# block 1

Fig. 1: block 1, metal 4
Bar = 50 um.
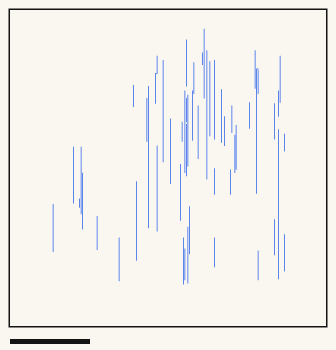

==> config.mk <==
export PLATFORM = sky130hd
export DESIGN_NAME = muldiv_sequencer
export DESIGN_NICKNAME = d
export VERILOG_FILES = /design/src/rtl/muldiv_sequencer.sv
export SDC_FILE = /design/constraint.sdc
export NUM_CORES = 1
export LEC_CHECK = 0
export CORE_MARGIN = 8
export CORE_UTILIZATION = 50
export DETAILED_ROUTE_END_ITERATION = 12
export HOLD_SLACK_MARGIN = 0.06
export PLACE_DENSITY = 0.8
export SLEW_MARGIN = 10
export SYNTH_ARGS = -nofsm -noshare
export SYNTH_HDL_FRONTEND = slang
export SYNTH_SLANG_ARGS = --single-unit
==> constraint.sdc <==
create_clock -name clk -period 4.6 [get_ports clk]
set_clock_uncertainty 0.15 [all_clocks]
set_input_delay 0.46 -clock clk [delete_from_list [all_inputs] [get_ports clk]]
set_output_delay 0.46 -clock clk [all_outputs]
set_load 0.01 [all_outputs]
==> src/rtl/muldiv_sequencer.sv <==
// HI/LO multiply/divide unit: 1-bit-per-cycle shift-add multiply / restoring divide, result WIDTH+1 cycles after issue.
// Starts outside IDLE are ignored; stall asks decode to hold MFHI/MFLO or a new issue while busy.
module muldiv_sequencer #(
    parameter int WIDTH = 32,
    parameter int CNT_W = 6
) (
    input  logic             clk,
    input  logic             rst_n,
    input  logic             start,
    input  logic [2:0]       op,
    input  logic [WIDTH-1:0] a,
    input  logic [WIDTH-1:0] b,
    input  logic             rd_req,
    input  logic             flush,
    output logic [WIDTH-1:0] hi,
    output logic [WIDTH-1:0] lo,
    output logic             busy,
    output logic             done,
    output logic             stall
);

    typedef enum logic [1:0] {IDLE, RUN, FIX} state_t;

    localparam logic [2:0] OP_MULTU = 3'b000;
    localparam logic [2:0] OP_MULT  = 3'b001;
    localparam logic [2:0] OP_DIVU  = 3'b010;
    localparam logic [2:0] OP_DIV   = 3'b011;
    localparam logic [2:0] OP_MTHI  = 3'b100;
    localparam logic [2:0] OP_MTLO  = 3'b101;
    localparam logic [CNT_W-1:0] LAST = CNT_W'(WIDTH - 1);

    state_t               state_q;
    logic [WIDTH-1:0]     hi_q, lo_q, opnd_q, araw_q;
    logic [2*WIDTH-1:0]   acc_q;
    logic [CNT_W-1:0]     cnt_q;
    logic                 busy_q, done_q, is_div_q, neg_q, sa_q, div0_q;

    logic                 sign_a, sign_b;
    logic [WIDTH-1:0]     mag_a, mag_b;
    logic [WIDTH:0]       mul_sum, div_t;
    logic [WIDTH-1:0]     div_diff, rem_d;
    logic                 div_ge;
    logic [2*WIDTH-1:0]   mul_d, div_d, prod_fix;
    logic [WIDTH-1:0]     res_hi, res_lo;

    assign sign_a = op[0] & a[WIDTH-1];
    assign sign_b = op[0] & b[WIDTH-1];
    assign mag_a  = sign_a ? -a : a;
    assign mag_b  = sign_b ? -b : b;

    // Multiply: acc holds {partial sum, remaining multiplier bits}, multiplier consumed LSB first.
    assign mul_sum = {1'b0, acc_q[2*WIDTH-1:WIDTH]} + (acc_q[0] ? {1'b0, opnd_q} : '0);
    assign mul_d   = {mul_sum, acc_q[WIDTH-1:1]};

    // Divide: acc holds {partial remainder, dividend bits shifting into quotient}.
    assign div_t    = {acc_q[2*WIDTH-1:WIDTH], acc_q[WIDTH-1]};
    assign div_ge   = (div_t >= {1'b0, opnd_q});
    assign div_diff = div_t[WIDTH-1:0] - opnd_q;
    assign rem_d    = div_ge ? div_diff : div_t[WIDTH-1:0];
    assign div_d    = {rem_d, acc_q[WIDTH-2:0], div_ge};

    assign prod_fix = neg_q ? -acc_q : acc_q;

    always_comb begin
        res_hi = prod_fix[2*WIDTH-1:WIDTH];
        res_lo = prod_fix[WIDTH-1:0];
        if (is_div_q) begin
            if (div0_q) begin
                res_hi = araw_q;
                res_lo = '1;
            end else begin
                res_lo = neg_q ? -acc_q[WIDTH-1:0] : acc_q[WIDTH-1:0];
                res_hi = sa_q ? -acc_q[2*WIDTH-1:WIDTH] : acc_q[2*WIDTH-1:WIDTH];
            end
        end
    end

    always_ff @(posedge clk or negedge rst_n) begin
        if (!rst_n) begin
            state_q  <= IDLE;
            hi_q     <= '0;
            lo_q     <= '0;
            busy_q   <= 1'b0;
            done_q   <= 1'b0;
            cnt_q    <= '0;
            acc_q    <= '0;
            opnd_q   <= '0;
            araw_q   <= '0;
            is_div_q <= 1'b0;
            neg_q    <= 1'b0;
            sa_q     <= 1'b0;
            div0_q   <= 1'b0;
        end else begin
            done_q <= 1'b0;
            case (state_q)
                IDLE: begin
                    if (start && !flush) begin
                        case (op)
                            OP_MTHI: hi_q <= a;
                            OP_MTLO: lo_q <= a;
                            OP_MULTU, OP_MULT, OP_DIVU, OP_DIV: begin
                                state_q  <= RUN;
                                busy_q   <= 1'b1;
                                cnt_q    <= '0;
                                acc_q    <= {{WIDTH{1'b0}}, mag_a};
                                opnd_q   <= mag_b;
                                araw_q   <= a;
                                is_div_q <= op[1];
                                neg_q    <= sign_a ^ sign_b;
                                sa_q     <= sign_a;
                                div0_q   <= (b == '0);
                            end
                            default: ;
                        endcase
                    end
                end
                RUN: begin
                    if (flush) begin
                        state_q <= IDLE;
                        busy_q  <= 1'b0;
                    end else begin
                        acc_q <= is_div_q ? div_d : mul_d;
                        cnt_q <= cnt_q + CNT_W'(1);
                        if (cnt_q == LAST) state_q <= FIX;
                    end
                end
                FIX: begin
                    state_q <= IDLE;
                    busy_q  <= 1'b0;
                    if (!flush) begin
                        hi_q   <= res_hi;
                        lo_q   <= res_lo;
                        done_q <= 1'b1;
                    end
                end
                default: begin
                    state_q <= IDLE;
                    busy_q  <= 1'b0;
                end
            endcase
        end
    end

    assign hi    = hi_q;
    assign lo    = lo_q;
    assign busy  = busy_q;
    assign done  = done_q;
    assign stall = busy_q & (rd_req | start);

endmodule

# block 2

**src/rtl/pipeline_mem_responder_pkg.sv**
```systemverilog
// Shared state encoding and constants for the pipeline memory responder.
package mem_resp_types;

   typedef enum logic [1:0] {
      IDLE,
      IFETCH,
      DACCESS,
      COMMIT
   } resp_state_t;

   localparam logic [31:0] NOP_INST = 32'h00000013;

endpackage

```
**src/rtl/pipeline_mem_responder_if.sv**
```systemverilog
// Datapath-side and pmem-side bus of the pipeline memory responder.
// The responder uses the slave modport; the datapath/pmem environment uses master.
interface pipeline_mem_responder_if #(
   parameter int ADDR_W = 32,
   parameter int DATA_W = 32
);
   logic                  iread;
   logic [ADDR_W-1:0]     inst_addr;
   logic                  dread;
   logic                  dwrite;
   logic [ADDR_W-1:0]     mem_address;
   logic [DATA_W-1:0]     mem_wdata;
   logic [DATA_W/8-1:0]   mem_byte_enable;
   logic [DATA_W-1:0]     inst;
   logic [DATA_W-1:0]     mem_rdata;
   logic                  load_pipeline;
   logic                  pmem_read;
   logic                  pmem_write;
   logic [ADDR_W-1:0]     pmem_address;
   logic [DATA_W-1:0]     pmem_wdata;
   logic [DATA_W/8-1:0]   pmem_byte_enable;
   logic [DATA_W-1:0]     pmem_rdata;
   logic                  pmem_resp;

   modport slave (
      input  iread, inst_addr, dread, dwrite, mem_address, mem_wdata, mem_byte_enable,
      input  pmem_rdata, pmem_resp,
      output inst, mem_rdata, load_pipeline,
      output pmem_read, pmem_write, pmem_address, pmem_wdata, pmem_byte_enable
   );

   modport master (
      output iread, inst_addr, dread, dwrite, mem_address, mem_wdata, mem_byte_enable,
      output pmem_rdata, pmem_resp,
      input  inst, mem_rdata, load_pipeline,
      input  pmem_read, pmem_write, pmem_address, pmem_wdata, pmem_byte_enable
   );
endinterface

```
**src/rtl/pipeline_mem_responder_watchdog.sv**
```systemverilog
// resp_watchdog: counts cycles spent waiting on pmem_resp and raises a sticky err
// once WDOG_CYCLES waiting cycles elapse without the state being re-entered.
module resp_watchdog #(
   parameter int WDOG_CYCLES = 1024
) (
   input  logic clk,
   input  logic rst_n,
   input  logic i_clear,
   input  logic i_countEn,
   output logic o_err
);
   localparam int CW = $clog2(WDOG_CYCLES + 1);

   logic [CW-1:0] r_count;
   logic          r_err;

   // The counter saturates so a very long stall cannot wrap it back below the limit.
   always_ff @(posedge clk or negedge rst_n) begin
      if (!rst_n) begin
         r_count <= '0;
         r_err   <= 1'b0;
      end else begin
         if (i_clear) begin
            r_count <= '0;
         end else if (i_countEn && (r_count != CW'(WDOG_CYCLES))) begin
            r_count <= r_count + CW'(1);
         end
         if (i_countEn && !i_clear && (r_count == CW'(WDOG_CYCLES - 1))) begin
            r_err <= 1'b1;
         end
      end
   end

   assign o_err = r_err;

endmodule

```
**src/rtl/pipeline_mem_responder.sv**
```systemverilog
// pipeline_mem_responder: serves one fetch plus at most one data access per pipeline step
// over a single pmem port, then pulses load_pipeline. Optional macro: INST_REUSE_EN.
module pipeline_mem_responder
   import mem_resp_types::*;
#(
   parameter int ADDR_W      = 32,
   parameter int DATA_W      = 32,
   parameter int WDOG_CYCLES = 1024
) (
   input  logic                     clk,
   input  logic                     rst_n,
   pipeline_mem_responder_if.slave  bus,
   output logic                     err
);

   resp_state_t           r_state;
   resp_state_t           w_next;
   resp_state_t           w_nr;
   logic                  w_skipFetch;
   logic                  w_wdClear;
   logic                  w_wdCountEn;
   logic                  w_unusedBits;

   logic [DATA_W-1:0]     r_inst;
   logic [DATA_W-1:0]     r_memRdata;
   logic                  r_loadPipeline;
   logic                  r_pmemRead;
   logic                  r_pmemWrite;
   logic [ADDR_W-1:0]     r_pmemAddress;
   logic [DATA_W-1:0]     r_pmemWdata;
   logic [DATA_W/8-1:0]   r_pmemBe;

`ifdef INST_REUSE_EN
   logic [ADDR_W-1:0]     r_lastIaddr;
   logic                  r_tagValid;

   // A store into the cached fetch word must force the next step to refetch it.
   always_ff @(posedge clk or negedge rst_n) begin
      if (!rst_n) begin
         r_lastIaddr <= '0;
         r_tagValid  <= 1'b0;
      end else if ((r_state == IFETCH) && bus.pmem_resp) begin
         r_lastIaddr <= bus.inst_addr;
         r_tagValid  <= 1'b1;
      end else if ((r_state == DACCESS) && bus.pmem_resp && bus.dwrite &&
                   (bus.mem_address[ADDR_W-1:2] == r_lastIaddr[ADDR_W-1:2])) begin
         r_tagValid  <= 1'b0;
      end
   end

   assign w_skipFetch = bus.iread & r_tagValid & (bus.inst_addr == r_lastIaddr);
`else
   assign w_skipFetch = 1'b0;
`endif

   assign w_unusedBits = ^{bus.inst_addr[1:0], bus.mem_address[1:0]};

   // Next-request rule, evaluated on leaving IDLE and COMMIT.
   always_comb begin
      w_nr = COMMIT;
      if (bus.iread && !w_skipFetch) begin
         w_nr = IFETCH;
      end else if (bus.dread || bus.dwrite) begin
         w_nr = DACCESS;
      end
   end

   always_comb begin
      w_next = r_state;
      case (r_state)
         IDLE:    w_next = w_nr;
         IFETCH:  if (bus.pmem_resp) w_next = (bus.dread || bus.dwrite) ? DACCESS : COMMIT;
         DACCESS: if (bus.pmem_resp) w_next = COMMIT;
         COMMIT:  w_next = w_nr;
         default: w_next = IDLE;
      endcase
   end

   // Outputs are registered from the next state so the strobes stay glitch-free and
   // hold steady for the whole wait; a write wins when dread and dwrite collide.
   always_ff @(posedge clk or negedge rst_n) begin
      if (!rst_n) begin
         r_state        <= IDLE;
         r_inst         <= DATA_W'(NOP_INST);
         r_memRdata     <= '0;
         r_loadPipeline <= 1'b0;
         r_pmemRead     <= 1'b0;
         r_pmemWrite    <= 1'b0;
         r_pmemAddress  <= '0;
         r_pmemWdata    <= '0;
         r_pmemBe       <= '0;
      end else begin
         r_state        <= w_next;
         r_loadPipeline <= (w_next == COMMIT);
         r_pmemRead     <= (w_next == IFETCH) ||
                           ((w_next == DACCESS) && bus.dread && !bus.dwrite);
         r_pmemWrite    <= (w_next == DACCESS) && bus.dwrite;
         if (w_next == IFETCH) begin
            r_pmemAddress <= {bus.inst_addr[ADDR_W-1:2], 2'b00};
         end else if (w_next == DACCESS) begin
            r_pmemAddress <= {bus.mem_address[ADDR_W-1:2], 2'b00};
         end else begin
            r_pmemAddress <= '0;
         end
         if ((w_next == DACCESS) && bus.dwrite) begin
            r_pmemWdata <= bus.mem_wdata;
            r_pmemBe    <= bus.mem_byte_enable;
         end else begin
            r_pmemWdata <= '0;
            r_pmemBe    <= '0;
         end
         if ((r_state == IFETCH) && bus.pmem_resp) begin
            r_inst <= bus.pmem_rdata;
         end
         if ((r_state == DACCESS) && bus.pmem_resp && bus.dread && !bus.dwrite) begin
            r_memRdata <= bus.pmem_rdata;
         end
      end
   end

   assign w_wdCountEn = (r_state == IFETCH) || (r_state == DACCESS);
   assign w_wdClear   = (w_next != r_state);

   resp_watchdog #(
      .WDOG_CYCLES(WDOG_CYCLES)
   ) u_watchdog (
      .clk       (clk),
      .rst_n     (rst_n),
      .i_clear   (w_wdClear),
      .i_countEn (w_wdCountEn),
      .o_err     (err)
   );

   assign bus.inst             = r_inst;
   assign bus.mem_rdata        = r_memRdata;
   assign bus.load_pipeline    = r_loadPipeline;
   assign bus.pmem_read        = r_pmemRead;
   assign bus.pmem_write       = r_pmemWrite;
   assign bus.pmem_address     = r_pmemAddress;
   assign bus.pmem_wdata       = r_pmemWdata;
   assign bus.pmem_byte_enable = r_pmemBe;

   // Simultaneous read and write requests are a datapath bug.
   assert property (@(posedge clk) disable iff (!rst_n) !(bus.dread && bus.dwrite));

endmodule

```
**src/flat_wrapper.sv**
```systemverilog
// flat-port wrapper written by rule: the top's interface ports become plain ports
module pipeline_mem_responder_flat import mem_resp_types::*;
#(
   parameter int ADDR_W      = 32,
   parameter int DATA_W      = 32,
   parameter int WDOG_CYCLES = 1024
)
  (clk, rst_n, err, bus_iread, bus_inst_addr, bus_dread, bus_dwrite, bus_mem_address, bus_mem_wdata, bus_mem_byte_enable, bus_pmem_rdata, bus_pmem_resp, bus_inst, bus_mem_rdata, bus_load_pipeline, bus_pmem_read, bus_pmem_write, bus_pmem_address, bus_pmem_wdata, bus_pmem_byte_enable);
  pipeline_mem_responder_if #(.ADDR_W(ADDR_W), .DATA_W(DATA_W)) bus_i ();
  input  logic clk;
  input  logic rst_n;
  output logic err;
  input wire logic [$bits(bus_i.iread)-1:0] bus_iread;
  input wire logic [$bits(bus_i.inst_addr)-1:0] bus_inst_addr;
  input wire logic [$bits(bus_i.dread)-1:0] bus_dread;
  input wire logic [$bits(bus_i.dwrite)-1:0] bus_dwrite;
  input wire logic [$bits(bus_i.mem_address)-1:0] bus_mem_address;
  input wire logic [$bits(bus_i.mem_wdata)-1:0] bus_mem_wdata;
  input wire logic [$bits(bus_i.mem_byte_enable)-1:0] bus_mem_byte_enable;
  input wire logic [$bits(bus_i.pmem_rdata)-1:0] bus_pmem_rdata;
  input wire logic [$bits(bus_i.pmem_resp)-1:0] bus_pmem_resp;
  output wire logic [$bits(bus_i.inst)-1:0] bus_inst;
  output wire logic [$bits(bus_i.mem_rdata)-1:0] bus_mem_rdata;
  output wire logic [$bits(bus_i.load_pipeline)-1:0] bus_load_pipeline;
  output wire logic [$bits(bus_i.pmem_read)-1:0] bus_pmem_read;
  output wire logic [$bits(bus_i.pmem_write)-1:0] bus_pmem_write;
  output wire logic [$bits(bus_i.pmem_address)-1:0] bus_pmem_address;
  output wire logic [$bits(bus_i.pmem_wdata)-1:0] bus_pmem_wdata;
  output wire logic [$bits(bus_i.pmem_byte_enable)-1:0] bus_pmem_byte_enable;
  assign bus_i.iread = bus_iread;
  assign bus_i.inst_addr = bus_inst_addr;
  assign bus_i.dread = bus_dread;
  assign bus_i.dwrite = bus_dwrite;
  assign bus_i.mem_address = bus_mem_address;
  assign bus_i.mem_wdata = bus_mem_wdata;
  assign bus_i.mem_byte_enable = bus_mem_byte_enable;
  assign bus_i.pmem_rdata = bus_pmem_rdata;
  assign bus_i.pmem_resp = bus_pmem_resp;
  assign bus_inst = bus_i.inst;
  assign bus_mem_rdata = bus_i.mem_rdata;
  assign bus_load_pipeline = bus_i.load_pipeline;
  assign bus_pmem_read = bus_i.pmem_read;
  assign bus_pmem_write = bus_i.pmem_write;
  assign bus_pmem_address = bus_i.pmem_address;
  assign bus_pmem_wdata = bus_i.pmem_wdata;
  assign bus_pmem_byte_enable = bus_i.pmem_byte_enable;
  pipeline_mem_responder #(.ADDR_W(ADDR_W), .DATA_W(DATA_W), .WDOG_CYCLES(WDOG_CYCLES)) u_core (.clk(clk), .rst_n(rst_n), .bus(bus_i), .err(err));
endmodule
```
**config.mk**
```make
export PLATFORM = sky130hd
export DESIGN_NAME = pipeline_mem_responder_flat
export DESIGN_NICKNAME = d
export VERILOG_FILES = /design/src/rtl/pipeline_mem_responder_pkg.sv /design/src/rtl/pipeline_mem_responder_if.sv /design/src/rtl/pipeline_mem_responder_watchdog.sv /design/src/rtl/pipeline_mem_responder.sv /design/src/flat_wrapper.sv
export SDC_FILE = /design/constraint.sdc
export NUM_CORES = 1
export LEC_CHECK = 0
export CAP_MARGIN = 10
export CORE_ASPECT_RATIO = 0.7
export CORE_MARGIN = 5
export CORE_UTILIZATION = 25
export CTS_BUF_LIST = sky130_fd_sc_hd__clkbuf_4 sky130_fd_sc_hd__clkbuf_8
export CTS_CLUSTER_DIAMETER = 100
export DETAILED_ROUTE_END_ITERATION = 6
export PLACE_DENSITY = 0.6
export SKIP_LAST_GASP = 1
export SYNTH_ARGS = -nofsm -noshare
export SYNTH_HDL_FRONTEND = slang
export SYNTH_SLANG_ARGS = --single-unit
```
**constraint.sdc**
```tcl
create_clock -name clk -period 1.89 [get_ports clk]
set_input_delay 0.189 -clock clk [delete_from_list [all_inputs] [get_ports clk]]
set_output_delay 0.189 -clock clk [all_outputs]
set_load 0.1 [all_outputs]
```
# block 3

`config.mk`:
```
export PLATFORM = sky130hd
export DESIGN_NAME = dpe_accumulator_flat
export DESIGN_NICKNAME = d
export VERILOG_FILES = /design/src/rtl/npu_pkg.sv /design/src/rtl/dpe_accumulator_if.sv /design/src/rtl/dpe_accumulator_result_fifo.sv /design/src/rtl/dpe_accumulator.sv /design/src/flat_wrapper.sv
export SDC_FILE = /design/constraint.sdc
export NUM_CORES = 1
export LEC_CHECK = 0
export ABC_AREA = 1
export CAP_MARGIN = 20
export CORE_AREA = 2 2 190 192
export CTS_BUF_LIST = sky130_fd_sc_hd__clkbuf_8
export CTS_CLUSTER_DIAMETER = 30
export DETAILED_ROUTE_END_ITERATION = 16
export DIE_AREA = 0 0 192 194
export HOLD_SLACK_MARGIN = 0.1
export PLACE_DENSITY_LB_ADDON = 0.12
export SLEW_MARGIN = 0
export SYNTH_ARGS = -nofsm -noshare
export SYNTH_HDL_FRONTEND = slang
export SYNTH_HIERARCHICAL = 1
export SYNTH_SLANG_ARGS = --single-unit
```
`constraint.sdc`:
```
create_clock -name clk -period 4.3 [get_ports clk]
set_clock_uncertainty 0.1 [all_clocks]
set_input_delay 0.86 -clock clk [delete_from_list [all_inputs] [get_ports clk]]
set_output_delay 0.86 -clock clk [all_outputs]
set_load 0.03 [all_outputs]
```
`src/rtl/npu_pkg.sv`:
```
// Definitions shared between the DPE and its downstream accumulator:
// the DPE result width, the accumulator FSM encoding and a saturating adder.
package npu_pkg;

  localparam int DPE_ODATAW = 24;
  localparam int SAT_W      = 64;

  typedef enum logic {
    ACC_IDLE  = 1'b0,
    ACC_ACCUM = 1'b1
  } acc_state_e;

  // Operands must already lie within the signed range of 'width' bits (width < SAT_W).
  function automatic logic signed [SAT_W-1:0] sat_add(
    input logic signed [SAT_W-1:0] a,
    input logic signed [SAT_W-1:0] b,
    input int                      width
  );
    logic signed [SAT_W:0] s;
    logic signed [SAT_W:0] one;
    logic signed [SAT_W:0] hi;
    logic signed [SAT_W:0] lo;
    logic signed [SAT_W-1:0] r;
    one = (SAT_W+1)'(1);
    s   = (SAT_W+1)'(a) + (SAT_W+1)'(b);
    hi  = (one <<< (width - 1)) - one;
    lo  = -(one <<< (width - 1));
    if (s > hi)
      r = hi[SAT_W-1:0];
    else if (s < lo)
      r = lo[SAT_W-1:0];
    else
      r = s[SAT_W-1:0];
    return r;
  endfunction

endpackage

```
`src/rtl/dpe_accumulator_if.sv`:
```
// Result stream between the DPE, the accumulator and its downstream consumer.
interface dpe_accumulator_if #(
  parameter int BATCH  = 1,
  parameter int IDATAW = 24,
  parameter int ODATAW = 32,
  parameter int TILEW  = 5
);
  logic [BATCH-1:0][IDATAW-1:0] i_data;
  logic                         i_valid;
  logic [TILEW-1:0]             i_num_tiles;
  logic [BATCH-1:0][ODATAW-1:0] o_data;
  logic                         o_valid;
  logic                         i_ready;
  logic                         o_almost_full;
  logic                         o_overflow;

  modport master (
    output i_data, i_valid, i_num_tiles, i_ready,
    input  o_data, o_valid, o_almost_full, o_overflow
  );

  modport slave (
    input  i_data, i_valid, i_num_tiles, i_ready,
    output o_data, o_valid, o_almost_full, o_overflow
  );
endinterface

```
`src/rtl/dpe_accumulator_result_fifo.sv`:
```
// Result FIFO: head entry is read straight from the storage array, almost-full
// is registered from the post-update occupancy.
module result_fifo #(
  parameter int DWIDTH       = 32,
  parameter int DEPTH        = 8,
  parameter int AFULL_THRESH = 6
) (
  input  logic                         clk,
  input  logic                         rst,
  input  logic                         push,
  input  logic [DWIDTH-1:0]            push_data,
  input  logic                         pop,
  output logic [DWIDTH-1:0]            head_data,
  output logic                         full,
  output logic                         empty,
  output logic                         almost_full,
  output logic [$clog2(DEPTH+1)-1:0]   count
);
  localparam int CNTW = $clog2(DEPTH + 1);
  localparam int PTRW = (DEPTH > 1) ? $clog2(DEPTH) : 1;

  logic [DWIDTH-1:0] mem [DEPTH];
  logic [PTRW-1:0]   wr_ptr_reg, rd_ptr_reg;
  logic [CNTW-1:0]   count_reg, count_next;
  logic              almost_full_reg;
  logic              wr_en, rd_en;

  assign rd_en = pop & (count_reg != '0);
  // A full FIFO still accepts a push when the same cycle frees the head slot.
  assign wr_en = push & ((count_reg != CNTW'(DEPTH)) | rd_en);

  always_comb begin
    count_next = count_reg;
    if (wr_en && !rd_en)
      count_next = count_reg + CNTW'(1);
    else if (rd_en && !wr_en)
      count_next = count_reg - CNTW'(1);
  end

  always_ff @(posedge clk) begin
    if (wr_en)
      mem[wr_ptr_reg] <= push_data;
  end

  always_ff @(posedge clk or posedge rst) begin
    if (rst) begin
      wr_ptr_reg      <= '0;
      rd_ptr_reg      <= '0;
      count_reg       <= '0;
      almost_full_reg <= 1'b0;
    end else begin
      if (wr_en)
        wr_ptr_reg <= (wr_ptr_reg == PTRW'(DEPTH - 1)) ? '0 : wr_ptr_reg + PTRW'(1);
      if (rd_en)
        rd_ptr_reg <= (rd_ptr_reg == PTRW'(DEPTH - 1)) ? '0 : rd_ptr_reg + PTRW'(1);
      count_reg       <= count_next;
      almost_full_reg <= (count_next >= CNTW'(AFULL_THRESH));
    end
  end

  assign empty       = (count_reg == '0);
  assign full        = (count_reg == CNTW'(DEPTH));
  assign almost_full = almost_full_reg;
  assign count       = count_reg;
  assign head_data   = empty ? '0 : mem[rd_ptr_reg];
endmodule

```
`src/rtl/dpe_accumulator.sv`:
```
// Sums consecutive DPE tile results per batch lane into saturated dot products
// and queues each completed group in the result FIFO.
module dpe_accumulator
  import npu_pkg::*;
#(
  parameter int IDATAW       = DPE_ODATAW,
  parameter int ODATAW       = 32,
  parameter int BATCH        = 1,
  parameter int MAX_TILES    = 16,
  parameter int FIFO_DEPTH   = 8,
  parameter int AFULL_THRESH = 6
) (
  input logic              clk,
  input logic              rst,
  dpe_accumulator_if.slave bus
);
  localparam int TILEW  = $clog2(MAX_TILES + 1);
  localparam int DWIDTH = BATCH * ODATAW;
  localparam int CNTW   = $clog2(FIFO_DEPTH + 1);

  acc_state_e                   state_reg, state_next;
  logic [BATCH-1:0][ODATAW-1:0] acc_reg, acc_next, sum;
  logic [TILEW-1:0]             cnt_reg, cnt_next, tiles_reg, tiles_next, tiles_in;
  logic                         push, pop, overflow_reg;
  logic                         fifo_full, fifo_empty, fifo_afull;
  logic [CNTW-1:0]              fifo_count;
  logic [DWIDTH-1:0]            fifo_head;

  // In IDLE the adder base is zero, so the first tile is just sign-extended.
  for (genvar gi = 0; gi < BATCH; gi++) begin : g_lane
    logic signed [IDATAW-1:0] din;
    logic        [ODATAW-1:0] base;
    assign din     = bus.i_data[gi];
    assign base    = (state_reg == ACC_ACCUM) ? acc_reg[gi] : '0;
    assign sum[gi] = ODATAW'(sat_add(SAT_W'($signed(base)), SAT_W'(din), ODATAW));
  end

  always_comb begin
    if (bus.i_num_tiles == '0)
      tiles_in = TILEW'(1);
    else if (bus.i_num_tiles > TILEW'(MAX_TILES))
      tiles_in = TILEW'(MAX_TILES);
    else
      tiles_in = bus.i_num_tiles;
  end

  always_comb begin
    state_next = state_reg;
    acc_next   = acc_reg;
    cnt_next   = cnt_reg;
    tiles_next = tiles_reg;
    push       = 1'b0;
    if (bus.i_valid) begin
      case (state_reg)
        ACC_IDLE: begin
          tiles_next = tiles_in;
          if (tiles_in == TILEW'(1)) begin
            push     = 1'b1;
            acc_next = '0;
            cnt_next = '0;
          end else begin
            acc_next   = sum;
            cnt_next   = TILEW'(1);
            state_next = ACC_ACCUM;
          end
        end
        ACC_ACCUM: begin
          if (cnt_reg + TILEW'(1) == tiles_reg) begin
            push       = 1'b1;
            acc_next   = '0;
            cnt_next   = '0;
            state_next = ACC_IDLE;
          end else begin
            acc_next = sum;
            cnt_next = cnt_reg + TILEW'(1);
          end
        end
        default: state_next = ACC_IDLE;
      endcase
    end
  end

  always_ff @(posedge clk or posedge rst) begin
    if (rst) begin
      state_reg    <= ACC_IDLE;
      acc_reg      <= '0;
      cnt_reg      <= '0;
      tiles_reg    <= '0;
      overflow_reg <= 1'b0;
    end else begin
      state_reg    <= state_next;
      acc_reg      <= acc_next;
      cnt_reg      <= cnt_next;
      tiles_reg    <= tiles_next;
      overflow_reg <= overflow_reg | (push & fifo_full & ~pop);
    end
  end

  assign pop = ~fifo_empty & bus.i_ready;

  result_fifo #(
    .DWIDTH      (DWIDTH),
    .DEPTH       (FIFO_DEPTH),
    .AFULL_THRESH(AFULL_THRESH)
  ) u_result_fifo (
    .clk        (clk),
    .rst        (rst),
    .push       (push),
    .push_data  (sum),
    .pop        (pop),
    .head_data  (fifo_head),
    .full       (fifo_full),
    .empty      (fifo_empty),
    .almost_full(fifo_afull),
    .count      (fifo_count)
  );

  assign bus.o_valid       = (fifo_count != '0);
  assign bus.o_data        = fifo_head;
  assign bus.o_almost_full = fifo_afull;
  assign bus.o_overflow    = overflow_reg;
endmodule

```
`src/flat_wrapper.sv`:
```
// flat-port wrapper written by rule: the top's interface ports become plain ports
module dpe_accumulator_flat import npu_pkg::*;
#(
  parameter int IDATAW       = DPE_ODATAW,
  parameter int ODATAW       = 32,
  parameter int BATCH        = 1,
  parameter int MAX_TILES    = 16,
  parameter int FIFO_DEPTH   = 8,
  parameter int AFULL_THRESH = 6
)
  (clk, rst, bus_i_data, bus_i_valid, bus_i_num_tiles, bus_i_ready, bus_o_data, bus_o_valid, bus_o_almost_full, bus_o_overflow);
  dpe_accumulator_if #(.BATCH(BATCH), .IDATAW(IDATAW), .ODATAW(ODATAW), .TILEW(($clog2(MAX_TILES + 1)))) bus_i ();
  input logic clk;
  input logic rst;
  input wire logic [$bits(bus_i.i_data)-1:0] bus_i_data;
  input wire logic [$bits(bus_i.i_valid)-1:0] bus_i_valid;
  input wire logic [$bits(bus_i.i_num_tiles)-1:0] bus_i_num_tiles;
  input wire logic [$bits(bus_i.i_ready)-1:0] bus_i_ready;
  output wire logic [$bits(bus_i.o_data)-1:0] bus_o_data;
  output wire logic [$bits(bus_i.o_valid)-1:0] bus_o_valid;
  output wire logic [$bits(bus_i.o_almost_full)-1:0] bus_o_almost_full;
  output wire logic [$bits(bus_i.o_overflow)-1:0] bus_o_overflow;
  assign bus_i.i_data = bus_i_data;
  assign bus_i.i_valid = bus_i_valid;
  assign bus_i.i_num_tiles = bus_i_num_tiles;
  assign bus_i.i_ready = bus_i_ready;
  assign bus_o_data = bus_i.o_data;
  assign bus_o_valid = bus_i.o_valid;
  assign bus_o_almost_full = bus_i.o_almost_full;
  assign bus_o_overflow = bus_i.o_overflow;
  dpe_accumulator #(.IDATAW(IDATAW), .ODATAW(ODATAW), .BATCH(BATCH), .MAX_TILES(MAX_TILES), .FIFO_DEPTH(FIFO_DEPTH), .AFULL_THRESH(AFULL_THRESH)) u_core (.clk(clk), .rst(rst), .bus(bus_i));
endmodule
```
Fig. 2: block 3, routing congestion
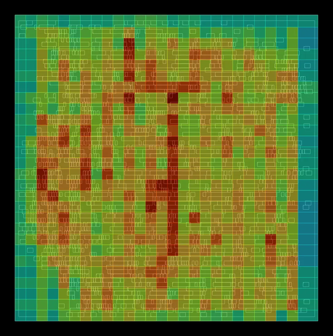
routing layer with the top usage in global route: met2
fin util: 0.5189

==> results_dict.tcl, block 3 <==
# flow metrics
set metrics [dict create \
    status "finished, final reports clean" \
    cts_inserted_buffers 58 \
    timing.critical_path.from "u_core/u_result_fifo/rd_ptr_reg[0]" \
    detail_route.wl_per_cell_um 18.19 \
    cts-resized-gates 0 \
    synthTopCellsByArea "sky130_fd_sc_hd__edfxtp_1, sky130_fd_sc_hd__nand2_1, sky130_fd_sc_hd__dfrtp_1" \
    fa_ha_area_frac 0.03258 \
    r2r_start "u_core/state_reg" \
    post_synth_and_or_nand_nor_area_fraction 0.2156 \
    crit_type "flop to output port" \
    htreeDepth 2 \
    cts_num_sinks 311 \
    crit_arrival_ps 3170 \
    synth.comb.largest_family "simple AND/OR/NAND/NOR gates" \
    detail_route.iter0.violations 810 \
    clkSlewWorstSetupHoldPaths_ps 60 \
    dp_cells 2157 \
    dr_total_vias 11570 \
    netlist.top_cell.by_instances "sky130_fd_sc_hd__nand2_1" \
    syn-num-nets 1736 \
    antenna_cells 0 \
]
[block 3: area by class of cell]
cell class	instances	area [um2]
Clock buffer	66	908.4
Fill cell	3250	16950
Multi-Input combinational cell	1130	5614
Timing Repair Buffer	101	1101
Clock inverter	43	426.7
Sequential cell	311	9070
Tap cell	461	576.8
Inverter	154	580.6
[block 3: metal layers]
layer,vias up,part of all wire,GRT usage
met3,60,0.060,0.03964
li1,5715,-,-
met2,308,0.46,0.3615
met5,-,0,0
met1,5482,0.45,0.3173
met4,0,0.024,0.07068
[block 3: worst max-delay path, cell delays in order (launching register included)]
cell and delay, ps:
sky130_fd_sc_hd__dfrtp_4 620, sky130_fd_sc_hd__inv_4 280, sky130_fd_sc_hd__buf_12 290, sky130_fd_sc_hd__o21ai_0 140
sky130_fd_sc_hd__o22ai_1 150, sky130_fd_sc_hd__nor2_1 60, sky130_fd_sc_hd__nor2_1 260, sky130_fd_sc_hd__clkdlybuf4s50_1 730
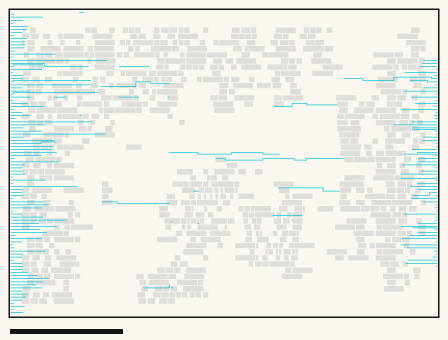
Fig. 3. Signal wires on met3 (block 2).
Bar = 50 um. Cells faint in the background.
wire length on this layer	1850 um
longest straight run	42.1 um
main direction	horizontal

Fig. 4: block 2, signal wires on met2
Bar = 50 um. Cells faint in the background.
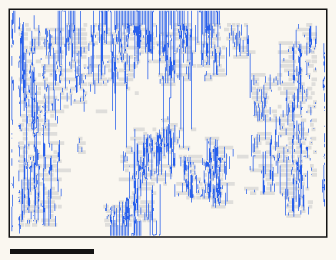
wire length on this layer	7980 um
main direction	vertical

==> results_dict.tcl, block 2 <==
# flow metrics
set metrics [dict create \
    avgSynthCellArea_um2 14.67 \
    htreeDepth 4 \
    antenna_cells 0 \
    layout_setup_ws_ps -21.73 \
    synthTopCellsByArea "sky130_fd_sc_hd__dfrtp_1, sky130_fd_sc_hd__mux2_2, sky130_fd_sc_hd__a22o_1" \
    routabilityCongestion 0.7714 \
    status "finished, violations left" \
    cts_inserted_buffers 17 \
    core.rowCount 45 \
    setup_violations 21 \
    fraction_of_final_layout_cells_with_drive_strength_greater_than_1 0.4040 \
    largest_cell_class "sequential cells" \
    maxUsedRoutingLayer "met5" \
    clkSlewWorstSetupHoldPaths_ps 90 \
    yosys_area_um2 5619 \
    global_route.usage.met3 0.06826 \
    gr-usage-met2 0.2124 \
    fin_nets 823 \
    failed_checks "setup timing" \
    worstReg2RegEnd "u_core.bus.pmem_address[18]" \
    layout.clock_buffers 17 \
    crit_arrival_ps 2230 \
    asr_flop_ratio_synth 1.000 \
    setup.worst_path.end "u_core.bus.pmem_address[18]" \
]
[block 2: sequential cells by signal, summed over array words and instances, names as in the netlist]
register / flops
u_core.bus.pmem_address: 30
u_core.u_watchdog.r_count: 11
u_core.u_watchdog.o_err: 1
u_core.bus.mem_rdata: 32
u_core.bus.pmem_write: 1
u_core.bus.pmem_byte_enable: 4
u_core.bus.pmem_wdata: 32
u_core.bus.pmem_read: 1
u_core.bus.load_pipeline: 1
u_core.bus.inst: 32
u_core.r_state: 2
[block 2: critical path: stages, from the launching register on]
cell                      delay [ps]
sky130_fd_sc_hd__dfrtp_1         400
sky130_fd_sc_hd__inv_2           100
sky130_fd_sc_hd__ha_4            240
sky130_fd_sc_hd__nor2b_4         150
sky130_fd_sc_hd__o32ai_4         250
sky130_fd_sc_hd__buf_4           180
sky130_fd_sc_hd__a21oi_4          50
sky130_fd_sc_hd__buf_12          170
sky130_fd_sc_hd__a22o_1          250
[block 2: repair_timing]
action / CTS / global route
hold endpoints to repair: 43 / 0
endpoints found under the setup margin: 35 / 79
pin swaps: 3 / 1
cloned: 1 / 0
hold buffers: 1 / 0
buffers inserted: 5 / 0
resized: 4 / 2
Fig. 5: block 1, routing congestion
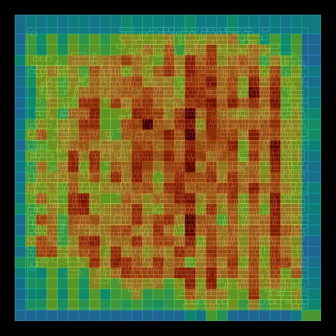
global-route total usage across every layer: 0.2733
M2 GR Usage: 0.4559
met3 Use GR: 0.03603

About Fig. 1:
wire length on this layer	1750 um
longest straight run	93.8 um
nets with wire on the layer	44
share of all routed wire	3.2%

==> results_dict.tcl, block 1 <==
# flow metrics
set metrics [dict create \
    setup.worst_path.start_class "flop" \
    first_pass_grt_wire_length_um 87360 \
    timing.critical_path.from "acc_q[0]" \
    logic_area_um2 10660 \
    grt_start_max_net_pins 117 \
    dp_cells 2651 \
    worst_hold_path.endpoint "lo[23]" \
    comb_share 0.5530 \
    synth_cell_type_count 77 \
    area.growth.synth_to_final_pct 15.63 \
    critPathMaxStageDelay_ps 660 \
    synth.yosys.num_cells 2180 \
    timing.critical_path.to_type "flop" \
    die_h_um 198.6 \
    status "finished, final reports clean" \
    grt_pass1_vias 16040 \
    well_tap_count 448 \
    cp.depth 12 \
    relSlewSlack 0.2933 \
    avgSynthCellArea_um2 7.644 \
    clockRootBuffer "sky130_fd_sc_hd__clkbuf_16" \
    timing.critical_path.required_ps 4860 \
    routabilityCongestion 0.9850 \
]
==> block 1: logic make-up (layout without fill, tap and decap cells) <==
group / after synthesis / count (layout)
adders and majority gates: 71 / 71
buffers and inverters: 232 / 301
DFF: 206 / 206
muxes: 62 / 62
and+or+nand+nor: 751 / 751
AOI/OAI and AO/OA: 671 / 671
xor gates and xnor gates: 187 / 187
==> block 1: metal layers <==
layer / wire length (um) / part of all wire / vias to the layer above / GRT usage
met5: 0 / 0 / - / 0
met4: 1754 / 0.032 / 0 / 0.09223
met3: 4292 / 0.077 / 127 / 0.03603
met2: 26010 / 0.47 / 748 / 0.4559
met1: 23350 / 0.42 / 7888 / 0.3623
li1: - / - / 7858 / -
==> block 1: state kept, by name, summed over array words and instances, names as in the netlist <==
signal,cells
lo,32
neg_q,1
div0_q,1
is_div_q,1
araw_q,32
cnt_q,6
sa_q,1
done,1
acc_q,64
opnd_q,32
state_q,2
hi,32
busy,1

==> gallery <==
The metal 1 layer.
Bar = 50 um. Cells faint in the background.
Plate I
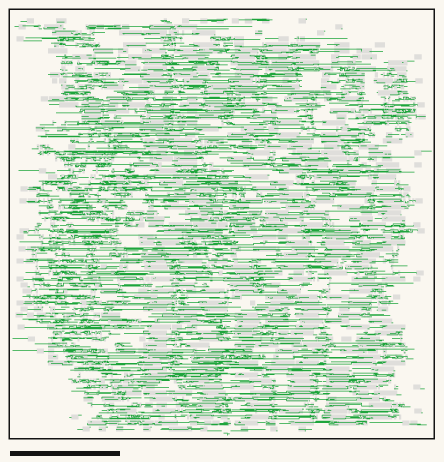
Plate II
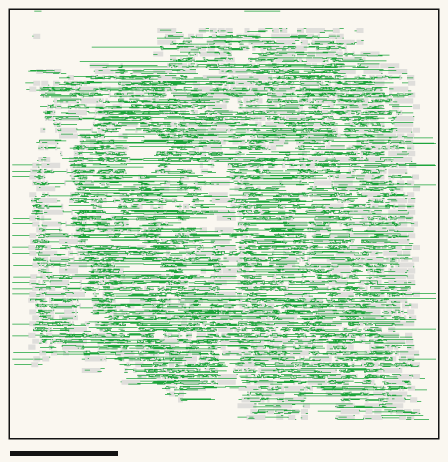
Plate III
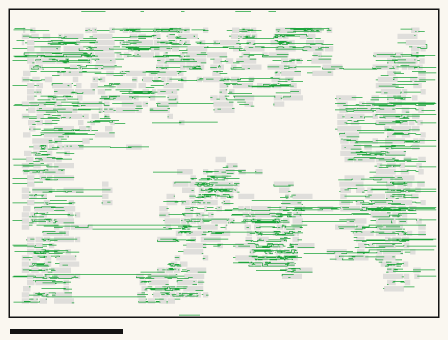
The one with the smallest die is Plate III.
For block 2, see Plate III.
For block 3, see Plate I.
For block 1, see Plate II.


# block 4

Fig. 6: block 4, signal wires on met2
Bar = 20 um. Cells faint in the background.
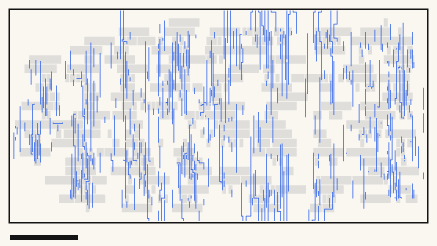

File: config.mk
export PLATFORM = sky130hd
export DESIGN_NAME = pilot_inserter
export DESIGN_NICKNAME = d
export VERILOG_FILES = /design/src/rtl/ofdm_tx_pkg.sv /design/src/rtl/tx_lfsr7.sv /design/src/rtl/pilot_inserter.sv
export SDC_FILE = /design/constraint.sdc
export NUM_CORES = 1
export LEC_CHECK = 0
export ABC_AREA = 1
export ABC_CLOCK_PERIOD_IN_PS = 3800
export CORE_ASPECT_RATIO = 0.5
export CORE_UTILIZATION = 40
export DETAILED_ROUTE_END_ITERATION = 7
export DONT_BUFFER_PORTS = 1
export GPL_TIMING_DRIVEN = 0
export PLACE_DENSITY_LB_ADDON = 0.05
export SYNTH_ARGS = -nofsm -noshare
export SYNTH_HDL_FRONTEND = slang
export SYNTH_SLANG_ARGS = --single-unit
File: constraint.sdc
create_clock -name clk -period 3.8 [get_ports clk]
set_input_delay 0.76 -clock clk [delete_from_list [all_inputs] [get_ports clk]]
set_output_delay 0.76 -clock clk [all_outputs]
set_load 0.005 [all_outputs]
File: src/rtl/ofdm_tx_pkg.sv
// Shared types and constants for the OFDM TX framing path.
// The state enum, the pilot LFSR seed/taps and a width helper live here.
package ofdm_tx_pkg;

    typedef enum logic [1:0] {
        IDLE,
        PRE,
        DATA
    } state_t;

    localparam logic [6:0]  LFSR_SEED   = 7'h7F;
    localparam int unsigned LFSR_TAP_HI = 6;
    localparam int unsigned LFSR_TAP_LO = 5;

    // Smallest r with 2**r >= v; usable in constant expressions.
    function automatic int unsigned clog2(input int unsigned v);
        int unsigned r;
        r = 0;
        for (int unsigned i = 0; i < 32; i++) begin
            if ((64'd1 << i) < 64'(v)) r = i + 1;
        end
        return r;
    endfunction

endpackage

File: src/rtl/tx_lfsr7.sv
// Pilot sign generator: x^7+x^6+1 Fibonacci LFSR, shift left, one step per pilot.
// bit_o is the sign of the pilot currently being emitted (1 = negative).
module tx_lfsr7
    import ofdm_tx_pkg::*;
(
    input  logic clk,
    input  logic rst_n,
    input  logic load,
    input  logic adv,
    output logic bit_o
);

    logic [6:0] lfsr;

    always_ff @(posedge clk or negedge rst_n) begin
        if (!rst_n) begin
            lfsr <= LFSR_SEED;
        end else if (load) begin
            lfsr <= LFSR_SEED;
        end else if (adv) begin
            lfsr <= {lfsr[5:0], lfsr[LFSR_TAP_HI] ^ lfsr[LFSR_TAP_LO]};
        end
    end

    assign bit_o = lfsr[0];

endmodule

File: src/rtl/pilot_inserter.sv
// TX framer: one all-pilot preamble symbol, then FRAME_SYMS data symbols with
// comb pilots every PILOT_STEP subcarriers, through a single output register.
module pilot_inserter
    import ofdm_tx_pkg::*;
#(
    parameter int                     DW         = 16,
    parameter int                     NFFT       = 64,
    parameter int                     PILOT_STEP = 8,
    parameter int                     FRAME_SYMS = 4,
    parameter logic signed [DW-1:0]   AMP        = 16'sd8192
) (
    input  logic                           clk,
    input  logic                           rst_n,
    input  logic signed [DW-1:0]           in_i,
    input  logic signed [DW-1:0]           in_q,
    input  logic                           in_valid,
    output logic                           in_ready,
    output logic signed [DW-1:0]           out_i,
    output logic signed [DW-1:0]           out_q,
    output logic                           out_valid,
    input  logic                           out_ready,
    output logic                           out_sop,
    output logic                           out_eop,
    output logic [clog2(NFFT)-1:0]         out_idx,
    output logic                           out_pilot,
    output logic                           out_pre
);

    localparam int unsigned IW = clog2(NFFT);
    localparam int unsigned SW = (clog2(FRAME_SYMS) > 0) ? clog2(FRAME_SYMS) : 1;

    localparam logic [IW-1:0]        IDX_LAST   = IW'(NFFT - 1);
    localparam logic [IW-1:0]        PILOT_MASK = IW'(PILOT_STEP - 1);
    localparam logic [SW-1:0]        SYM_LAST   = SW'(FRAME_SYMS - 1);
    localparam logic signed [DW-1:0] NEG_AMP    = -AMP;

    state_t         state_q, state_d;
    logic [IW-1:0]  idx_q;
    logic [SW-1:0]  sym_q;

    logic adv;
    logic is_pilot;
    logic last_idx;
    logic emit;
    logic emit_pilot;
    logic lfsr_load;
    logic sign;

    assign adv      = !out_valid || out_ready;
    assign is_pilot = (idx_q & PILOT_MASK) == '0;
    assign last_idx = idx_q == IDX_LAST;

    always_ff @(posedge clk or negedge rst_n) begin
        if (!rst_n) begin
            state_q <= IDLE;
        end else begin
            state_q <= state_d;
        end
    end

    always_comb begin
        state_d    = state_q;
        in_ready   = 1'b0;
        emit       = 1'b0;
        emit_pilot = 1'b0;
        lfsr_load  = 1'b0;
        case (state_q)
            IDLE: begin
                // The waiting sample only starts the frame; it is consumed in DATA.
                if (in_valid) begin
                    state_d   = PRE;
                    lfsr_load = 1'b1;
                end
            end
            PRE: begin
                if (adv) begin
                    emit       = 1'b1;
                    emit_pilot = 1'b1;
                    if (last_idx) state_d = DATA;
                end
            end
            DATA: begin
                if (is_pilot) begin
                    emit       = adv;
                    emit_pilot = adv;
                end else begin
                    in_ready = adv;
                    emit     = adv && in_valid;
                end
                if (emit && last_idx && sym_q == SYM_LAST) state_d = IDLE;
            end
            default: state_d = IDLE;
        endcase
    end

    always_ff @(posedge clk or negedge rst_n) begin
        if (!rst_n) begin
            idx_q <= '0;
            sym_q <= '0;
        end else if (emit) begin
            idx_q <= last_idx ? '0 : idx_q + IW'(1);
            if (state_q == DATA && last_idx) begin
                sym_q <= (sym_q == SYM_LAST) ? '0 : sym_q + SW'(1);
            end
        end
    end

    tx_lfsr7 u_lfsr (
        .clk   (clk),
        .rst_n (rst_n),
        .load  (lfsr_load),
        .adv   (emit_pilot),
        .bit_o (sign)
    );

    // Payload fields keep their last value when a bubble clears out_valid.
    always_ff @(posedge clk or negedge rst_n) begin
        if (!rst_n) begin
            out_valid <= 1'b0;
            out_i     <= '0;
            out_q     <= '0;
            out_idx   <= '0;
            out_sop   <= 1'b0;
            out_eop   <= 1'b0;
            out_pilot <= 1'b0;
            out_pre   <= 1'b0;
        end else if (adv) begin
            out_valid <= emit;
            if (emit) begin
                out_i     <= emit_pilot ? (sign ? NEG_AMP : AMP) : in_i;
                out_q     <= emit_pilot ? '0 : in_q;
                out_idx   <= idx_q;
                out_sop   <= idx_q == '0;
                out_eop   <= last_idx;
                out_pilot <= emit_pilot;
                out_pre   <= state_q == PRE;
            end
        end
    end

endmodule

# block 5

$ cat config.mk
export PLATFORM = sky130hd
export DESIGN_NAME = input_settle_timer
export DESIGN_NICKNAME = d
export VERILOG_FILES = /design/src/rtl/three_input_nor_gate_checker_settle_timer.sv
export SDC_FILE = /design/constraint.sdc
export NUM_CORES = 1
export LEC_CHECK = 0
export CAP_MARGIN = 20
export CORE_AREA = 5 5 42 44
export DETAILED_ROUTE_END_ITERATION = 7
export DIE_AREA = 0 0 47 49
export SLEW_MARGIN = 0
export SYNTH_ARGS = -nofsm -noshare
export SYNTH_HDL_FRONTEND = slang
export SYNTH_SLANG_ARGS = --single-unit
$ cat constraint.sdc
create_clock -name clk -period 1.37 [get_ports clk]
set_clock_uncertainty 0.05 [all_clocks]
set_input_delay 0.411 -clock clk [delete_from_list [all_inputs] [get_ports clk]]
set_output_delay 0.411 -clock clk [all_outputs]
set_load 0.01 [all_outputs]
$ cat src/rtl/three_input_nor_gate_checker_settle_timer.sv
// Raises a one-cycle fire strobe once vec has held still for SETTLE_CYCLES clock
// edges, counting the edge that captured the change (or the clr edge) as the first.
module input_settle_timer #(
   parameter int SETTLE_CYCLES = 4
) (
   input  logic       clk,
   input  logic       rst_n,
   input  logic       clr,
   input  logic [2:0] vec,
   output logic       fire
);

   localparam int CNT_W = (SETTLE_CYCLES > 1) ? $clog2(SETTLE_CYCLES) : 1;
   // fire is registered downstream, so it is raised one count early.
   localparam logic [CNT_W-1:0] FIRE_AT = CNT_W'((SETTLE_CYCLES > 1) ? SETTLE_CYCLES - 2 : 0);

   logic [2:0]       abc_q;
   logic [CNT_W-1:0] cnt_q;
   logic             armed_q;
   logic             restart;

   assign restart = clr | (vec != abc_q);

   always_comb begin
      fire = 1'b0;
      if (SETTLE_CYCLES == 1) begin
         fire = restart;
      end else begin
         fire = armed_q & ~restart & (cnt_q == FIRE_AT);
      end
   end

   always_ff @(posedge clk or negedge rst_n) begin
      if (!rst_n) begin
         abc_q   <= 3'b000;
         cnt_q   <= '0;
         armed_q <= 1'b0;
      end else begin
         abc_q <= vec;
         if (restart) begin
            cnt_q   <= '0;
            armed_q <= (SETTLE_CYCLES == 1) ? 1'b0 : 1'b1;
         end else if (armed_q) begin
            cnt_q <= cnt_q + 1'b1;
            if (fire) begin
               armed_q <= 1'b0;
            end
         end
      end
   end

endmodule

# block 6

<file path="config.mk">
export PLATFORM = sky130hd
export DESIGN_NAME = wiener_n_channel_block
export DESIGN_NICKNAME = d
export VERILOG_FILES = /design/src/rtl/wiener_n_channel_block.sv
export SDC_FILE = /design/constraint.sdc
export NUM_CORES = 2
export LEC_CHECK = 0
export CAP_MARGIN = 20
export CORE_UTILIZATION = 58
export CTS_CLUSTER_SIZE = 14
export DETAILED_ROUTE_END_ITERATION = 8
export PLACE_DENSITY = 0.77
export SKIP_LAST_GASP = 1
export SYNTH_ARGS = -nofsm -noshare
export SYNTH_HDL_FRONTEND = slang
export SYNTH_SLANG_ARGS = --single-unit
</file>
<file path="constraint.sdc">
create_clock -name clk -period 18.8 [get_ports clk]
set_input_delay 1.88 -clock clk [delete_from_list [all_inputs] [get_ports clk]]
set_output_delay 1.88 -clock clk [all_outputs]
set_load 0.005 [all_outputs]
</file>
<file path="src/rtl/wiener_n_channel_block.sv">
// Block-adaptive Wiener denoiser: buffers a block of packed pixels, derives per-channel
// mean/variance and gain, then emits y = mean + g*(x-mean) through a valid/ready port.
module wiener_n_channel_block #(
  parameter int unsigned NUM_CHANNELS  = 3,
  parameter int unsigned CH_WIDTH      = 8,
  parameter int unsigned BLOCK_SAMPLES = 8,
  parameter int unsigned GAIN_FRAC     = 8
) (
  input  logic                             clk,
  input  logic                             rst,
  input  logic                             start_of_frame,
  input  logic                             end_of_frame,
  input  logic                             start_data,
  input  logic                             data_valid,
  output logic                             in_ready,
  input  logic [NUM_CHANNELS*CH_WIDTH-1:0] data_in,
  input  logic [2*CH_WIDTH-1:0]            noise_variance,
  input  logic                             bypass,
  output logic                             out_valid,
  input  logic                             out_ready,
  output logic [NUM_CHANNELS*CH_WIDTH-1:0] data_out,
  output logic                             out_start_block,
  output logic                             frame_done,
  output logic [31:0]                      data_count
);

  localparam int unsigned DataW  = NUM_CHANNELS * CH_WIDTH;
  localparam int unsigned LogB   = $clog2(BLOCK_SAMPLES);
  localparam int unsigned IdxW   = LogB;
  localparam int unsigned KW     = LogB + 1;
  localparam int unsigned SumW   = CH_WIDTH + LogB;
  localparam int unsigned SqW    = 2 * CH_WIDTH + LogB;
  localparam int unsigned VarW   = 2 * CH_WIDTH;
  localparam int unsigned GainW  = GAIN_FRAC + 1;
  localparam int unsigned ChIdxW = (NUM_CHANNELS > 1) ? $clog2(NUM_CHANNELS) : 1;
  localparam int unsigned CntW   = (GAIN_FRAC > 0) ? $clog2(GAIN_FRAC + 1) : 1;
  localparam int unsigned ProdW  = CH_WIDTH + GAIN_FRAC + 3;

  typedef enum logic [2:0] {StIdle, StLoad, StStats, StDivide, StEmit} state_e;

  // Signed floor-shifted gain applied around the mean, clamped to the channel range.
  function automatic logic [CH_WIDTH-1:0] filter_px(input logic [CH_WIDTH-1:0] x,
                                                    input logic [CH_WIDTH-1:0] mean,
                                                    input logic [GainW-1:0]    g);
    logic signed [ProdW-1:0] diff;
    logic signed [ProdW-1:0] prod;
    logic signed [ProdW-1:0] ysum;
    diff = $signed(ProdW'(x)) - $signed(ProdW'(mean));
    prod = diff * $signed(ProdW'(g));
    ysum = (prod >>> GAIN_FRAC) + $signed(ProdW'(mean));
    if (ysum[ProdW-1]) return '0;
    else if (|ysum[ProdW-2:CH_WIDTH]) return '1;
    else return ysum[CH_WIDTH-1:0];
  endfunction

  function automatic logic [VarW-1:0] calc_var(input logic [SqW-1:0]      sq,
                                               input logic [CH_WIDTH-1:0] mean);
    logic [VarW-1:0] msq;
    msq = VarW'(mean) * VarW'(mean);
    return VarW'(sq >> LogB) - msq;
  endfunction

  state_e                state_q, state_d;
  logic [IdxW-1:0]       idx_q, idx_d;
  logic [KW-1:0]         k_q, k_d;
  logic [ChIdxW-1:0]     ch_q, ch_d;
  logic [CntW-1:0]       cnt_q, cnt_d;
  logic [VarW:0]         rem_q, rem_d;
  logic [GainW-1:0]      quo_q, quo_d;
  logic                  sof_q, sof_d, eof_q, eof_d;
  logic [VarW-1:0]       noise_q, noise_d;
  logic                  bypass_q, bypass_d;
  logic                  in_ready_q, in_ready_d;
  logic                  out_valid_q, out_valid_d;
  logic [DataW-1:0]      data_out_q, data_out_d;
  logic                  out_start_q, out_start_d;
  logic                  frame_done_q, frame_done_d;
  logic [31:0]           count_q, count_d;
  logic [SumW-1:0]       sum_q [NUM_CHANNELS];
  logic [SumW-1:0]       sum_d [NUM_CHANNELS];
  logic [SqW-1:0]        sq_q [NUM_CHANNELS];
  logic [SqW-1:0]        sq_d [NUM_CHANNELS];
  logic [CH_WIDTH-1:0]   mean_q [NUM_CHANNELS];
  logic [CH_WIDTH-1:0]   mean_d [NUM_CHANNELS];
  logic [VarW-1:0]       var_q [NUM_CHANNELS];
  logic [VarW-1:0]       var_d [NUM_CHANNELS];
  logic [GainW-1:0]      g_q [NUM_CHANNELS];
  logic [GainW-1:0]      g_d [NUM_CHANNELS];
  logic [DataW-1:0]      buf_q [BLOCK_SAMPLES];
  logic                  buf_we;
  logic [IdxW-1:0]       buf_wa;

  logic                  accept, fire;
  logic [VarW-1:0]       div_var, div_num;
  logic                  div_skip, div_bit;
  logic [VarW:0]         div_trial, div_diff;
  logic [DataW-1:0]      emit_px, emit_y;

  assign accept = data_valid && in_ready_q;
  assign fire   = out_valid_q && out_ready;

  // Restoring divider: the first step compares the unshifted numerator so that g=1.0
  // (noise=0) still fits in GAIN_FRAC+1 quotient bits.
  assign div_var   = var_q[ch_q];
  assign div_skip  = (div_var == '0) || (div_var <= noise_q);
  assign div_num   = div_var - noise_q;
  assign div_trial = (cnt_q == '0) ? {1'b0, div_num} : (rem_q << 1);
  assign div_bit   = (div_trial >= {1'b0, div_var});
  assign div_diff  = div_bit ? (div_trial - {1'b0, div_var}) : div_trial;

  always_comb begin
    emit_px = buf_q[k_q[IdxW-1:0]];
    emit_y  = emit_px;
    if (!bypass_q) begin
      for (int unsigned c = 0; c < NUM_CHANNELS; c++) begin
        emit_y[c*CH_WIDTH +: CH_WIDTH] = filter_px(emit_px[c*CH_WIDTH +: CH_WIDTH],
                                                   mean_q[c], g_q[c]);
      end
    end
  end

  always_comb begin
    state_d      = state_q;
    idx_d        = idx_q;
    k_d          = k_q;
    ch_d         = ch_q;
    cnt_d        = cnt_q;
    rem_d        = rem_q;
    quo_d        = quo_q;
    sof_d        = sof_q;
    eof_d        = eof_q;
    noise_d      = noise_q;
    bypass_d     = bypass_q;
    out_valid_d  = out_valid_q;
    data_out_d   = data_out_q;
    out_start_d  = out_start_q;
    frame_done_d = 1'b0;
    count_d      = count_q;
    buf_we       = 1'b0;
    buf_wa       = idx_q;
    for (int unsigned c = 0; c < NUM_CHANNELS; c++) begin
      sum_d[c]  = sum_q[c];
      sq_d[c]   = sq_q[c];
      mean_d[c] = mean_q[c];
      var_d[c]  = var_q[c];
      g_d[c]    = g_q[c];
    end

    unique case (state_q)
      StIdle, StLoad: begin
        if (accept && start_data) begin
          // A new block start always restarts at pixel 0, discarding any partial block.
          buf_we  = 1'b1;
          buf_wa  = '0;
          idx_d   = IdxW'(1);
          sof_d   = start_of_frame;
          eof_d   = end_of_frame;
          state_d = StLoad;
          for (int unsigned c = 0; c < NUM_CHANNELS; c++) begin
            sum_d[c] = SumW'(data_in[c*CH_WIDTH +: CH_WIDTH]);
            sq_d[c]  = SqW'(VarW'(data_in[c*CH_WIDTH +: CH_WIDTH]) *
                            VarW'(data_in[c*CH_WIDTH +: CH_WIDTH]));
          end
        end else if (accept && (state_q == StLoad)) begin
          buf_we = 1'b1;
          idx_d  = idx_q + IdxW'(1);
          for (int unsigned c = 0; c < NUM_CHANNELS; c++) begin
            sum_d[c] = sum_q[c] + SumW'(data_in[c*CH_WIDTH +: CH_WIDTH]);
            sq_d[c]  = sq_q[c] + SqW'(VarW'(data_in[c*CH_WIDTH +: CH_WIDTH]) *
                                      VarW'(data_in[c*CH_WIDTH +: CH_WIDTH]));
          end
          if (idx_q == IdxW'(BLOCK_SAMPLES - 1)) begin
            state_d  = StStats;
            noise_d  = noise_variance;
            bypass_d = bypass;
            if (sof_q) count_d = '0;
          end
        end
      end
      StStats: begin
        for (int unsigned c = 0; c < NUM_CHANNELS; c++) begin
          mean_d[c] = CH_WIDTH'(sum_q[c] >> LogB);
          var_d[c]  = calc_var(sq_q[c], CH_WIDTH'(sum_q[c] >> LogB));
        end
        ch_d    = '0;
        cnt_d   = '0;
        quo_d   = '0;
        k_d     = '0;
        state_d = bypass_q ? StEmit : StDivide;
      end
      StDivide: begin
        rem_d = div_diff;
        quo_d = (quo_q << 1) | GainW'(div_bit);
        cnt_d = cnt_q + CntW'(1);
        if (cnt_q == CntW'(GAIN_FRAC)) begin
          g_d[ch_q] = div_skip ? '0 : ((quo_q << 1) | GainW'(div_bit));
          cnt_d     = '0;
          quo_d     = '0;
          ch_d      = ch_q + ChIdxW'(1);
          if (ch_q == ChIdxW'(NUM_CHANNELS - 1)) state_d = StEmit;
        end
      end
      StEmit: begin
        if (fire) count_d = count_q + 32'd1;
        if (k_q == KW'(BLOCK_SAMPLES)) begin
          if (fire) begin
            out_valid_d  = 1'b0;
            out_start_d  = 1'b0;
            frame_done_d = eof_q;
            state_d      = StIdle;
          end
        end else if (!out_valid_q || out_ready) begin
          data_out_d  = emit_y;
          out_valid_d = 1'b1;
          out_start_d = (k_q == '0);
          k_d         = k_q + KW'(1);
        end
      end
      default: state_d = StIdle;
    endcase

    in_ready_d = (state_d == StIdle) || (state_d == StLoad);
  end

  always_ff @(posedge clk or posedge rst) begin
    if (rst) begin
      state_q      <= StIdle;
      idx_q        <= '0;
      k_q          <= '0;
      ch_q         <= '0;
      cnt_q        <= '0;
      rem_q        <= '0;
      quo_q        <= '0;
      sof_q        <= 1'b0;
      eof_q        <= 1'b0;
      noise_q      <= '0;
      bypass_q     <= 1'b0;
      in_ready_q   <= 1'b0;
      out_valid_q  <= 1'b0;
      data_out_q   <= '0;
      out_start_q  <= 1'b0;
      frame_done_q <= 1'b0;
      count_q      <= '0;
      for (int unsigned c = 0; c < NUM_CHANNELS; c++) begin
        sum_q[c]  <= '0;
        sq_q[c]   <= '0;
        mean_q[c] <= '0;
        var_q[c]  <= '0;
        g_q[c]    <= '0;
      end
    end else begin
      state_q      <= state_d;
      idx_q        <= idx_d;
      k_q          <= k_d;
      ch_q         <= ch_d;
      cnt_q        <= cnt_d;
      rem_q        <= rem_d;
      quo_q        <= quo_d;
      sof_q        <= sof_d;
      eof_q        <= eof_d;
      noise_q      <= noise_d;
      bypass_q     <= bypass_d;
      in_ready_q   <= in_ready_d;
      out_valid_q  <= out_valid_d;
      data_out_q   <= data_out_d;
      out_start_q  <= out_start_d;
      frame_done_q <= frame_done_d;
      count_q      <= count_d;
      for (int unsigned c = 0; c < NUM_CHANNELS; c++) begin
        sum_q[c]  <= sum_d[c];
        sq_q[c]   <= sq_d[c];
        mean_q[c] <= mean_d[c];
        var_q[c]  <= var_d[c];
        g_q[c]    <= g_d[c];
      end
    end
  end

  // Pixel storage needs no reset: every block overwrites it from pixel 0 before use.
  always_ff @(posedge clk) begin
    if (buf_we) buf_q[buf_wa] <= data_in;
  end

  assign in_ready        = in_ready_q;
  assign out_valid       = out_valid_q;
  assign data_out        = data_out_q;
  assign out_start_block = out_start_q;
  assign frame_done      = frame_done_q;
  assign data_count      = count_q;

endmodule

</file>
Fig. 7: block 5, pin placement
Bar = 10 um. Pins as bars across the die edge, other pins in gray.
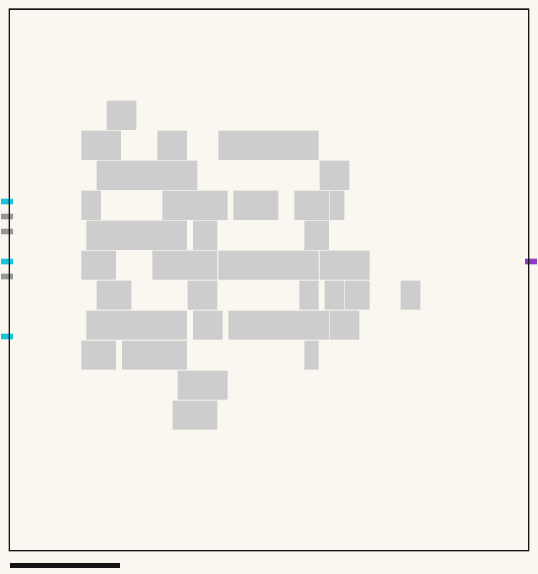
color	port	pins	direction	edge
cyan	vec	3	input	left
purple	fire	1	output	right
Die X: 47 um
die height: 49 um
count of input and output buffers: 6

Fig. 8: block 5, the metal 1 layer
Bar = 10 um. Cells faint in the background.
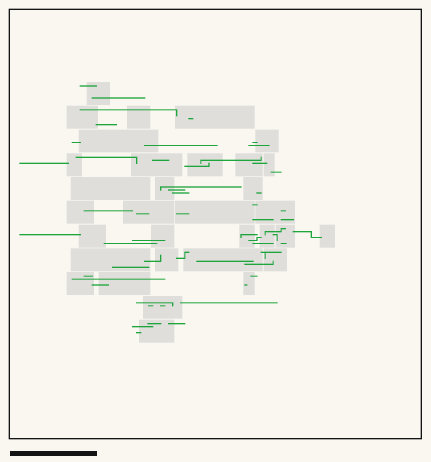
wire length on this layer	179 um
main direction	horizontal
share of all routed wire	39%
longest straight run	11.0 um
total detailed-routing wirelength: 455 um
met1 layer usage reported by global route: 0.04289
number of vias after detailed routing: 194

==> results_dict.tcl, block 5 <==
# flow metrics
set metrics [dict create \
    failed_checks "setup timing" \
    timing.hold.worst.start "vec[1]" \
    critical_path_peak_fanout 2 \
    max_clk_rate_ghz 0.5410 \
    synth_cell_type_count 12 \
    status "finished, violations left" \
    log.warning_count 29 \
    post-dp-hpwl_um 345.5 \
    cts_inserted_buffers 3 \
    layout_setup_ws_ps -478.5 \
    clock_tree_from_tritoncts "done" \
    hold_path.class "input port to flop" \
    number_of_cells_on_the_worst_hold_path 1 \
    setup_violations 3 \
    cts_num_sinks 6 \
    post_synth_most_frequent_cells "sky130_fd_sc_hd__dfrtp_1, sky130_fd_sc_hd__xor2_1, sky130_fd_sc_hd__inv_1, sky130_fd_sc_hd__nor2_1" \
    initial_antenna_violation_count 0 \
]
[block 5: routing by layer]
layer / track usage / vias up / share of wire
met4: 0.05530 / 0 / 0.035
li1: - / 92 / -
met5: 0 / - / 0
met1: 0.04289 / 91 / 0.39
met2: 0.07692 / 9 / 0.48
met3: 0.03321 / 2 / 0.095
[block 5: final cells by class]
type                            instances  area (um2)
Multi-Input combinational cell         13       133.9
Inverter                                2       7.507
Fill cell                             160       998.5
Sequential cell                         6       150.1
Tap cell                               16       20.02
Clock buffer                            3       22.52
Timing Repair Buffer                    9       68.82
[block 5: sequential cells by signal, summed over array words and instances (netlist names)]
register	flops
abc_q	3
cnt_q	2
armed_q	1
[block 5: cell families (layout without fill, tap and decap cells)]
kind of cell,Yosys count,in the layout,synth area share
flops,6,6,0.5940
simple gates,6,6,0.1486
xor+xnor,4,4,0.1386
compound gates,2,2,0.03957
buf+inv,2,14,0.02971
fa+ha+maj,1,1,0.04950
[block 5: stage by stage]
stage,utilization,setup WS [ps]
2_1_floorplan,-,-140.2
3_3_place_gp,0.2482,-1182
3_5_place_dp,0.2482,-1190
4_1_cts,0.2804,-493.1
5_1_grt,0.2875,-577.1
6_report,0.2875,-478.5
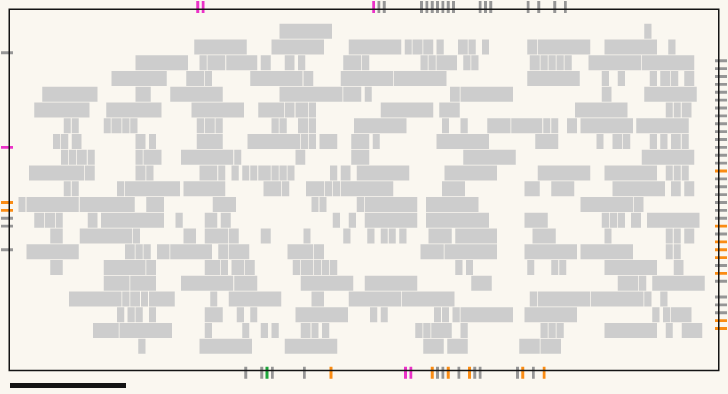
Fig. 9. Pin placement (block 4).
Bar = 20 um. Pins as bars across the die edge, other pins in gray.
color	port	pins	direction	edge
green	out_ready	1	input	bottom
magenta	out_idx	6	output	3 top, 2 bottom, 1 left
orange	out_i	16	output	8 right, 6 bottom, 2 left

Fig. 10: block 4, the metal 1 layer
Bar = 20 um. Cells faint in the background.
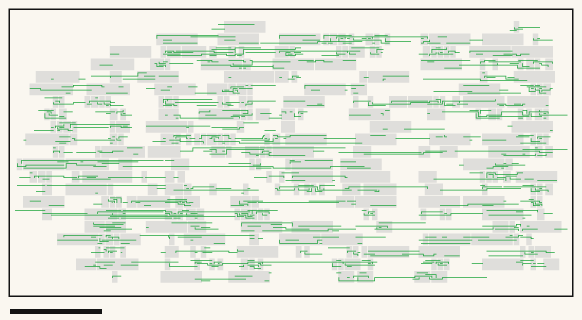
nets with wire on the layer	305
longest straight run	33.1 um

Notes on Fig. 6 above:
longest straight run	31.8 um
main direction	vertical
wire length on this layer	2690 um
share of all routed wire	44%
nets with wire on the layer	290

==> results_dict.tcl, block 4 <==
# flow metrics
set metrics [dict create \
    syn-cell-area_um2 2893 \
    tightest_slew_ps 282.1 \
    crit_type "flop to output port" \
    synthesis.instances 307 \
    asr_flop_ratio_synth 1.000 \
    status "finished, final reports clean" \
    area.growth.synth_to_final_pct 15.74 \
    fraction_of_final_layout_cells_with_drive_strength_greater_than_1 0.2136 \
    finalNonFillerCells 415 \
    grt_pass1_vias 2096 \
    finalInstanceArea_um2 3348 \
    post_synth_most_frequent_cells "sky130_fd_sc_hd__nand2_1, sky130_fd_sc_hd__dfrtp_1, sky130_fd_sc_hd__nand3_1" \
    critPathMaxStageDelay_ps 400 \
    fin_hold_ws_ps 125.2 \
    setup_violations 0 \
    placeableCoreArea_um2 6832 \
    layout.core_utilization 0.4901 \
    initial_drt_pass_iterations 4 \
    core.rowCount 21 \
    hold_viol_final 0 \
    synth_cell_type_count 31 \
    fin_nets 361 \
]
## block 4: area by class of cell
type / instances / area [um2]
multi-input combinational: 216 / 1155
inverter: 19 / 80.08
fill: 655 / 3483
tap: 92 / 115.1
sequential: 60 / 1510
buffer: 12 / 147.6
clock buffer: 10 / 229.0
clock inverter: 6 / 111.4
## block 4: cells by family after synthesis
family          after synthesis  synth area share
xor+xnor                      3          0.009085
flops                        60            0.5221
buf+inv                      31           0.07872
compound gates               17           0.04066
simple gates                189            0.3192
fa+ha+maj                     7           0.03028
## block 4: path summary, 6_finish.rpt
path,startpoint,to,slack (ps),cells past startpoint
max,idx_q[0],in_ready,1550,5
min,rst_n,out_i[3],130,0
max reg2reg,idx_q[0],out_q[10],1940,10
min reg2reg,u_lfsr.lfsr[3],u_lfsr.lfsr[3],470,2
max in group asynchronous,rst_n,u_lfsr.lfsr[3],3480,0
min in group clk,u_lfsr.lfsr[3],u_lfsr.lfsr[3],470,2
Fig. 11: block 6, routing congestion
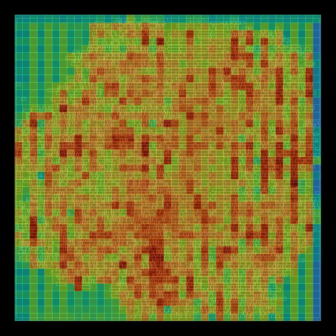
met1 layer usage reported by global route: 0.3684
global-route total usage across every layer: 0.2715
M2 GR Usage: 0.4580
met3 Use GR: 0.02882

Fig. 12: block 6, the metal 1 layer
Bar = 100 um. Cells faint in the background.
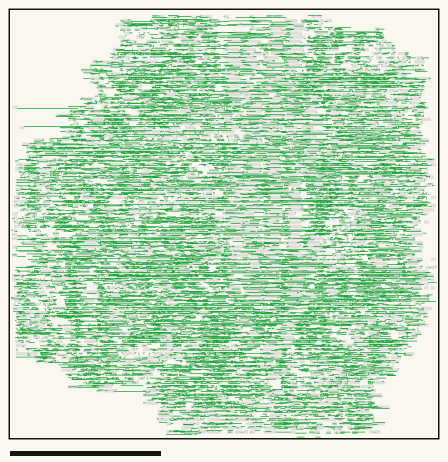
share of all routed wire	43%
longest straight run	58.9 um
main direction	horizontal

==> results_dict.tcl, block 6 <==
# flow metrics
set metrics [dict create \
    via_per_inst 5.739 \
    fraction_of_final_layout_cells_with_drive_strength_greater_than_1 0.05567 \
    cts_hold_buf 0 \
    crit_arrival_ps 10960 \
    synth-seq-cells 500 \
    die.size.x_um 283.2 \
    count_of_input_and_output_buffers 107 \
    critical_path.slowest_cell "sky130_fd_sc_hd__dfrtp_4" \
    met2_length_um 51670 \
    hold_viol_final 0 \
    met3_length_um 6191 \
    postPlaceCellArea_um2 47980 \
    die_h_um 283.2 \
    timing.critical_path.to_type "flop" \
    fin_nets 5687 \
    relSlewSlack 0.3279 \
    synth.yosys.num_cells 4722 \
    grt_start_max_net_pins 144 \
    grt.overflow.total 0 \
    chip_area_um2 80190 \
    crit_buf_inv 5 \
    clock_tree_from_tritoncts "done" \
    status "finished, final reports clean" \
    setup.worst_path.end "data_out[8]" \
]
[block 6: worst min-delay path, delay by kind of cell, from the launching register on]
kind,cells,cell delay (ps)
and+or+nand+nor,1,50
AOI/OAI and AO/OA,1,60
DFF,1,340
[block 6: cell type report]
type	instances	area, um2	share of cell area
Inverter	649	2444	0.04911
Sequential cell	500	13480	0.2709
Clock buffer	78	1523	0.03060
Antenna cell	2	5.005	0.0001006
Clock inverter	24	250.2	0.005029
Timing Repair Buffer	143	1354	0.02721
Tap cell	1040	1301	0.02615
Multi-Input combinational cell	3420	29400	0.5909
[block 6: cells by family (layout without fill, tap and decap cells)]
logic type | Yosys count | count (layout) | share of synthesized area
compound gates | 886 | 886 | 0.1196
xor+xnor | 271 | 271 | 0.05176
fa+ha+maj | 871 | 871 | 0.2936
buf+inv | 802 | 894 | 0.06625
flops | 500 | 500 | 0.2938
mux | 131 | 131 | 0.04292
other cells | 2 | 4 | 0.0001638
simple gates | 1259 | 1259 | 0.1319
[block 6: sequential cells by signal, summed over array words and instances (netlist names), 8 cells and up]
signal and cells:
g_q 27, sq_q 57, var_q 48, data_count 32, sum_q 33, data_out 24
quo_q 8, noise_q 16, mean_q 24, rem_q 16, buf_q 192

# block 7

Fig. 13: block 7, signal wires on met2
Bar = 100 um. Cells faint in the background.
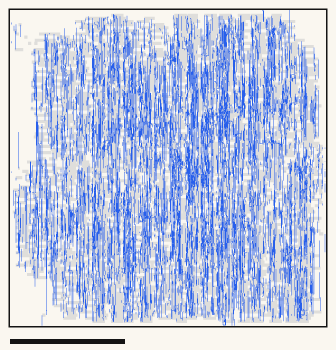

===== src/rtl/led_cube_frame_buffer.sv =====
// rtl/led_cube_frame_buffer.sv - double-buffered 64-byte frame store for the LED cube driver
//
// Purpose:
//   Stores one frame per bank. The source writes bytes into the back bank over
//   a valid/ready handshake. The frame driver reads the front bank by address.
//   The banks swap only when the back bank holds a complete frame and the
//   driver signals a frame boundary. A frame is therefore never shown half-written.
//
// Ports:
//   clk          system clock, rising edge
//   rst_n        asynchronous active-low reset
//   in_valid     source presents a byte
//   in_data      byte to store
//   in_sof       marks in_data as byte 0 of a frame (resync)
//   in_ready     block accepts a byte this cycle (state FILL)
//   frame_done   one-cycle pulse from the driver: swap permitted
//   rd_addr      driver read address
//   rd_data      registered front-bank byte (0 while no frame is shown)
//   frame_ready  back bank complete, waiting for a swap
//   front_valid  front bank holds a complete frame
//   sync_err     one-cycle pulse: in_sof accepted with write pointer != 0
//   swap_count   swaps since reset, wraps at 16 bits

module led_cube_frame_buffer #(
  parameter int FRAME_BYTES = 64,
  parameter int ADDR_W      = 6
) (
  input  logic              clk,
  input  logic              rst_n,
  input  logic              in_valid,
  input  logic [7:0]        in_data,
  input  logic              in_sof,
  output logic              in_ready,
  input  logic              frame_done,
  input  logic [ADDR_W-1:0] rd_addr,
  output logic [7:0]        rd_data,
  output logic              frame_ready,
  output logic              front_valid,
  output logic              sync_err,
  output logic [15:0]       swap_count
);

  typedef enum logic {
    S_FILL = 1'b0,
    S_FULL = 1'b1
  } state_t;

  state_t            r_state;
  state_t            w_state_nxt;

  logic [ADDR_W-1:0] r_wptr;
  logic              r_front_sel;
  logic              r_front_valid;
  logic              r_sync_err;
  logic [15:0]       r_swap_count;
  logic [7:0]        r_rd_data;

  logic [7:0]        r_bank0 [FRAME_BYTES];
  logic [7:0]        r_bank1 [FRAME_BYTES];

  logic              w_in_ready;
  logic              w_frame_ready;
  logic              w_accept;
  logic              w_last;
  logic              w_swap;
  logic [ADDR_W-1:0] w_wr_addr;
  logic [7:0]        w_front_byte;

  // A start-of-frame byte always lands at address 0, whatever the pointer holds.
  assign w_accept  = in_valid & w_in_ready;
  assign w_wr_addr = in_sof ? '0 : r_wptr;
  // A sof byte can never be the last byte. The frame has more than one byte.
  assign w_last    = w_accept & ~in_sof & (r_wptr == ADDR_W'(FRAME_BYTES - 1));
  // frame_done counts only in FULL. In FILL the driver repeats the current front frame.
  assign w_swap    = (r_state == S_FULL) & frame_done;

  // ---------------------------------------------------------------- FSM
  always_ff @(posedge clk or negedge rst_n) begin
    if (!rst_n) begin
      r_state <= S_FILL;
    end else begin
      r_state <= w_state_nxt;
    end
  end

  // The handshake outputs decode from the state register only.
  always_comb begin
    w_state_nxt   = r_state;
    w_in_ready    = 1'b0;
    w_frame_ready = 1'b0;
    case (r_state)
      S_FILL: begin
        w_in_ready = 1'b1;
        // If the last byte and frame_done arrive together, the byte wins.
        // The swap then waits for the next frame_done.
        if (w_last) begin
          w_state_nxt = S_FULL;
        end
      end
      S_FULL: begin
        w_frame_ready = 1'b1;
        if (frame_done) begin
          w_state_nxt = S_FILL;
        end
      end
      default: w_state_nxt = S_FILL;
    endcase
  end

  // ---------------------------------------------------------------- control
  always_ff @(posedge clk or negedge rst_n) begin
    if (!rst_n) begin
      r_wptr        <= '0;
      r_front_sel   <= 1'b0;
      r_front_valid <= 1'b0;
      r_sync_err    <= 1'b0;
      r_swap_count  <= '0;
    end else begin
      // A sof that lands mid-frame drops the partial frame. The bytes already
      // written are overwritten as the new frame fills.
      r_sync_err <= w_accept & in_sof & (r_wptr != '0);

      if (w_accept) begin
        if (in_sof) begin
          r_wptr <= ADDR_W'(1);
        end else if (w_last) begin
          r_wptr <= '0;
        end else begin
          r_wptr <= r_wptr + ADDR_W'(1);
        end
      end

      if (w_swap) begin
        r_front_sel   <= ~r_front_sel;
        r_front_valid <= 1'b1;
        r_swap_count  <= r_swap_count + 16'd1;
      end
    end
  end

  // ---------------------------------------------------------------- storage
  // The back bank is the one front_sel does not point at. Writes happen only
  // in FILL and swaps only in FULL, so a bank is never read and written as
  // front in the same cycle.
  always_ff @(posedge clk) begin
    if (w_accept && r_front_sel) begin
      r_bank0[w_wr_addr] <= in_data;
    end
    if (w_accept && !r_front_sel) begin
      r_bank1[w_wr_addr] <= in_data;
    end
  end

  assign w_front_byte = r_front_sel ? r_bank1[rd_addr] : r_bank0[rd_addr];

  // Bank contents are undefined after reset. front_valid masks them until the
  // first complete frame has been swapped in.
  always_ff @(posedge clk or negedge rst_n) begin
    if (!rst_n) begin
      r_rd_data <= '0;
    end else begin
      r_rd_data <= r_front_valid ? w_front_byte : 8'h00;
    end
  end

  assign in_ready    = w_in_ready;
  assign frame_ready = w_frame_ready;
  assign front_valid = r_front_valid;
  assign sync_err    = r_sync_err;
  assign swap_count  = r_swap_count;
  assign rd_data     = r_rd_data;

endmodule


===== config.mk =====
export PLATFORM = sky130hd
export DESIGN_NAME = led_cube_frame_buffer
export DESIGN_NICKNAME = d
export VERILOG_FILES = /design/src/rtl/led_cube_frame_buffer.sv
export SDC_FILE = /design/constraint.sdc
export NUM_CORES = 1
export LEC_CHECK = 0
export CAP_MARGIN = 20
export CORE_MARGIN = 2
export CORE_UTILIZATION = 56
export DETAILED_ROUTE_END_ITERATION = 8
export MAX_ROUTING_LAYER = met4
export PLACE_DENSITY_LB_ADDON = 0.15
export SLEW_MARGIN = 5
export SYNTH_ARGS = -nofsm -noshare
export SYNTH_HDL_FRONTEND = slang
export SYNTH_SLANG_ARGS = --single-unit

===== constraint.sdc =====
create_clock -name clk -period 2.2 [get_ports clk]
set_input_delay 0.44 -clock clk [delete_from_list [all_inputs] [get_ports clk]]
set_output_delay 0.44 -clock clk [all_outputs]
set_load 0.05 [all_outputs]

# block 8

File: config.mk
export PLATFORM = sky130hd
export DESIGN_NAME = logdrop_window_accum
export DESIGN_NICKNAME = d
export VERILOG_FILES = /design/src/rtl/logdrop_window_accum_pkg.sv /design/src/rtl/logdrop_weight.sv /design/src/rtl/logdrop_window_accum.sv
export SDC_FILE = /design/constraint.sdc
export NUM_CORES = 1
export LEC_CHECK = 0
export CORE_ASPECT_RATIO = 1.4
export CORE_MARGIN = 2
export CORE_UTILIZATION = 35
export DETAILED_ROUTE_END_ITERATION = 8
export HOLD_SLACK_MARGIN = 0.02
export PLACE_DENSITY = 0.65
export SYNTH_ARGS = -nofsm -noshare
export SYNTH_HDL_FRONTEND = slang
export SYNTH_HIERARCHICAL = 1
export SYNTH_SLANG_ARGS = --single-unit
export TNS_END_PERCENT = 100
File: constraint.sdc
create_clock -name i_clk -period 5.45 [get_ports i_clk]
set_input_delay 1.09 -clock i_clk [delete_from_list [all_inputs] [get_ports i_clk]]
set_output_delay 1.09 -clock i_clk [all_outputs]
set_load 0.005 [all_outputs]
File: src/rtl/logdrop_window_accum_pkg.sv
// Shared constants and width helpers for the windowed logdrop accumulator.
// Mode encodings, a constant-foldable clog2, and the sum-width derivation.
package logdrop_window_accum_pkg;

  localparam logic MODE_RECT    = 1'b0;
  localparam logic MODE_LOGDROP = 1'b1;

  function automatic int clog2(input int value);
    int r;
    r = 0;
    for (int v = value - 1; v > 0; v = v >> 1) begin
      r++;
    end
    return r;
  endfunction

  // A full window of maximal samples needs clog2(WINLEN) extra bits.
  function automatic int sumWidth(input int dataW, input int winLen);
    return dataW + clog2(winLen);
  endfunction

endpackage

File: src/rtl/logdrop_weight.sv
// Combinational per-sample weight: passes x through (rectangular) or shifts it
// right by floor(log2(age+1)) with age = WINLEN-1-t (logdrop).
module logdrop_weight
  import logdrop_window_accum_pkg::*;
#(
  parameter int DATA_W = 8,
  parameter int WINLEN = 64,
  localparam int T_W   = clog2(WINLEN),
  localparam int SUM_W = sumWidth(DATA_W, WINLEN),
  localparam int SH_W  = clog2(T_W + 1)
) (
  input  logic [T_W-1:0]    t,
  input  logic              mode,
  input  logic [DATA_W-1:0] x,
  output logic [SUM_W-1:0]  weighted
);

  logic [T_W:0]    span;
  logic [SH_W-1:0] shift;

  // span = age + 1 = WINLEN - t, always in 1..WINLEN
  assign span = (T_W + 1)'(WINLEN) - {1'b0, t};

  always_comb begin
    shift = '0;
    for (int b = 0; b <= T_W; b++) begin
      if (span[b]) begin
        shift = SH_W'(b);
      end
    end
  end

  always_comb begin
    weighted = SUM_W'(x);
    if (mode == MODE_LOGDROP) begin
      weighted = SUM_W'(x) >> shift;
    end
  end

endmodule

File: src/rtl/logdrop_window_accum.sv
// Multi-channel windowed accumulator: weights each accepted sample by its window
// position and hands completed per-channel sums to a one-entry result buffer.
module logdrop_window_accum
  import logdrop_window_accum_pkg::*;
#(
  parameter int N_CHANNEL = 4,
  parameter int DATA_W    = 8,
  parameter int WINLEN    = 64,
  localparam int T_W      = clog2(WINLEN),
  localparam int SUM_W    = sumWidth(DATA_W, WINLEN)
) (
  input  logic                          i_clk,
  input  logic                          i_rst,
  input  logic                          i_cg,
  input  logic                          i_clear,
  input  logic                          i_mode,
  input  logic                          i_valid,
  input  logic [N_CHANNEL*DATA_W-1:0]   i_x,
  output logic [T_W-1:0]                o_t,
  output logic                          o_valid,
  input  logic                          i_ready,
  output logic [N_CHANNEL*SUM_W-1:0]    o_sum,
  output logic                          o_mode,
  output logic                          o_drop
);

  logic [T_W-1:0] tReg;
  logic           modeReg;
  logic           validReg;
  logic           modeOutReg;
  logic           dropReg;

  logic accept;
  logic windowStart;
  logic effMode;
  logic lastSample;
  logic bufFree;
  logic loadResult;
  logic consume;
  logic clearNow;

  assign accept      = i_cg && i_valid && !i_clear;
  assign windowStart = (tReg == '0);
  // The first sample of a window sees i_mode before it has been latched.
  assign effMode     = windowStart ? i_mode : modeReg;
  assign lastSample  = accept && (tReg == T_W'(WINLEN - 1));
  assign bufFree     = !validReg || i_ready;
  assign loadResult  = lastSample && bufFree;
  assign consume     = i_cg && validReg && i_ready;
  assign clearNow    = i_cg && i_clear;

  always_ff @(posedge i_clk or posedge i_rst) begin
    if (i_rst) begin
      tReg       <= '0;
      modeReg    <= MODE_RECT;
      validReg   <= 1'b0;
      modeOutReg <= MODE_RECT;
      dropReg    <= 1'b0;
    end else begin
      // Drop pulse is recomputed every cycle, so it never outlives one cycle.
      dropReg <= lastSample && !bufFree;
      if (clearNow) begin
        tReg <= '0;
      end else if (accept) begin
        tReg <= tReg + T_W'(1);
      end
      if (accept && windowStart) begin
        modeReg <= i_mode;
      end
      if (loadResult) begin
        validReg   <= 1'b1;
        modeOutReg <= effMode;
      end else if (consume) begin
        validReg <= 1'b0;
      end
    end
  end

  generate
    for (genvar gi = 0; gi < N_CHANNEL; gi++) begin : gChan
      logic [SUM_W-1:0] contrib;
      logic [SUM_W-1:0] accReg;
      logic [SUM_W-1:0] sumReg;

      logdrop_weight #(
        .DATA_W (DATA_W),
        .WINLEN (WINLEN)
      ) uWeight (
        .t        (tReg),
        .mode     (effMode),
        .x        (i_x[gi*DATA_W +: DATA_W]),
        .weighted (contrib)
      );

      always_ff @(posedge i_clk or posedge i_rst) begin
        if (i_rst) begin
          accReg <= '0;
          sumReg <= '0;
        end else begin
          if (clearNow || lastSample) begin
            accReg <= '0;
          end else if (accept) begin
            accReg <= accReg + contrib;
          end
          if (loadResult) begin
            sumReg <= accReg + contrib;
          end
        end
      end

      assign o_sum[gi*SUM_W +: SUM_W] = sumReg;
    end
  endgenerate

  assign o_t     = tReg;
  assign o_valid = validReg;
  assign o_mode  = modeOutReg;
  assign o_drop  = dropReg;

endmodule


==> notes/layouts.md <==
Pictures saved along the way, in no particular order.

Routing congestion.
image #1
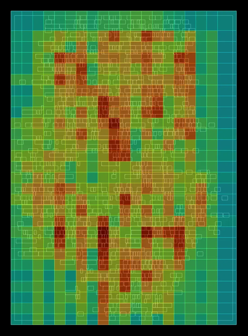
image #2
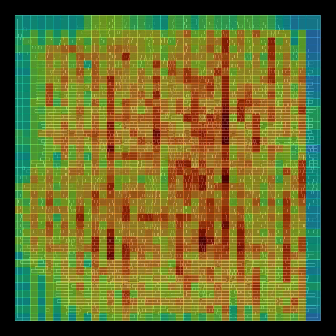
The one with the highest track usage is image #2.
The one with the highest utilization is image #2.
- block 8 = image #1
- block 7 = image #2

Fig. 14: block 8, signal wires on met2
Bar = 50 um. Cells faint in the background.
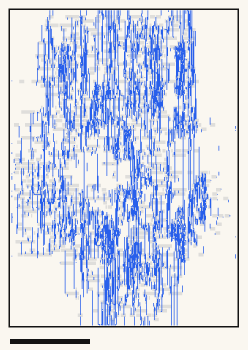
share of all routed wire	50%
nets with wire on the layer	1080
wire length on this layer	12500 um
longest straight run	73.4 um
main direction	vertical
M2 GR Usage: 0.3071
number of vias after detailed routing: 8262
total detailed-routing wirelength: 24940 um

==> results_dict.tcl, block 8 <==
# flow metrics
set metrics [dict create \
    netlist.top_cell.by_instances "sky130_fd_sc_hd__nand2_1" \
    synth.comb.largest_family "AND-OR/OR-AND gates" \
    chip_area_um2 28430 \
    finalNonFillerCells 1553 \
    pwr.group.sequential_mw 1.05 \
    top_level_ports 104 \
    die_h_um 198.7 \
    synthesis.instances 1085 \
    status "finished, final reports clean" \
    detail_route.drc_violations 0 \
    finalSetupTns_ps 0 \
    ys_sh_mux 0.04224 \
    synth-seq-cells 122 \
    drt-met1-wl_um 11110 \
    post_synth_most_frequent_cells "sky130_fd_sc_hd__nand2_1, sky130_fd_sc_hd__dfrtp_1, sky130_fd_sc_hd__ha_1, sky130_fd_sc_hd__o21ai_0, sky130_fd_sc_hd__nor2_1" \
]
==> block 8: final cells by class <==
type,instances,area [um2]
Fill cell,2667,15350
Multi-Input combinational cell,871,5953
Sequential cell,122,3053
Timing Repair Buffer,114,1126
Clock buffer,22,464.2
Tap cell,365,456.7
Inverter,50,190.2
Clock inverter,9,145.1
==> block 8: through the flow <==
step	area, um2	hold slack [ps]
finish	11390	470.1
global route	11390	490.3
CTS	11390	475.4
detailed placement	10780	461.0
global placement	10780	460.8
floorplan	9553	453.8
==> block 8: logic make-up after synthesis <==
group / Yosys count
AND-OR/OR-AND: 337
XOR/XNOR: 46
adder cells (fa/ha/maj): 62
buffers and inverters: 112
flip-flops: 122
multiplexers: 36
other: 4
AND/OR/NAND/NOR: 366
==> block 8: final timing paths <==
kind,cells after the start,from,slack [ps],to
min,2,gChan[1].sumReg[6],470,gChan[1].sumReg[6]
max in group asynchronous,3,i_rst,3410,gChan[2].sumReg[5]
min in group asynchronous,2,i_rst,1160,gChan[0].sumReg[4]
min reg2reg,2,gChan[1].sumReg[6],470,gChan[1].sumReg[6]
max,19,o_t[0],550,gChan[2].sumReg[12]
max reg2reg,19,o_t[0],550,gChan[2].sumReg[12]
Fig. 15: block 7, the metal 1 layer
Bar = 100 um. Cells faint in the background.
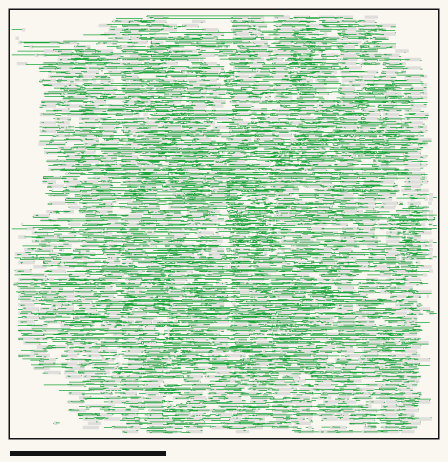
main direction	horizontal
nets with wire on the layer	2424
total detailed-routing wirelength: 97130 um
met1 layer usage reported by global route: 0.3827

Notes on Fig. 13 above:
longest straight run	94.9 um
wire length on this layer	47.2 mm
number of vias after detailed routing: 21840
M2 GR Usage: 0.4193

==> results_dict.tcl, block 7 <==
# flow metrics
set metrics [dict create \
    route.antenna.remaining_nets 0 \
    initial_antenna_violation_count 4 \
    fin_nets 2505 \
    seq_power_share 0.522 \
    status "finished, final reports clean" \
    dp_cells 3334 \
    grt_util_all_layers 0.2710 \
    post_synth_and_or_nand_nor_area_fraction 0.04046 \
    clkSlewWorstSetupHoldPaths_ps 60 \
    r2r_start "r_bank1[52][4]" \
    grt_pass1_vias 22050 \
    cp.depth 7 \
    avgSynthCellArea_um2 19.92 \
    first_pass_grt_wire_length_um 144000 \
    setup_violations 0 \
    grt.overflow.total 0 \
    timing.critical_path.required_ps 2740 \
    htreeDepth 3 \
    post_synth_most_frequent_cells "sky130_fd_sc_hd__edfxtp_1, sky130_fd_sc_hd__mux4_2, sky130_fd_sc_hd__nor2_1" \
    initial_drt_pass_iterations 5 \
]
-- block 7: per-layer routing --
layer  routed length, um  up-vias  track usage
li1                    -     9328            -
met5                   0        -            -
met2               47230      941       0.4193
met4                2190        0      0.07553
met3                7266      140      0.04106
met1               40440    11430       0.3827
-- block 7: power by group through the flow --
stage | registers (mW) | logic [mW] | clock network, mW
floorplan | 22.8 | 1.27 | 0
global placement | 22.8 | 2.73 | 0
detailed placement | 22.8 | 2.78 | 0
CTS | 22.3 | 2.79 | 17.9
global route | 22.4 | 2.96 | 18.7
finish | 22.4 | 2.79 | 17.7
-- block 7: cell type report --
class	count	area (um2)
diodes	4	10.01
repair buffers	424	3921
multi-input cells	888	9061
fillers	4645	23590
inverters	6	22.52
clock inverters	59	574.3
flip-flops and latches	1058	31600
well taps	959	1200
clock buffers	135	2853
-- block 7: stage by stage --
step / instance area, um2 / setup WS, ps / TNS, ps
2_1_floorplan: 41210 / -65.92 / -22630
6_report: 49240 / 36.24 / 0
4_1_cts: 49190 / 7.964 / 0
5_1_grt: 49240 / 1.687 / 0
3_3_place_gp: 45750 / -704.8 / -197330
3_5_place_dp: 45750 / -658.8 / -229100

# block 9

Fig. 16: block 9, routing congestion
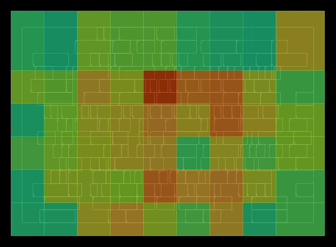

$ cat src/rtl/detector_stream_arbiter_pkg.sv
// Shared types for the detector stream arbiter: FSM state encoding and the
// hit-counter width derivation.
package detector_stream_arbiter_pkg;

    typedef enum logic [2:0] {
        ST_IDLE  = 3'd0,
        ST_CLEAR = 3'd1,
        ST_SHIFT = 3'd2,
        ST_DRAIN = 3'd3,
        ST_DONE  = 3'd4
    } state_t;

    // Width able to hold the values 0..width (hit count and bit index).
    function automatic int calc_cw(input int width);
        return $clog2(width + 1);
    endfunction

endpackage

$ cat src/rtl/detector_stream_arbiter_rr_arbiter2.sv
// Two-way round-robin pick: a lone request wins outright; on a tie the
// requester that did not win last time is chosen.
module rr_arbiter2 (
    input  logic [1:0] req_i,
    input  logic       rr_last_i,
    input  logic       en_i,
    output logic       winner_o,
    output logic       valid_o
);

    assign valid_o  = en_i & (|req_i);
    assign winner_o = (req_i == 2'b11) ? ~rr_last_i : req_i[1];

endmodule

$ cat src/rtl/detector_stream_arbiter.sv
// Shares one serial sequence detector between two requesters: clears it,
// shifts the granted word in MSB-first and returns the number of hits.
//
// state | meaning
// IDLE  | waiting for a request; arbitration and word capture on the exit edge
// CLEAR | detector held in reset for one cycle; grant pulse visible
// SHIFT | one word bit per cycle onto det_w; det_z of the previous bit counted
// DRAIN | det_z of the final bit counted; result registered
// DONE  | done pulse with hit_count/done_id valid
module detector_stream_arbiter
    import detector_stream_arbiter_pkg::*;
#(
    parameter  int WIDTH = 8,
    localparam int CW    = calc_cw(WIDTH)
) (
    input  logic             clock,
    input  logic             reset_n,
    input  logic [1:0]       req,
    input  logic [WIDTH-1:0] data0,
    input  logic [WIDTH-1:0] data1,
    output logic [1:0]       grant,
    output logic             busy,
    output logic             done,
    output logic             done_id,
    output logic [CW-1:0]    hit_count,
    output logic             det_reset_n,
    output logic             det_w,
    input  logic             det_z
);

    state_t           state_q, state_d;
    logic [WIDTH-1:0] shift_q, shift_d;
    logic [CW-1:0]    idx_q, idx_d;
    logic [CW-1:0]    acc_q, acc_d;
    logic [CW-1:0]    hit_count_q, hit_count_d;
    logic             rr_last_q, rr_last_d;
    logic             done_id_q, done_id_d;
    logic             done_q, done_d;
    logic [1:0]       grant_q, grant_d;

    logic             arb_winner;
    logic             arb_valid;

    rr_arbiter2 u_rr_arbiter2 (
        .req_i     (req),
        .rr_last_i (rr_last_q),
        .en_i      (state_q == ST_IDLE),
        .winner_o  (arb_winner),
        .valid_o   (arb_valid)
    );

    always_ff @(posedge clock) begin
        if (!reset_n) begin
            state_q     <= ST_IDLE;
            shift_q     <= '0;
            idx_q       <= '0;
            acc_q       <= '0;
            hit_count_q <= '0;
            rr_last_q   <= 1'b1;
            done_id_q   <= 1'b0;
            done_q      <= 1'b0;
            grant_q     <= 2'b00;
        end else begin
            state_q     <= state_d;
            shift_q     <= shift_d;
            idx_q       <= idx_d;
            acc_q       <= acc_d;
            hit_count_q <= hit_count_d;
            rr_last_q   <= rr_last_d;
            done_id_q   <= done_id_d;
            done_q      <= done_d;
            grant_q     <= grant_d;
        end
    end

    always_comb begin
        state_d     = state_q;
        shift_d     = shift_q;
        idx_d       = idx_q;
        acc_d       = acc_q;
        hit_count_d = hit_count_q;
        rr_last_d   = rr_last_q;
        done_id_d   = done_id_q;
        done_d      = 1'b0;
        grant_d     = 2'b00;

        case (state_q)
            ST_IDLE: begin
                if (arb_valid) begin
                    state_d   = ST_CLEAR;
                    shift_d   = arb_winner ? data1 : data0;
                    rr_last_d = arb_winner;
                    done_id_d = arb_winner;
                    grant_d   = arb_winner ? 2'b10 : 2'b01;
                    acc_d     = '0;
                    idx_d     = '0;
                end
            end
            ST_CLEAR: begin
                state_d = ST_SHIFT;
            end
            ST_SHIFT: begin
                shift_d = {shift_q[WIDTH-2:0], 1'b0};
                idx_d   = idx_q + CW'(1);
                // det_z lags det_w by one edge, so index 0 has nothing to count yet.
                if (idx_q != '0) begin
                    acc_d = acc_q + CW'(det_z);
                end
                if (idx_q == CW'(WIDTH - 1)) begin
                    state_d = ST_DRAIN;
                end
            end
            ST_DRAIN: begin
                acc_d       = acc_q + CW'(det_z);
                hit_count_d = acc_q + CW'(det_z);
                done_d      = 1'b1;
                state_d     = ST_DONE;
            end
            ST_DONE: begin
                state_d = ST_IDLE;
            end
            default: begin
                state_d = ST_IDLE;
            end
        endcase
    end

    assign grant       = grant_q;
    assign busy        = (state_q != ST_IDLE);
    assign done        = done_q;
    assign done_id     = done_id_q;
    assign hit_count   = hit_count_q;
    assign det_reset_n = reset_n & (state_q != ST_CLEAR);
    assign det_w       = (state_q == ST_SHIFT) ? shift_q[WIDTH-1] : 1'b0;

endmodule

$ cat config.mk
export PLATFORM = sky130hd
export DESIGN_NAME = detector_stream_arbiter
export DESIGN_NICKNAME = d
export VERILOG_FILES = /design/src/rtl/detector_stream_arbiter_pkg.sv /design/src/rtl/detector_stream_arbiter_rr_arbiter2.sv /design/src/rtl/detector_stream_arbiter.sv
export SDC_FILE = /design/constraint.sdc
export NUM_CORES = 1
export LEC_CHECK = 0
export CAP_MARGIN = 20
export CORE_ASPECT_RATIO = 0.7
export CORE_MARGIN = 2
export CORE_UTILIZATION = 52
export DETAILED_ROUTE_END_ITERATION = 7
export HOLD_SLACK_MARGIN = 0.06
export PLACE_DENSITY = 0.83
export RECOVER_POWER = 50
export SYNTH_ARGS = -nofsm -noshare
export SYNTH_HDL_FRONTEND = slang
export SYNTH_HIERARCHICAL = 1
export SYNTH_SLANG_ARGS = --single-unit
$ cat constraint.sdc
create_clock -name clock -period 3.6 [get_ports clock]
set_input_delay 0.72 -clock clock [delete_from_list [all_inputs] [get_ports clock]]
set_output_delay 0.72 -clock clock [all_outputs]
set_load 0.05 [all_outputs]
# block 10

--- config.mk ---
export PLATFORM = sky130hd
export DESIGN_NAME = lf_accum
export DESIGN_NICKNAME = d
export VERILOG_FILES = /design/src/rtl/lf_accum.sv
export SDC_FILE = /design/constraint.sdc
export NUM_CORES = 1
export LEC_CHECK = 0
export ABC_AREA = 0
export CAP_MARGIN = 20
export CELL_PAD_IN_SITES_DETAIL_PLACEMENT = 0
export CELL_PAD_IN_SITES_GLOBAL_PLACEMENT = 1
export CORE_ASPECT_RATIO = 0.8
export CORE_MARGIN = 2
export CORE_UTILIZATION = 38
export CTS_BUF_LIST = sky130_fd_sc_hd__clkbuf_8
export CTS_CLUSTER_SIZE = 24
export DETAILED_ROUTE_END_ITERATION = 12
export PLACE_DENSITY = 0.85
export SLEW_MARGIN = 20
export SYNTH_ARGS = -nofsm -noshare
export SYNTH_HDL_FRONTEND = slang
export SYNTH_SLANG_ARGS = --single-unit
--- constraint.sdc ---
create_clock -name clk -period 3.1 [get_ports clk]
set_input_delay 0.62 -clock clk [delete_from_list [all_inputs] [get_ports clk]]
set_output_delay 0.62 -clock clk [all_outputs]
set_load 0.02 [all_outputs]
--- src/rtl/lf_accum.sv ---
// Grouped accumulator: sums a stream of 32-bit beats per group (closed by in_last)
// through a Ladner-Fischer prefix adder and reports sum, carry-out count and beat count.

module lfadder (
  input  logic [31:0] a,
  input  logic [31:0] b,
  output logic [31:0] s_list,
  output logic        c
);

  logic [31:0] w_p0;
  logic [31:0] w_g;
  logic [31:0] w_p;
  logic [31:0] w_g_nxt;
  logic [31:0] w_p_nxt;

  // Sparse-tree prefix: at level s every bit with bit s of its index set merges
  // with the last bit of the preceding 2^s-aligned block.
  always_comb begin
    w_p0 = a ^ b;
    w_g  = a & b;
    w_p  = w_p0;
    for (int s = 0; s < 5; s++) begin
      w_g_nxt = w_g;
      w_p_nxt = w_p;
      for (int i = 0; i < 32; i++) begin
        if (((i >> s) & 1) == 1) begin
          w_g_nxt[i] = w_g[i] | (w_p[i] & w_g[((i >> s) << s) - 1]);
          w_p_nxt[i] = w_p[i] & w_p[((i >> s) << s) - 1];
        end
      end
      w_g = w_g_nxt;
      w_p = w_p_nxt;
    end
    s_list = w_p0 ^ {w_g[30:0], 1'b0};
    c      = w_g[31];
  end

endmodule

module lf_accum #(
  parameter int CNT_W = 8
) (
  input  logic             clk,
  input  logic             rst_n,
  input  logic             in_valid,
  output logic             in_ready,
  input  logic [31:0]      in_data,
  input  logic             in_last,
  output logic             out_valid,
  input  logic             out_ready,
  output logic [31:0]      out_sum,
  output logic [CNT_W-1:0] out_carries,
  output logic [CNT_W-1:0] out_count
);

  typedef enum logic [1:0] {S_IDLE, S_ACCUM, S_HOLD} state_t;

  localparam logic [CNT_W-1:0] CNT_MAX = '1;

  state_t           r_state;
  state_t           w_next;
  logic [31:0]      r_acc;
  logic [CNT_W-1:0] r_beat_cnt;
  logic [CNT_W-1:0] r_carry_cnt;
  logic             r_out_valid;
  logic [31:0]      r_out_sum;
  logic [CNT_W-1:0] r_out_count;
  logic [CNT_W-1:0] r_out_carries;
  logic [31:0]      w_sum;
  logic             w_c;
  logic             w_in_ready;
  logic             w_in_xfer;
  logic             w_out_xfer;

  function automatic logic [CNT_W-1:0] sat_inc(input logic [CNT_W-1:0] v, input logic inc);
    return (inc && (v != CNT_MAX)) ? v + 1'b1 : v;
  endfunction

  lfadder u_add (
    .a      (r_acc),
    .b      (in_data),
    .s_list (w_sum),
    .c      (w_c)
  );

  // HOLD accepts a new first beat only in the cycle its result drains.
  assign w_in_ready = rst_n && ((r_state != S_HOLD) || out_ready);
  assign w_in_xfer  = in_valid && w_in_ready;
  assign w_out_xfer = r_out_valid && out_ready;

  // NOTE: every always_comb output gets a default first so no path infers a latch.
  always_comb begin
    w_next = r_state;
    case (r_state)
      S_IDLE, S_ACCUM: begin
        if (w_in_xfer) w_next = in_last ? S_HOLD : S_ACCUM;
      end
      S_HOLD: begin
        if (w_out_xfer) begin
          if (w_in_xfer) w_next = in_last ? S_HOLD : S_ACCUM;
          else           w_next = S_IDLE;
        end
      end
      default: w_next = S_IDLE;
    endcase
  end

  // NOTE: sequential state uses non-blocking assignments so all registers see pre-edge values.
  always_ff @(posedge clk) begin
    if (!rst_n) begin
      r_state       <= S_IDLE;
      r_acc         <= '0;
      r_beat_cnt    <= '0;
      r_carry_cnt   <= '0;
      r_out_valid   <= 1'b0;
      r_out_sum     <= '0;
      r_out_count   <= '0;
      r_out_carries <= '0;
    end else begin
      r_state <= w_next;
      if (w_out_xfer) r_out_valid <= 1'b0;
      if (w_in_xfer) begin
        if (in_last) begin
          r_out_sum     <= w_sum;
          r_out_count   <= sat_inc(r_beat_cnt, 1'b1);
          r_out_carries <= sat_inc(r_carry_cnt, w_c);
          r_out_valid   <= 1'b1;
          r_acc         <= '0;
          r_beat_cnt    <= '0;
          r_carry_cnt   <= '0;
        end else begin
          r_acc         <= w_sum;
          r_beat_cnt    <= sat_inc(r_beat_cnt, 1'b1);
          r_carry_cnt   <= sat_inc(r_carry_cnt, w_c);
        end
      end
    end
  end

  assign in_ready    = w_in_ready;
  assign out_valid   = r_out_valid;
  assign out_sum     = r_out_sum;
  assign out_count   = r_out_count;
  assign out_carries = r_out_carries;

endmodule

# block 11

[config.mk]
export PLATFORM = sky130hd
export DESIGN_NAME = idct_8x8
export DESIGN_NICKNAME = d
export VERILOG_FILES = /design/src/rtl/idct_8x8.sv
export SDC_FILE = /design/constraint.sdc
export NUM_CORES = 2
export LEC_CHECK = 0
export CORE_UTILIZATION = 35
export DETAILED_ROUTE_END_ITERATION = 10
export PLACE_DENSITY = 0.47
export SLEW_MARGIN = 0
export SYNTH_ARGS = -nofsm -noshare
export SYNTH_HDL_FRONTEND = slang
export SYNTH_SLANG_ARGS = --single-unit
[constraint.sdc]
create_clock -name clk -period 47.5 [get_ports clk]
set_input_delay 4.75 -clock clk [delete_from_list [all_inputs] [get_ports clk]]
set_output_delay 4.75 -clock clk [all_outputs]
set_load 0.02 [all_outputs]
[src/rtl/idct_8x8.sv]
`default_nettype none
// +----------------------------------------------------------------------------+
// | idct_8x8 : serial 8x8 2-D inverse DCT, one time-shared MAC, column pass    |
// |            then row pass, valid/ready pixel output.                        |
// | Optional : IDCT_DC_FASTPATH_EN enables a 2-cycle path for DC-only blocks.  |
// | Revision : 1.0                                                             |
// +----------------------------------------------------------------------------+
module idct_8x8 #(
  parameter int COEF_W = 12,
  parameter int FRAC_W = 14,
  parameter int MID_W  = 16
) (
  input  logic              clk,
  input  logic              rst,
  input  logic              in_valid,
  output logic              in_ready,
  input  logic [COEF_W-1:0] in_data,
  output logic              out_valid,
  input  logic              out_ready,
  output logic [7:0]        out_data,
  output logic              out_last,
  output logic              busy
);

  localparam int c_ROM_W  = FRAC_W + 2;
  localparam int c_PROD_W = MID_W + c_ROM_W;
  localparam int c_ACC_W  = MID_W + FRAC_W + 5;
  // The cosine table is held in Q14; other fraction widths are rescaled from it.
  localparam int c_UP     = (FRAC_W >= 14) ? (FRAC_W - 14) : 0;
  localparam int c_DN     = (FRAC_W < 14) ? (14 - FRAC_W) : 0;
  localparam int c_DN_RND = (c_DN > 0) ? (1 << (c_DN - 1)) : 0;

  localparam logic signed [c_ACC_W-1:0] c_HALF =
    {{(c_ACC_W-FRAC_W){1'b0}}, 1'b1, {(FRAC_W-1){1'b0}}};
  localparam logic signed [c_ACC_W-1:0] c_MID_MAX =
    {{(c_ACC_W-MID_W+1){1'b0}}, {(MID_W-1){1'b1}}};
  localparam logic signed [c_ACC_W-1:0] c_MID_MIN = ~c_MID_MAX;
  localparam logic signed [c_ACC_W-1:0] c_PIX_OFS = c_ACC_W'(128);
  localparam logic signed [c_ACC_W-1:0] c_PIX_MAX = c_ACC_W'(255);

  typedef enum logic [2:0] {
    S_LOAD  = 3'd0,
    S_PASS1 = 3'd1,
    S_PASS2 = 3'd2,
    S_OUT   = 3'd3,
    S_DC1   = 3'd4,
    S_DC2   = 3'd5
  } state_t;

  state_t                     r_state, w_state_next;
  logic [5:0]                 r_idx, r_oidx;
  logic [8:0]                 r_cnt;
  logic signed [c_ACC_W-1:0]  r_acc;

  logic signed [COEF_W-1:0]   r_coef_buf [64];
  logic signed [MID_W-1:0]    r_t_buf    [64];
  logic [7:0]                 r_pix_buf  [64];

  logic                       w_in_fire, w_out_fire, w_pass;
  logic [2:0]                 w_k, w_mid, w_hi;
  logic signed [MID_W-1:0]    w_mul_a;
  logic signed [c_ROM_W-1:0]  w_mul_b;
  logic signed [c_PROD_W-1:0] w_prod;
  logic signed [c_ACC_W-1:0]  w_prod_ext, w_acc_base, w_acc_next, w_rnd, w_pval;
  logic signed [MID_W-1:0]    w_sat;
  logic [7:0]                 w_pix;

`ifdef IDCT_DC_FASTPATH_EN
  logic                       r_ac_nz;
  logic signed [MID_W-1:0]    r_dc_t;
`endif

  // C[u][x] = round(c(u) * cos((2x+1)*u*pi/16) * 2^FRAC_W)
  function automatic logic signed [c_ROM_W-1:0] cos_rom(input logic [2:0] u,
                                                        input logic [2:0] x);
    int m, k, q14, v;
    logic neg;
    m = ((2 * int'(x) + 1) * int'(u)) % 32;
    if (m <= 8) begin
      k = m; neg = 1'b0;
    end else if (m <= 16) begin
      k = 16 - m; neg = 1'b1;
    end else if (m <= 24) begin
      k = m - 16; neg = 1'b1;
    end else begin
      k = 32 - m; neg = 1'b0;
    end
    case (k)
      0:       q14 = 8192;
      1:       q14 = 8035;
      2:       q14 = 7568;
      3:       q14 = 6811;
      4:       q14 = 5793;
      5:       q14 = 4551;
      6:       q14 = 3135;
      7:       q14 = 1598;
      default: q14 = 0;
    endcase
    if (u == 3'd0) begin
      q14 = 5793;
      neg = 1'b0;
    end
    if (neg) q14 = -q14;
    if (c_DN == 0) v = q14 <<< c_UP;
    else           v = (q14 + c_DN_RND) >>> c_DN;
    return c_ROM_W'(v);
  endfunction

  assign in_ready   = (r_state == S_LOAD);
  assign out_valid  = (r_state == S_OUT);
  assign out_data   = out_valid ? r_pix_buf[r_oidx] : 8'd0;
  assign out_last   = out_valid && (r_oidx == 6'd63);
  assign busy       = (r_state != S_LOAD);
  assign w_in_fire  = in_valid && in_ready;
  assign w_out_fire = out_valid && out_ready;
  assign w_pass     = (r_state == S_PASS1) || (r_state == S_PASS2);

  // cnt = {row/outer index, column index, MAC step}
  assign w_hi  = r_cnt[8:6];
  assign w_mid = r_cnt[5:3];
  assign w_k   = r_cnt[2:0];

  always_comb begin
    w_mul_a = '0;
    w_mul_b = '0;
    case (r_state)
      S_PASS1: begin
        w_mul_a = MID_W'(r_coef_buf[{w_k, w_mid}]);
        w_mul_b = cos_rom(w_k, w_hi);
      end
      S_PASS2: begin
        w_mul_a = r_t_buf[{w_hi, w_k}];
        w_mul_b = cos_rom(w_k, w_mid);
      end
`ifdef IDCT_DC_FASTPATH_EN
      S_DC1: begin
        w_mul_a = MID_W'(r_coef_buf[0]);
        w_mul_b = cos_rom(3'd0, 3'd0);
      end
      S_DC2: begin
        w_mul_a = r_dc_t;
        w_mul_b = cos_rom(3'd0, 3'd0);
      end
`endif
      default: ;
    endcase
  end

  // Counter is zero outside the passes, so the DC states also start a fresh sum.
  assign w_prod     = w_mul_a * w_mul_b;
  assign w_prod_ext = c_ACC_W'(w_prod);
  assign w_acc_base = (w_k == 3'd0) ? '0 : r_acc;
  assign w_acc_next = w_acc_base + w_prod_ext;
  assign w_rnd      = (w_acc_next + c_HALF) >>> FRAC_W;
  assign w_pval     = w_rnd + c_PIX_OFS;

  always_comb begin
    if (w_rnd > c_MID_MAX)      w_sat = c_MID_MAX[MID_W-1:0];
    else if (w_rnd < c_MID_MIN) w_sat = c_MID_MIN[MID_W-1:0];
    else                        w_sat = w_rnd[MID_W-1:0];
    if (w_pval[c_ACC_W-1])      w_pix = 8'd0;
    else if (w_pval > c_PIX_MAX) w_pix = 8'd255;
    else                        w_pix = w_pval[7:0];
  end

  always_comb begin
    w_state_next = r_state;
    case (r_state)
      S_LOAD: begin
        if (w_in_fire && (r_idx == 6'd63)) begin
`ifdef IDCT_DC_FASTPATH_EN
          w_state_next = (!r_ac_nz && (in_data == '0)) ? S_DC1 : S_PASS1;
`else
          w_state_next = S_PASS1;
`endif
        end
      end
      S_PASS1: if (r_cnt == 9'd511) w_state_next = S_PASS2;
      S_PASS2: if (r_cnt == 9'd511) w_state_next = S_OUT;
`ifdef IDCT_DC_FASTPATH_EN
      S_DC1:   w_state_next = S_DC2;
      S_DC2:   w_state_next = S_OUT;
`endif
      S_OUT:   if (w_out_fire && (r_oidx == 6'd63)) w_state_next = S_LOAD;
      default: w_state_next = S_LOAD;
    endcase
  end

  always_ff @(posedge clk or posedge rst) begin
    if (rst) begin
      r_state <= S_LOAD;
      r_idx   <= '0;
      r_oidx  <= '0;
      r_cnt   <= '0;
      r_acc   <= '0;
    end else begin
      r_state <= w_state_next;
      if (w_in_fire)  r_idx  <= r_idx + 6'd1;
      if (w_out_fire) r_oidx <= r_oidx + 6'd1;
      if (w_pass) begin
        r_cnt <= r_cnt + 9'd1;
        r_acc <= w_acc_next;
      end
    end
  end

`ifdef IDCT_DC_FASTPATH_EN
  // r_ac_nz: some coefficient 1..62 of the current block was non-zero.
  always_ff @(posedge clk or posedge rst) begin
    if (rst) begin
      r_ac_nz <= 1'b0;
      r_dc_t  <= '0;
    end else begin
      if (w_in_fire) begin
        if (r_idx == 6'd0)        r_ac_nz <= 1'b0;
        else if (in_data != '0)   r_ac_nz <= 1'b1;
      end
      if (r_state == S_DC1) r_dc_t <= w_sat;
    end
  end
`endif

  // Buffers carry no reset: each entry is written before it is read.
  always_ff @(posedge clk) begin
    if (w_in_fire) r_coef_buf[r_idx] <= in_data;
    if ((r_state == S_PASS1) && (w_k == 3'd7)) r_t_buf[{w_hi, w_mid}] <= w_sat;
    if ((r_state == S_PASS2) && (w_k == 3'd7)) r_pix_buf[{w_hi, w_mid}] <= w_pix;
`ifdef IDCT_DC_FASTPATH_EN
    if (r_state == S_DC2) begin
      for (int n = 0; n < 64; n++) r_pix_buf[n] <= w_pix;
    end
`endif
  end

endmodule
`default_nettype wire

Fig. 17: block 9, pin placement
Bar = 20 um. Pins as bars across the die edge, other pins in gray.
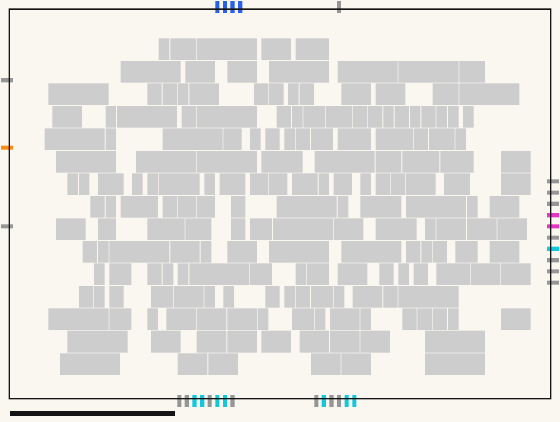
color	port	pins	direction	edge
magenta	req	2	input	right
cyan	data1	8	input	7 bottom, 1 right
orange	done	1	output	left
blue	hit_count	4	output	top
Die X: 65.30 um
die height: 46.91 um
count of input and output buffers: 31

Fig. 18: block 9, the metal 1 layer
Bar = 20 um. Cells faint in the background.
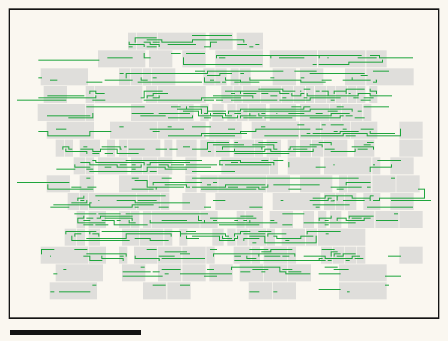
share of all routed wire	48%
longest straight run	25.3 um
main direction	horizontal
wire length on this layer	1420 um

About Fig. 16:
global-route total usage across every layer: 0.2193
routing layer with the top usage in global route: met2

==> results_dict.tcl, block 9 <==
# flow metrics
set metrics [dict create \
    fa_ha_area_frac 0.03660 \
    ys_seq_share 0.4099 \
    number_of_cells_on_the_worst_hold_path 2 \
    floorplanUtilization 0.5520 \
    status "finished, final reports clean" \
    cts_inserted_buffers 3 \
    met2_length_um 1419 \
    critical_path_peak_fanout 8 \
    top_area_cell "sky130_fd_sc_hd__dfxtp_1" \
    synth.comb.largest_family "simple AND/OR/NAND/NOR gates" \
    drt-met1-wl_um 1415 \
    seqCellArea_um2 560.5 \
    tightest_slew_ps 1074 \
    core.rowCount 15 \
    ctsLongestPathBuffers 2 \
    synthXorXnorAreaFrac 0.01921 \
    detail_route.iter0.violations 55 \
    number_of_warnings_printed_during_yosys_synthesis 6 \
    clock-skew-final_ps 5.716 \
    critPathMaxStageDelay_ps 800 \
    total_detailed_routing_wirelength_um 2972 \
    crit_buf_inv 2 \
]
[block 9: layout by cell type (no fill, tap or decap), types with 2 or more instances in the layout]
master,instances
sky130_fd_sc_hd__dfxtp_1,28
sky130_fd_sc_hd__clkdlybuf4s50_1,27
sky130_fd_sc_hd__nand2_1,24
sky130_fd_sc_hd__a21oi_1,17
sky130_fd_sc_hd__nor2_1,10
sky130_fd_sc_hd__nand3_1,9
sky130_fd_sc_hd__mux2i_1,9
sky130_fd_sc_hd__nor3_1,7
sky130_fd_sc_hd__inv_1,7
sky130_fd_sc_hd__o211ai_1,7
sky130_fd_sc_hd__ha_1,4
sky130_fd_sc_hd__clkbuf_8,4
sky130_fd_sc_hd__dlygate4sd3_1,4
sky130_fd_sc_hd__and3_1,2
sky130_fd_sc_hd__o21a_1,2
sky130_fd_sc_hd__a32oi_1,2
sky130_fd_sc_hd__nor2b_1,2
sky130_fd_sc_hd__xnor2_1,2
[block 9: flip-flops by register name, indices dropped and copies added (netlist names)]
name,count
rr_last_q,1
idx_q,4
done_id,1
acc_q,4
done,1
state_q,3
grant,2
shift_q,8
hit_count,4
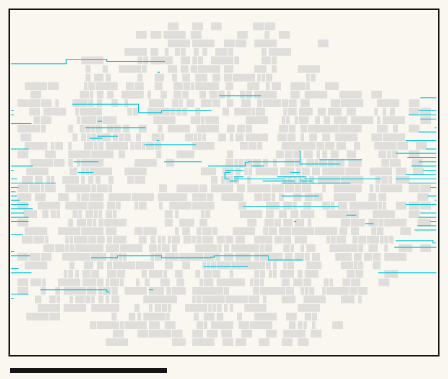
Fig. 19. Signal wires on met3 (block 10).
Bar = 50 um. Cells faint in the background.
longest straight run	30.4 um
nets with wire on the layer	76
total detailed-routing wirelength: 14900 um
met3 Use GR: 0.05763
number of vias after detailed routing: 5038

==> results_dict.tcl, block 10 <==
# flow metrics
set metrics [dict create \
    asr_flop_ratio_synth 0 \
    maxUsedRoutingLayer "met4" \
    first_pass_grt_wire_length_um 23550 \
    r2r_start "r_acc[0]" \
    core.rowCount 38 \
    max_capacitance_violation_count 0 \
    final_layout_top_logic_cells "sky130_fd_sc_hd__dfxtp_1, sky130_fd_sc_hd__clkdlybuf4s50_1, sky130_fd_sc_hd__buf_4, sky130_fd_sc_hd__nand2_1, sky130_fd_sc_hd__nor2_1" \
    hold_viol_final 0 \
    grt_pass1_vias 4908 \
    fin_hold_ws_ps 457.3 \
    netlist.top_cell.by_instances "sky130_fd_sc_hd__dfxtp_1" \
    finalNonFillerCells 952 \
    busiest_layer "met2" \
    die.size.x_um 136.4 \
    layout.core_utilization 0.5409 \
    cts_hold_buf 0 \
    initial_antenna_violation_count 0 \
    crit_buf_inv 2 \
    setup_violations 0 \
    relSlewSlack 0.3924 \
    cts_inserted_buffers 9 \
    via_per_inst 5.292 \
    syn-cell-area_um2 5329 \
    status "finished, final reports clean" \
    tightest_slew_ps 908.1 \
]
[block 10: logic make-up after synthesis]
logic type,after synthesis,share of synthesized area
buffers and inverters,53,0.03968
xor gates and xnor gates,34,0.05588
and+or+nand+nor,227,0.2116
DFF,99,0.3719
muxes,3,0.005635
adders and majority gates,38,0.09627
AOI/OAI and AO/OA,171,0.2191
[block 10: final cells by class]
class	count	area (um2)	share of cell area
tap	180	225.2	0.03051
clock buffer	10	137.6	0.01865
inverter	19	71.32	0.009663
clock inverter	6	111.4	0.01509
multi-input combinational	473	3367	0.4562
timing repair buffer	165	1486	0.2014
sequential	99	1982	0.2685
[block 10: worst max-delay path by stage]
stage | startpoint | endpoint
after global placement | in_data[0] | r_carry_cnt[5]
after global routing | in_data[5] | r_carry_cnt[4]
after CTS | in_data[22] | r_carry_cnt[7]
final | in_data[12] | r_carry_cnt[7]
after detailed placement | in_data[0] | r_carry_cnt[5]
after floorplan | in_data[0] | r_carry_cnt[3]
[block 10: flip-flops by register name (all words and copies together) (netlist names)]
name         flops
r_state          2
out_carries      8
r_carry_cnt      8
r_beat_cnt       8
out_sum         32
out_count        8
r_acc           32
out_valid        1
Fig. 20: block 11, signal wires on met2
Bar = 200 um. Cells faint in the background.
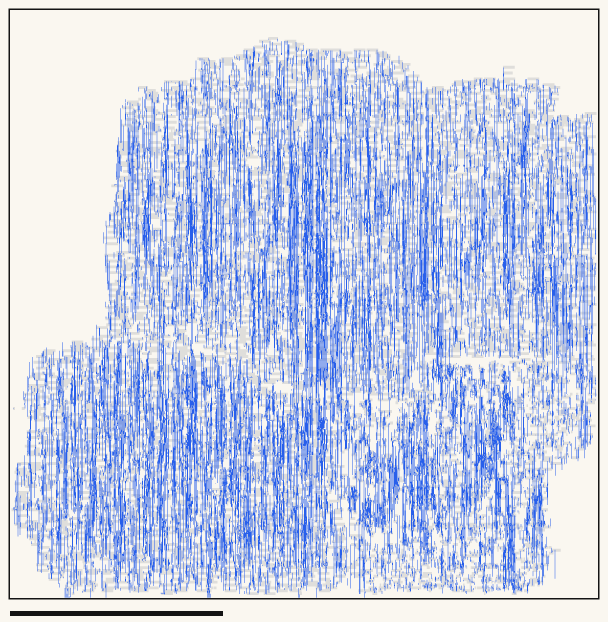
nets with wire on the layer	5846
main direction	vertical
wire length on this layer	145 mm
share of all routed wire	46%
longest straight run	225 um

==> results_dict.tcl, block 11 <==
# flow metrics
set metrics [dict create \
    setup_violations 0 \
    met2_length_um 144600 \
    cts-resized-gates 0 \
    detail_route.drc_violations 0 \
    htreeDepth 5 \
    synth-seq-cells 2362 \
    critPathTopFamily "adder cells" \
    tightest_slew_ps 1442 \
    initial_drt_pass_iterations 8 \
    critical_path_peak_fanout 64 \
    finalMaxSlewViolations 0 \
    dp_cells 10140 \
    count_of_input_and_output_buffers 27 \
    timing.critical_path.to_type "flop" \
    relSlewSlack 0.03184 \
    largest_reg_flops 1024 \
    registers.top_by_ff_count "r_t_buf" \
    worstSkewPairLatency_ps 920 \
    gr-usage-met2 0.3184 \
    status "finished, final reports clean" \
    final.fill_count 27330 \
    fraction_of_final_layout_cells_with_drive_strength_greater_than_1 0.1989 \
    hold_viol_final 0 \
    ctsLongestPathBuffers 4 \
    synth_cell_type_count 107 \
]
-- block 11: area by class of cell --
cell class                      instances  share of cell area
Clock buffer                          354             0.05947
Antenna cell                            7           0.0001454
Tap cell                             3958             0.04109
Inverter                              398             0.01247
Multi-Input combinational cell       3167              0.2765
Sequential cell                      2362              0.5864
Clock inverter                        122            0.007735
Timing Repair Buffer                  252             0.01618
-- block 11: cells by family after synthesis --
logic type / count (synthesis) / synth area share
AND-OR/OR-AND: 753 / 0.04800
XOR/XNOR: 101 / 0.009126
flip-flops: 2362 / 0.6648
buffers and inverters: 732 / 0.02740
adder cells (fa/ha/maj): 450 / 0.07538
multiplexers: 757 / 0.1262
AND/OR/NAND/NOR: 1106 / 0.04911
-- block 11: path summary, 6_finish.rpt --
check,from,cells past startpoint,slack (ps),endpoint
worst max-delay path,r_cnt[0],47,31640,r_t_buf[62][1]
worst min-delay path,r_acc[1],1,500,r_acc[1]
worst max register to register,r_cnt[0],47,31640,r_t_buf[62][1]
worst min register to register,r_acc[1],1,500,r_acc[1]
max in group asynchronous,rst,3,42040,r_oidx[1]
min in group asynchronous,rst,2,4230,r_acc[3]


==> screenshots <==
Metal 4.
(a)
Bar = 50 um.
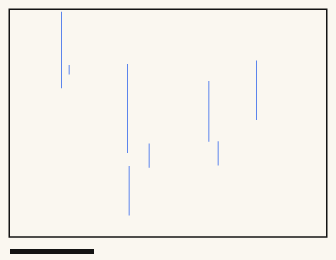
(b)
Bar = 100 um.
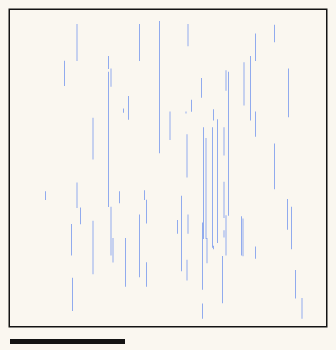
(c)
Bar = 100 um.
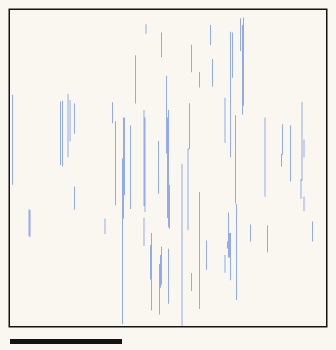
(d)
Bar = 50 um.
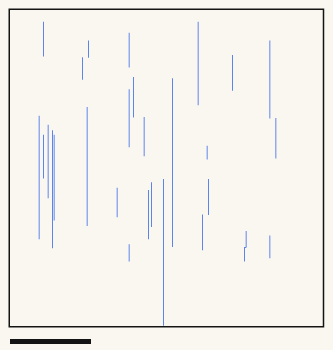
(e)
Bar = 200 um.
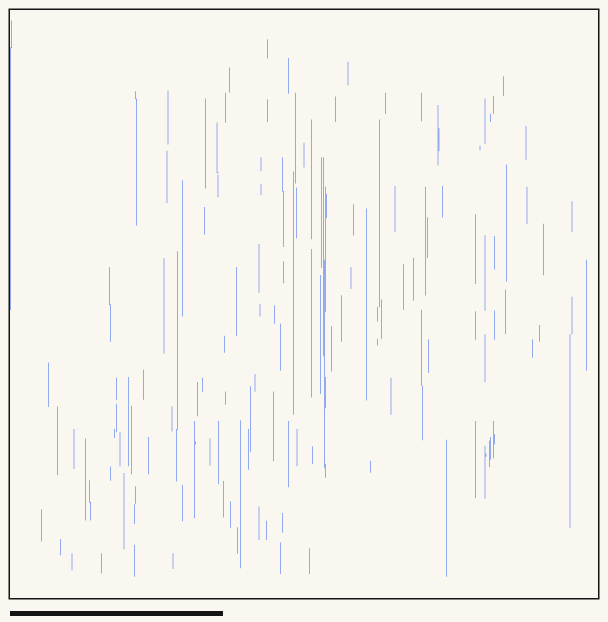
(f)
Bar = 50 um.
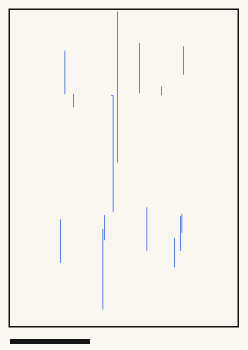
(a) is block 2.
(f) is block 8.
(e) is block 11.
(d) is block 3.
(b) is block 7.
(c) is block 6.
Of these, largest die: (e)

Key to (f):
share of all routed wire	1.7%
longest straight run	94.5 um


==> gallery <==
Signal wires on met2.
shot_01.png
Bar = 20 um. Cells faint in the background.
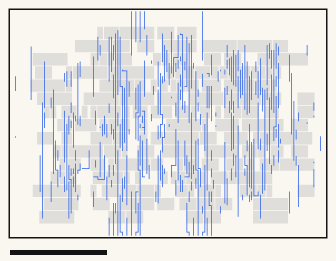
shot_02.png
Bar = 10 um. Cells faint in the background.
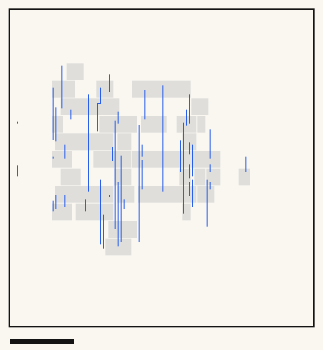
shot_03.png
Bar = 100 um. Cells faint in the background.
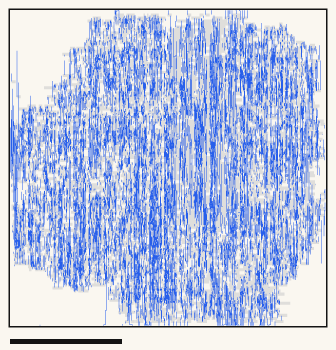
shot_04.png
Bar = 50 um. Cells faint in the background.
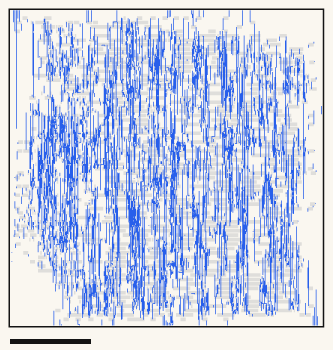
shot_05.png
Bar = 50 um. Cells faint in the background.
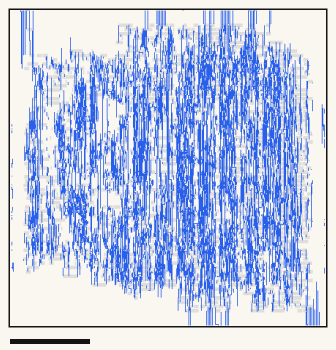
shot_06.png
Bar = 50 um. Cells faint in the background.
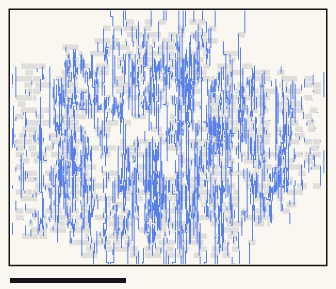
shot_03.png -> block 6
shot_04.png -> block 3
shot_01.png -> block 9
shot_05.png -> block 1
shot_02.png -> block 5
shot_06.png -> block 10
- smallest die: shot_02.png

Key to shot_02.png:
longest straight run	18.0 um
wire length on this layer	217 um
main direction	vertical

No activity file was given, so power comes from the tool's default toggle rates.
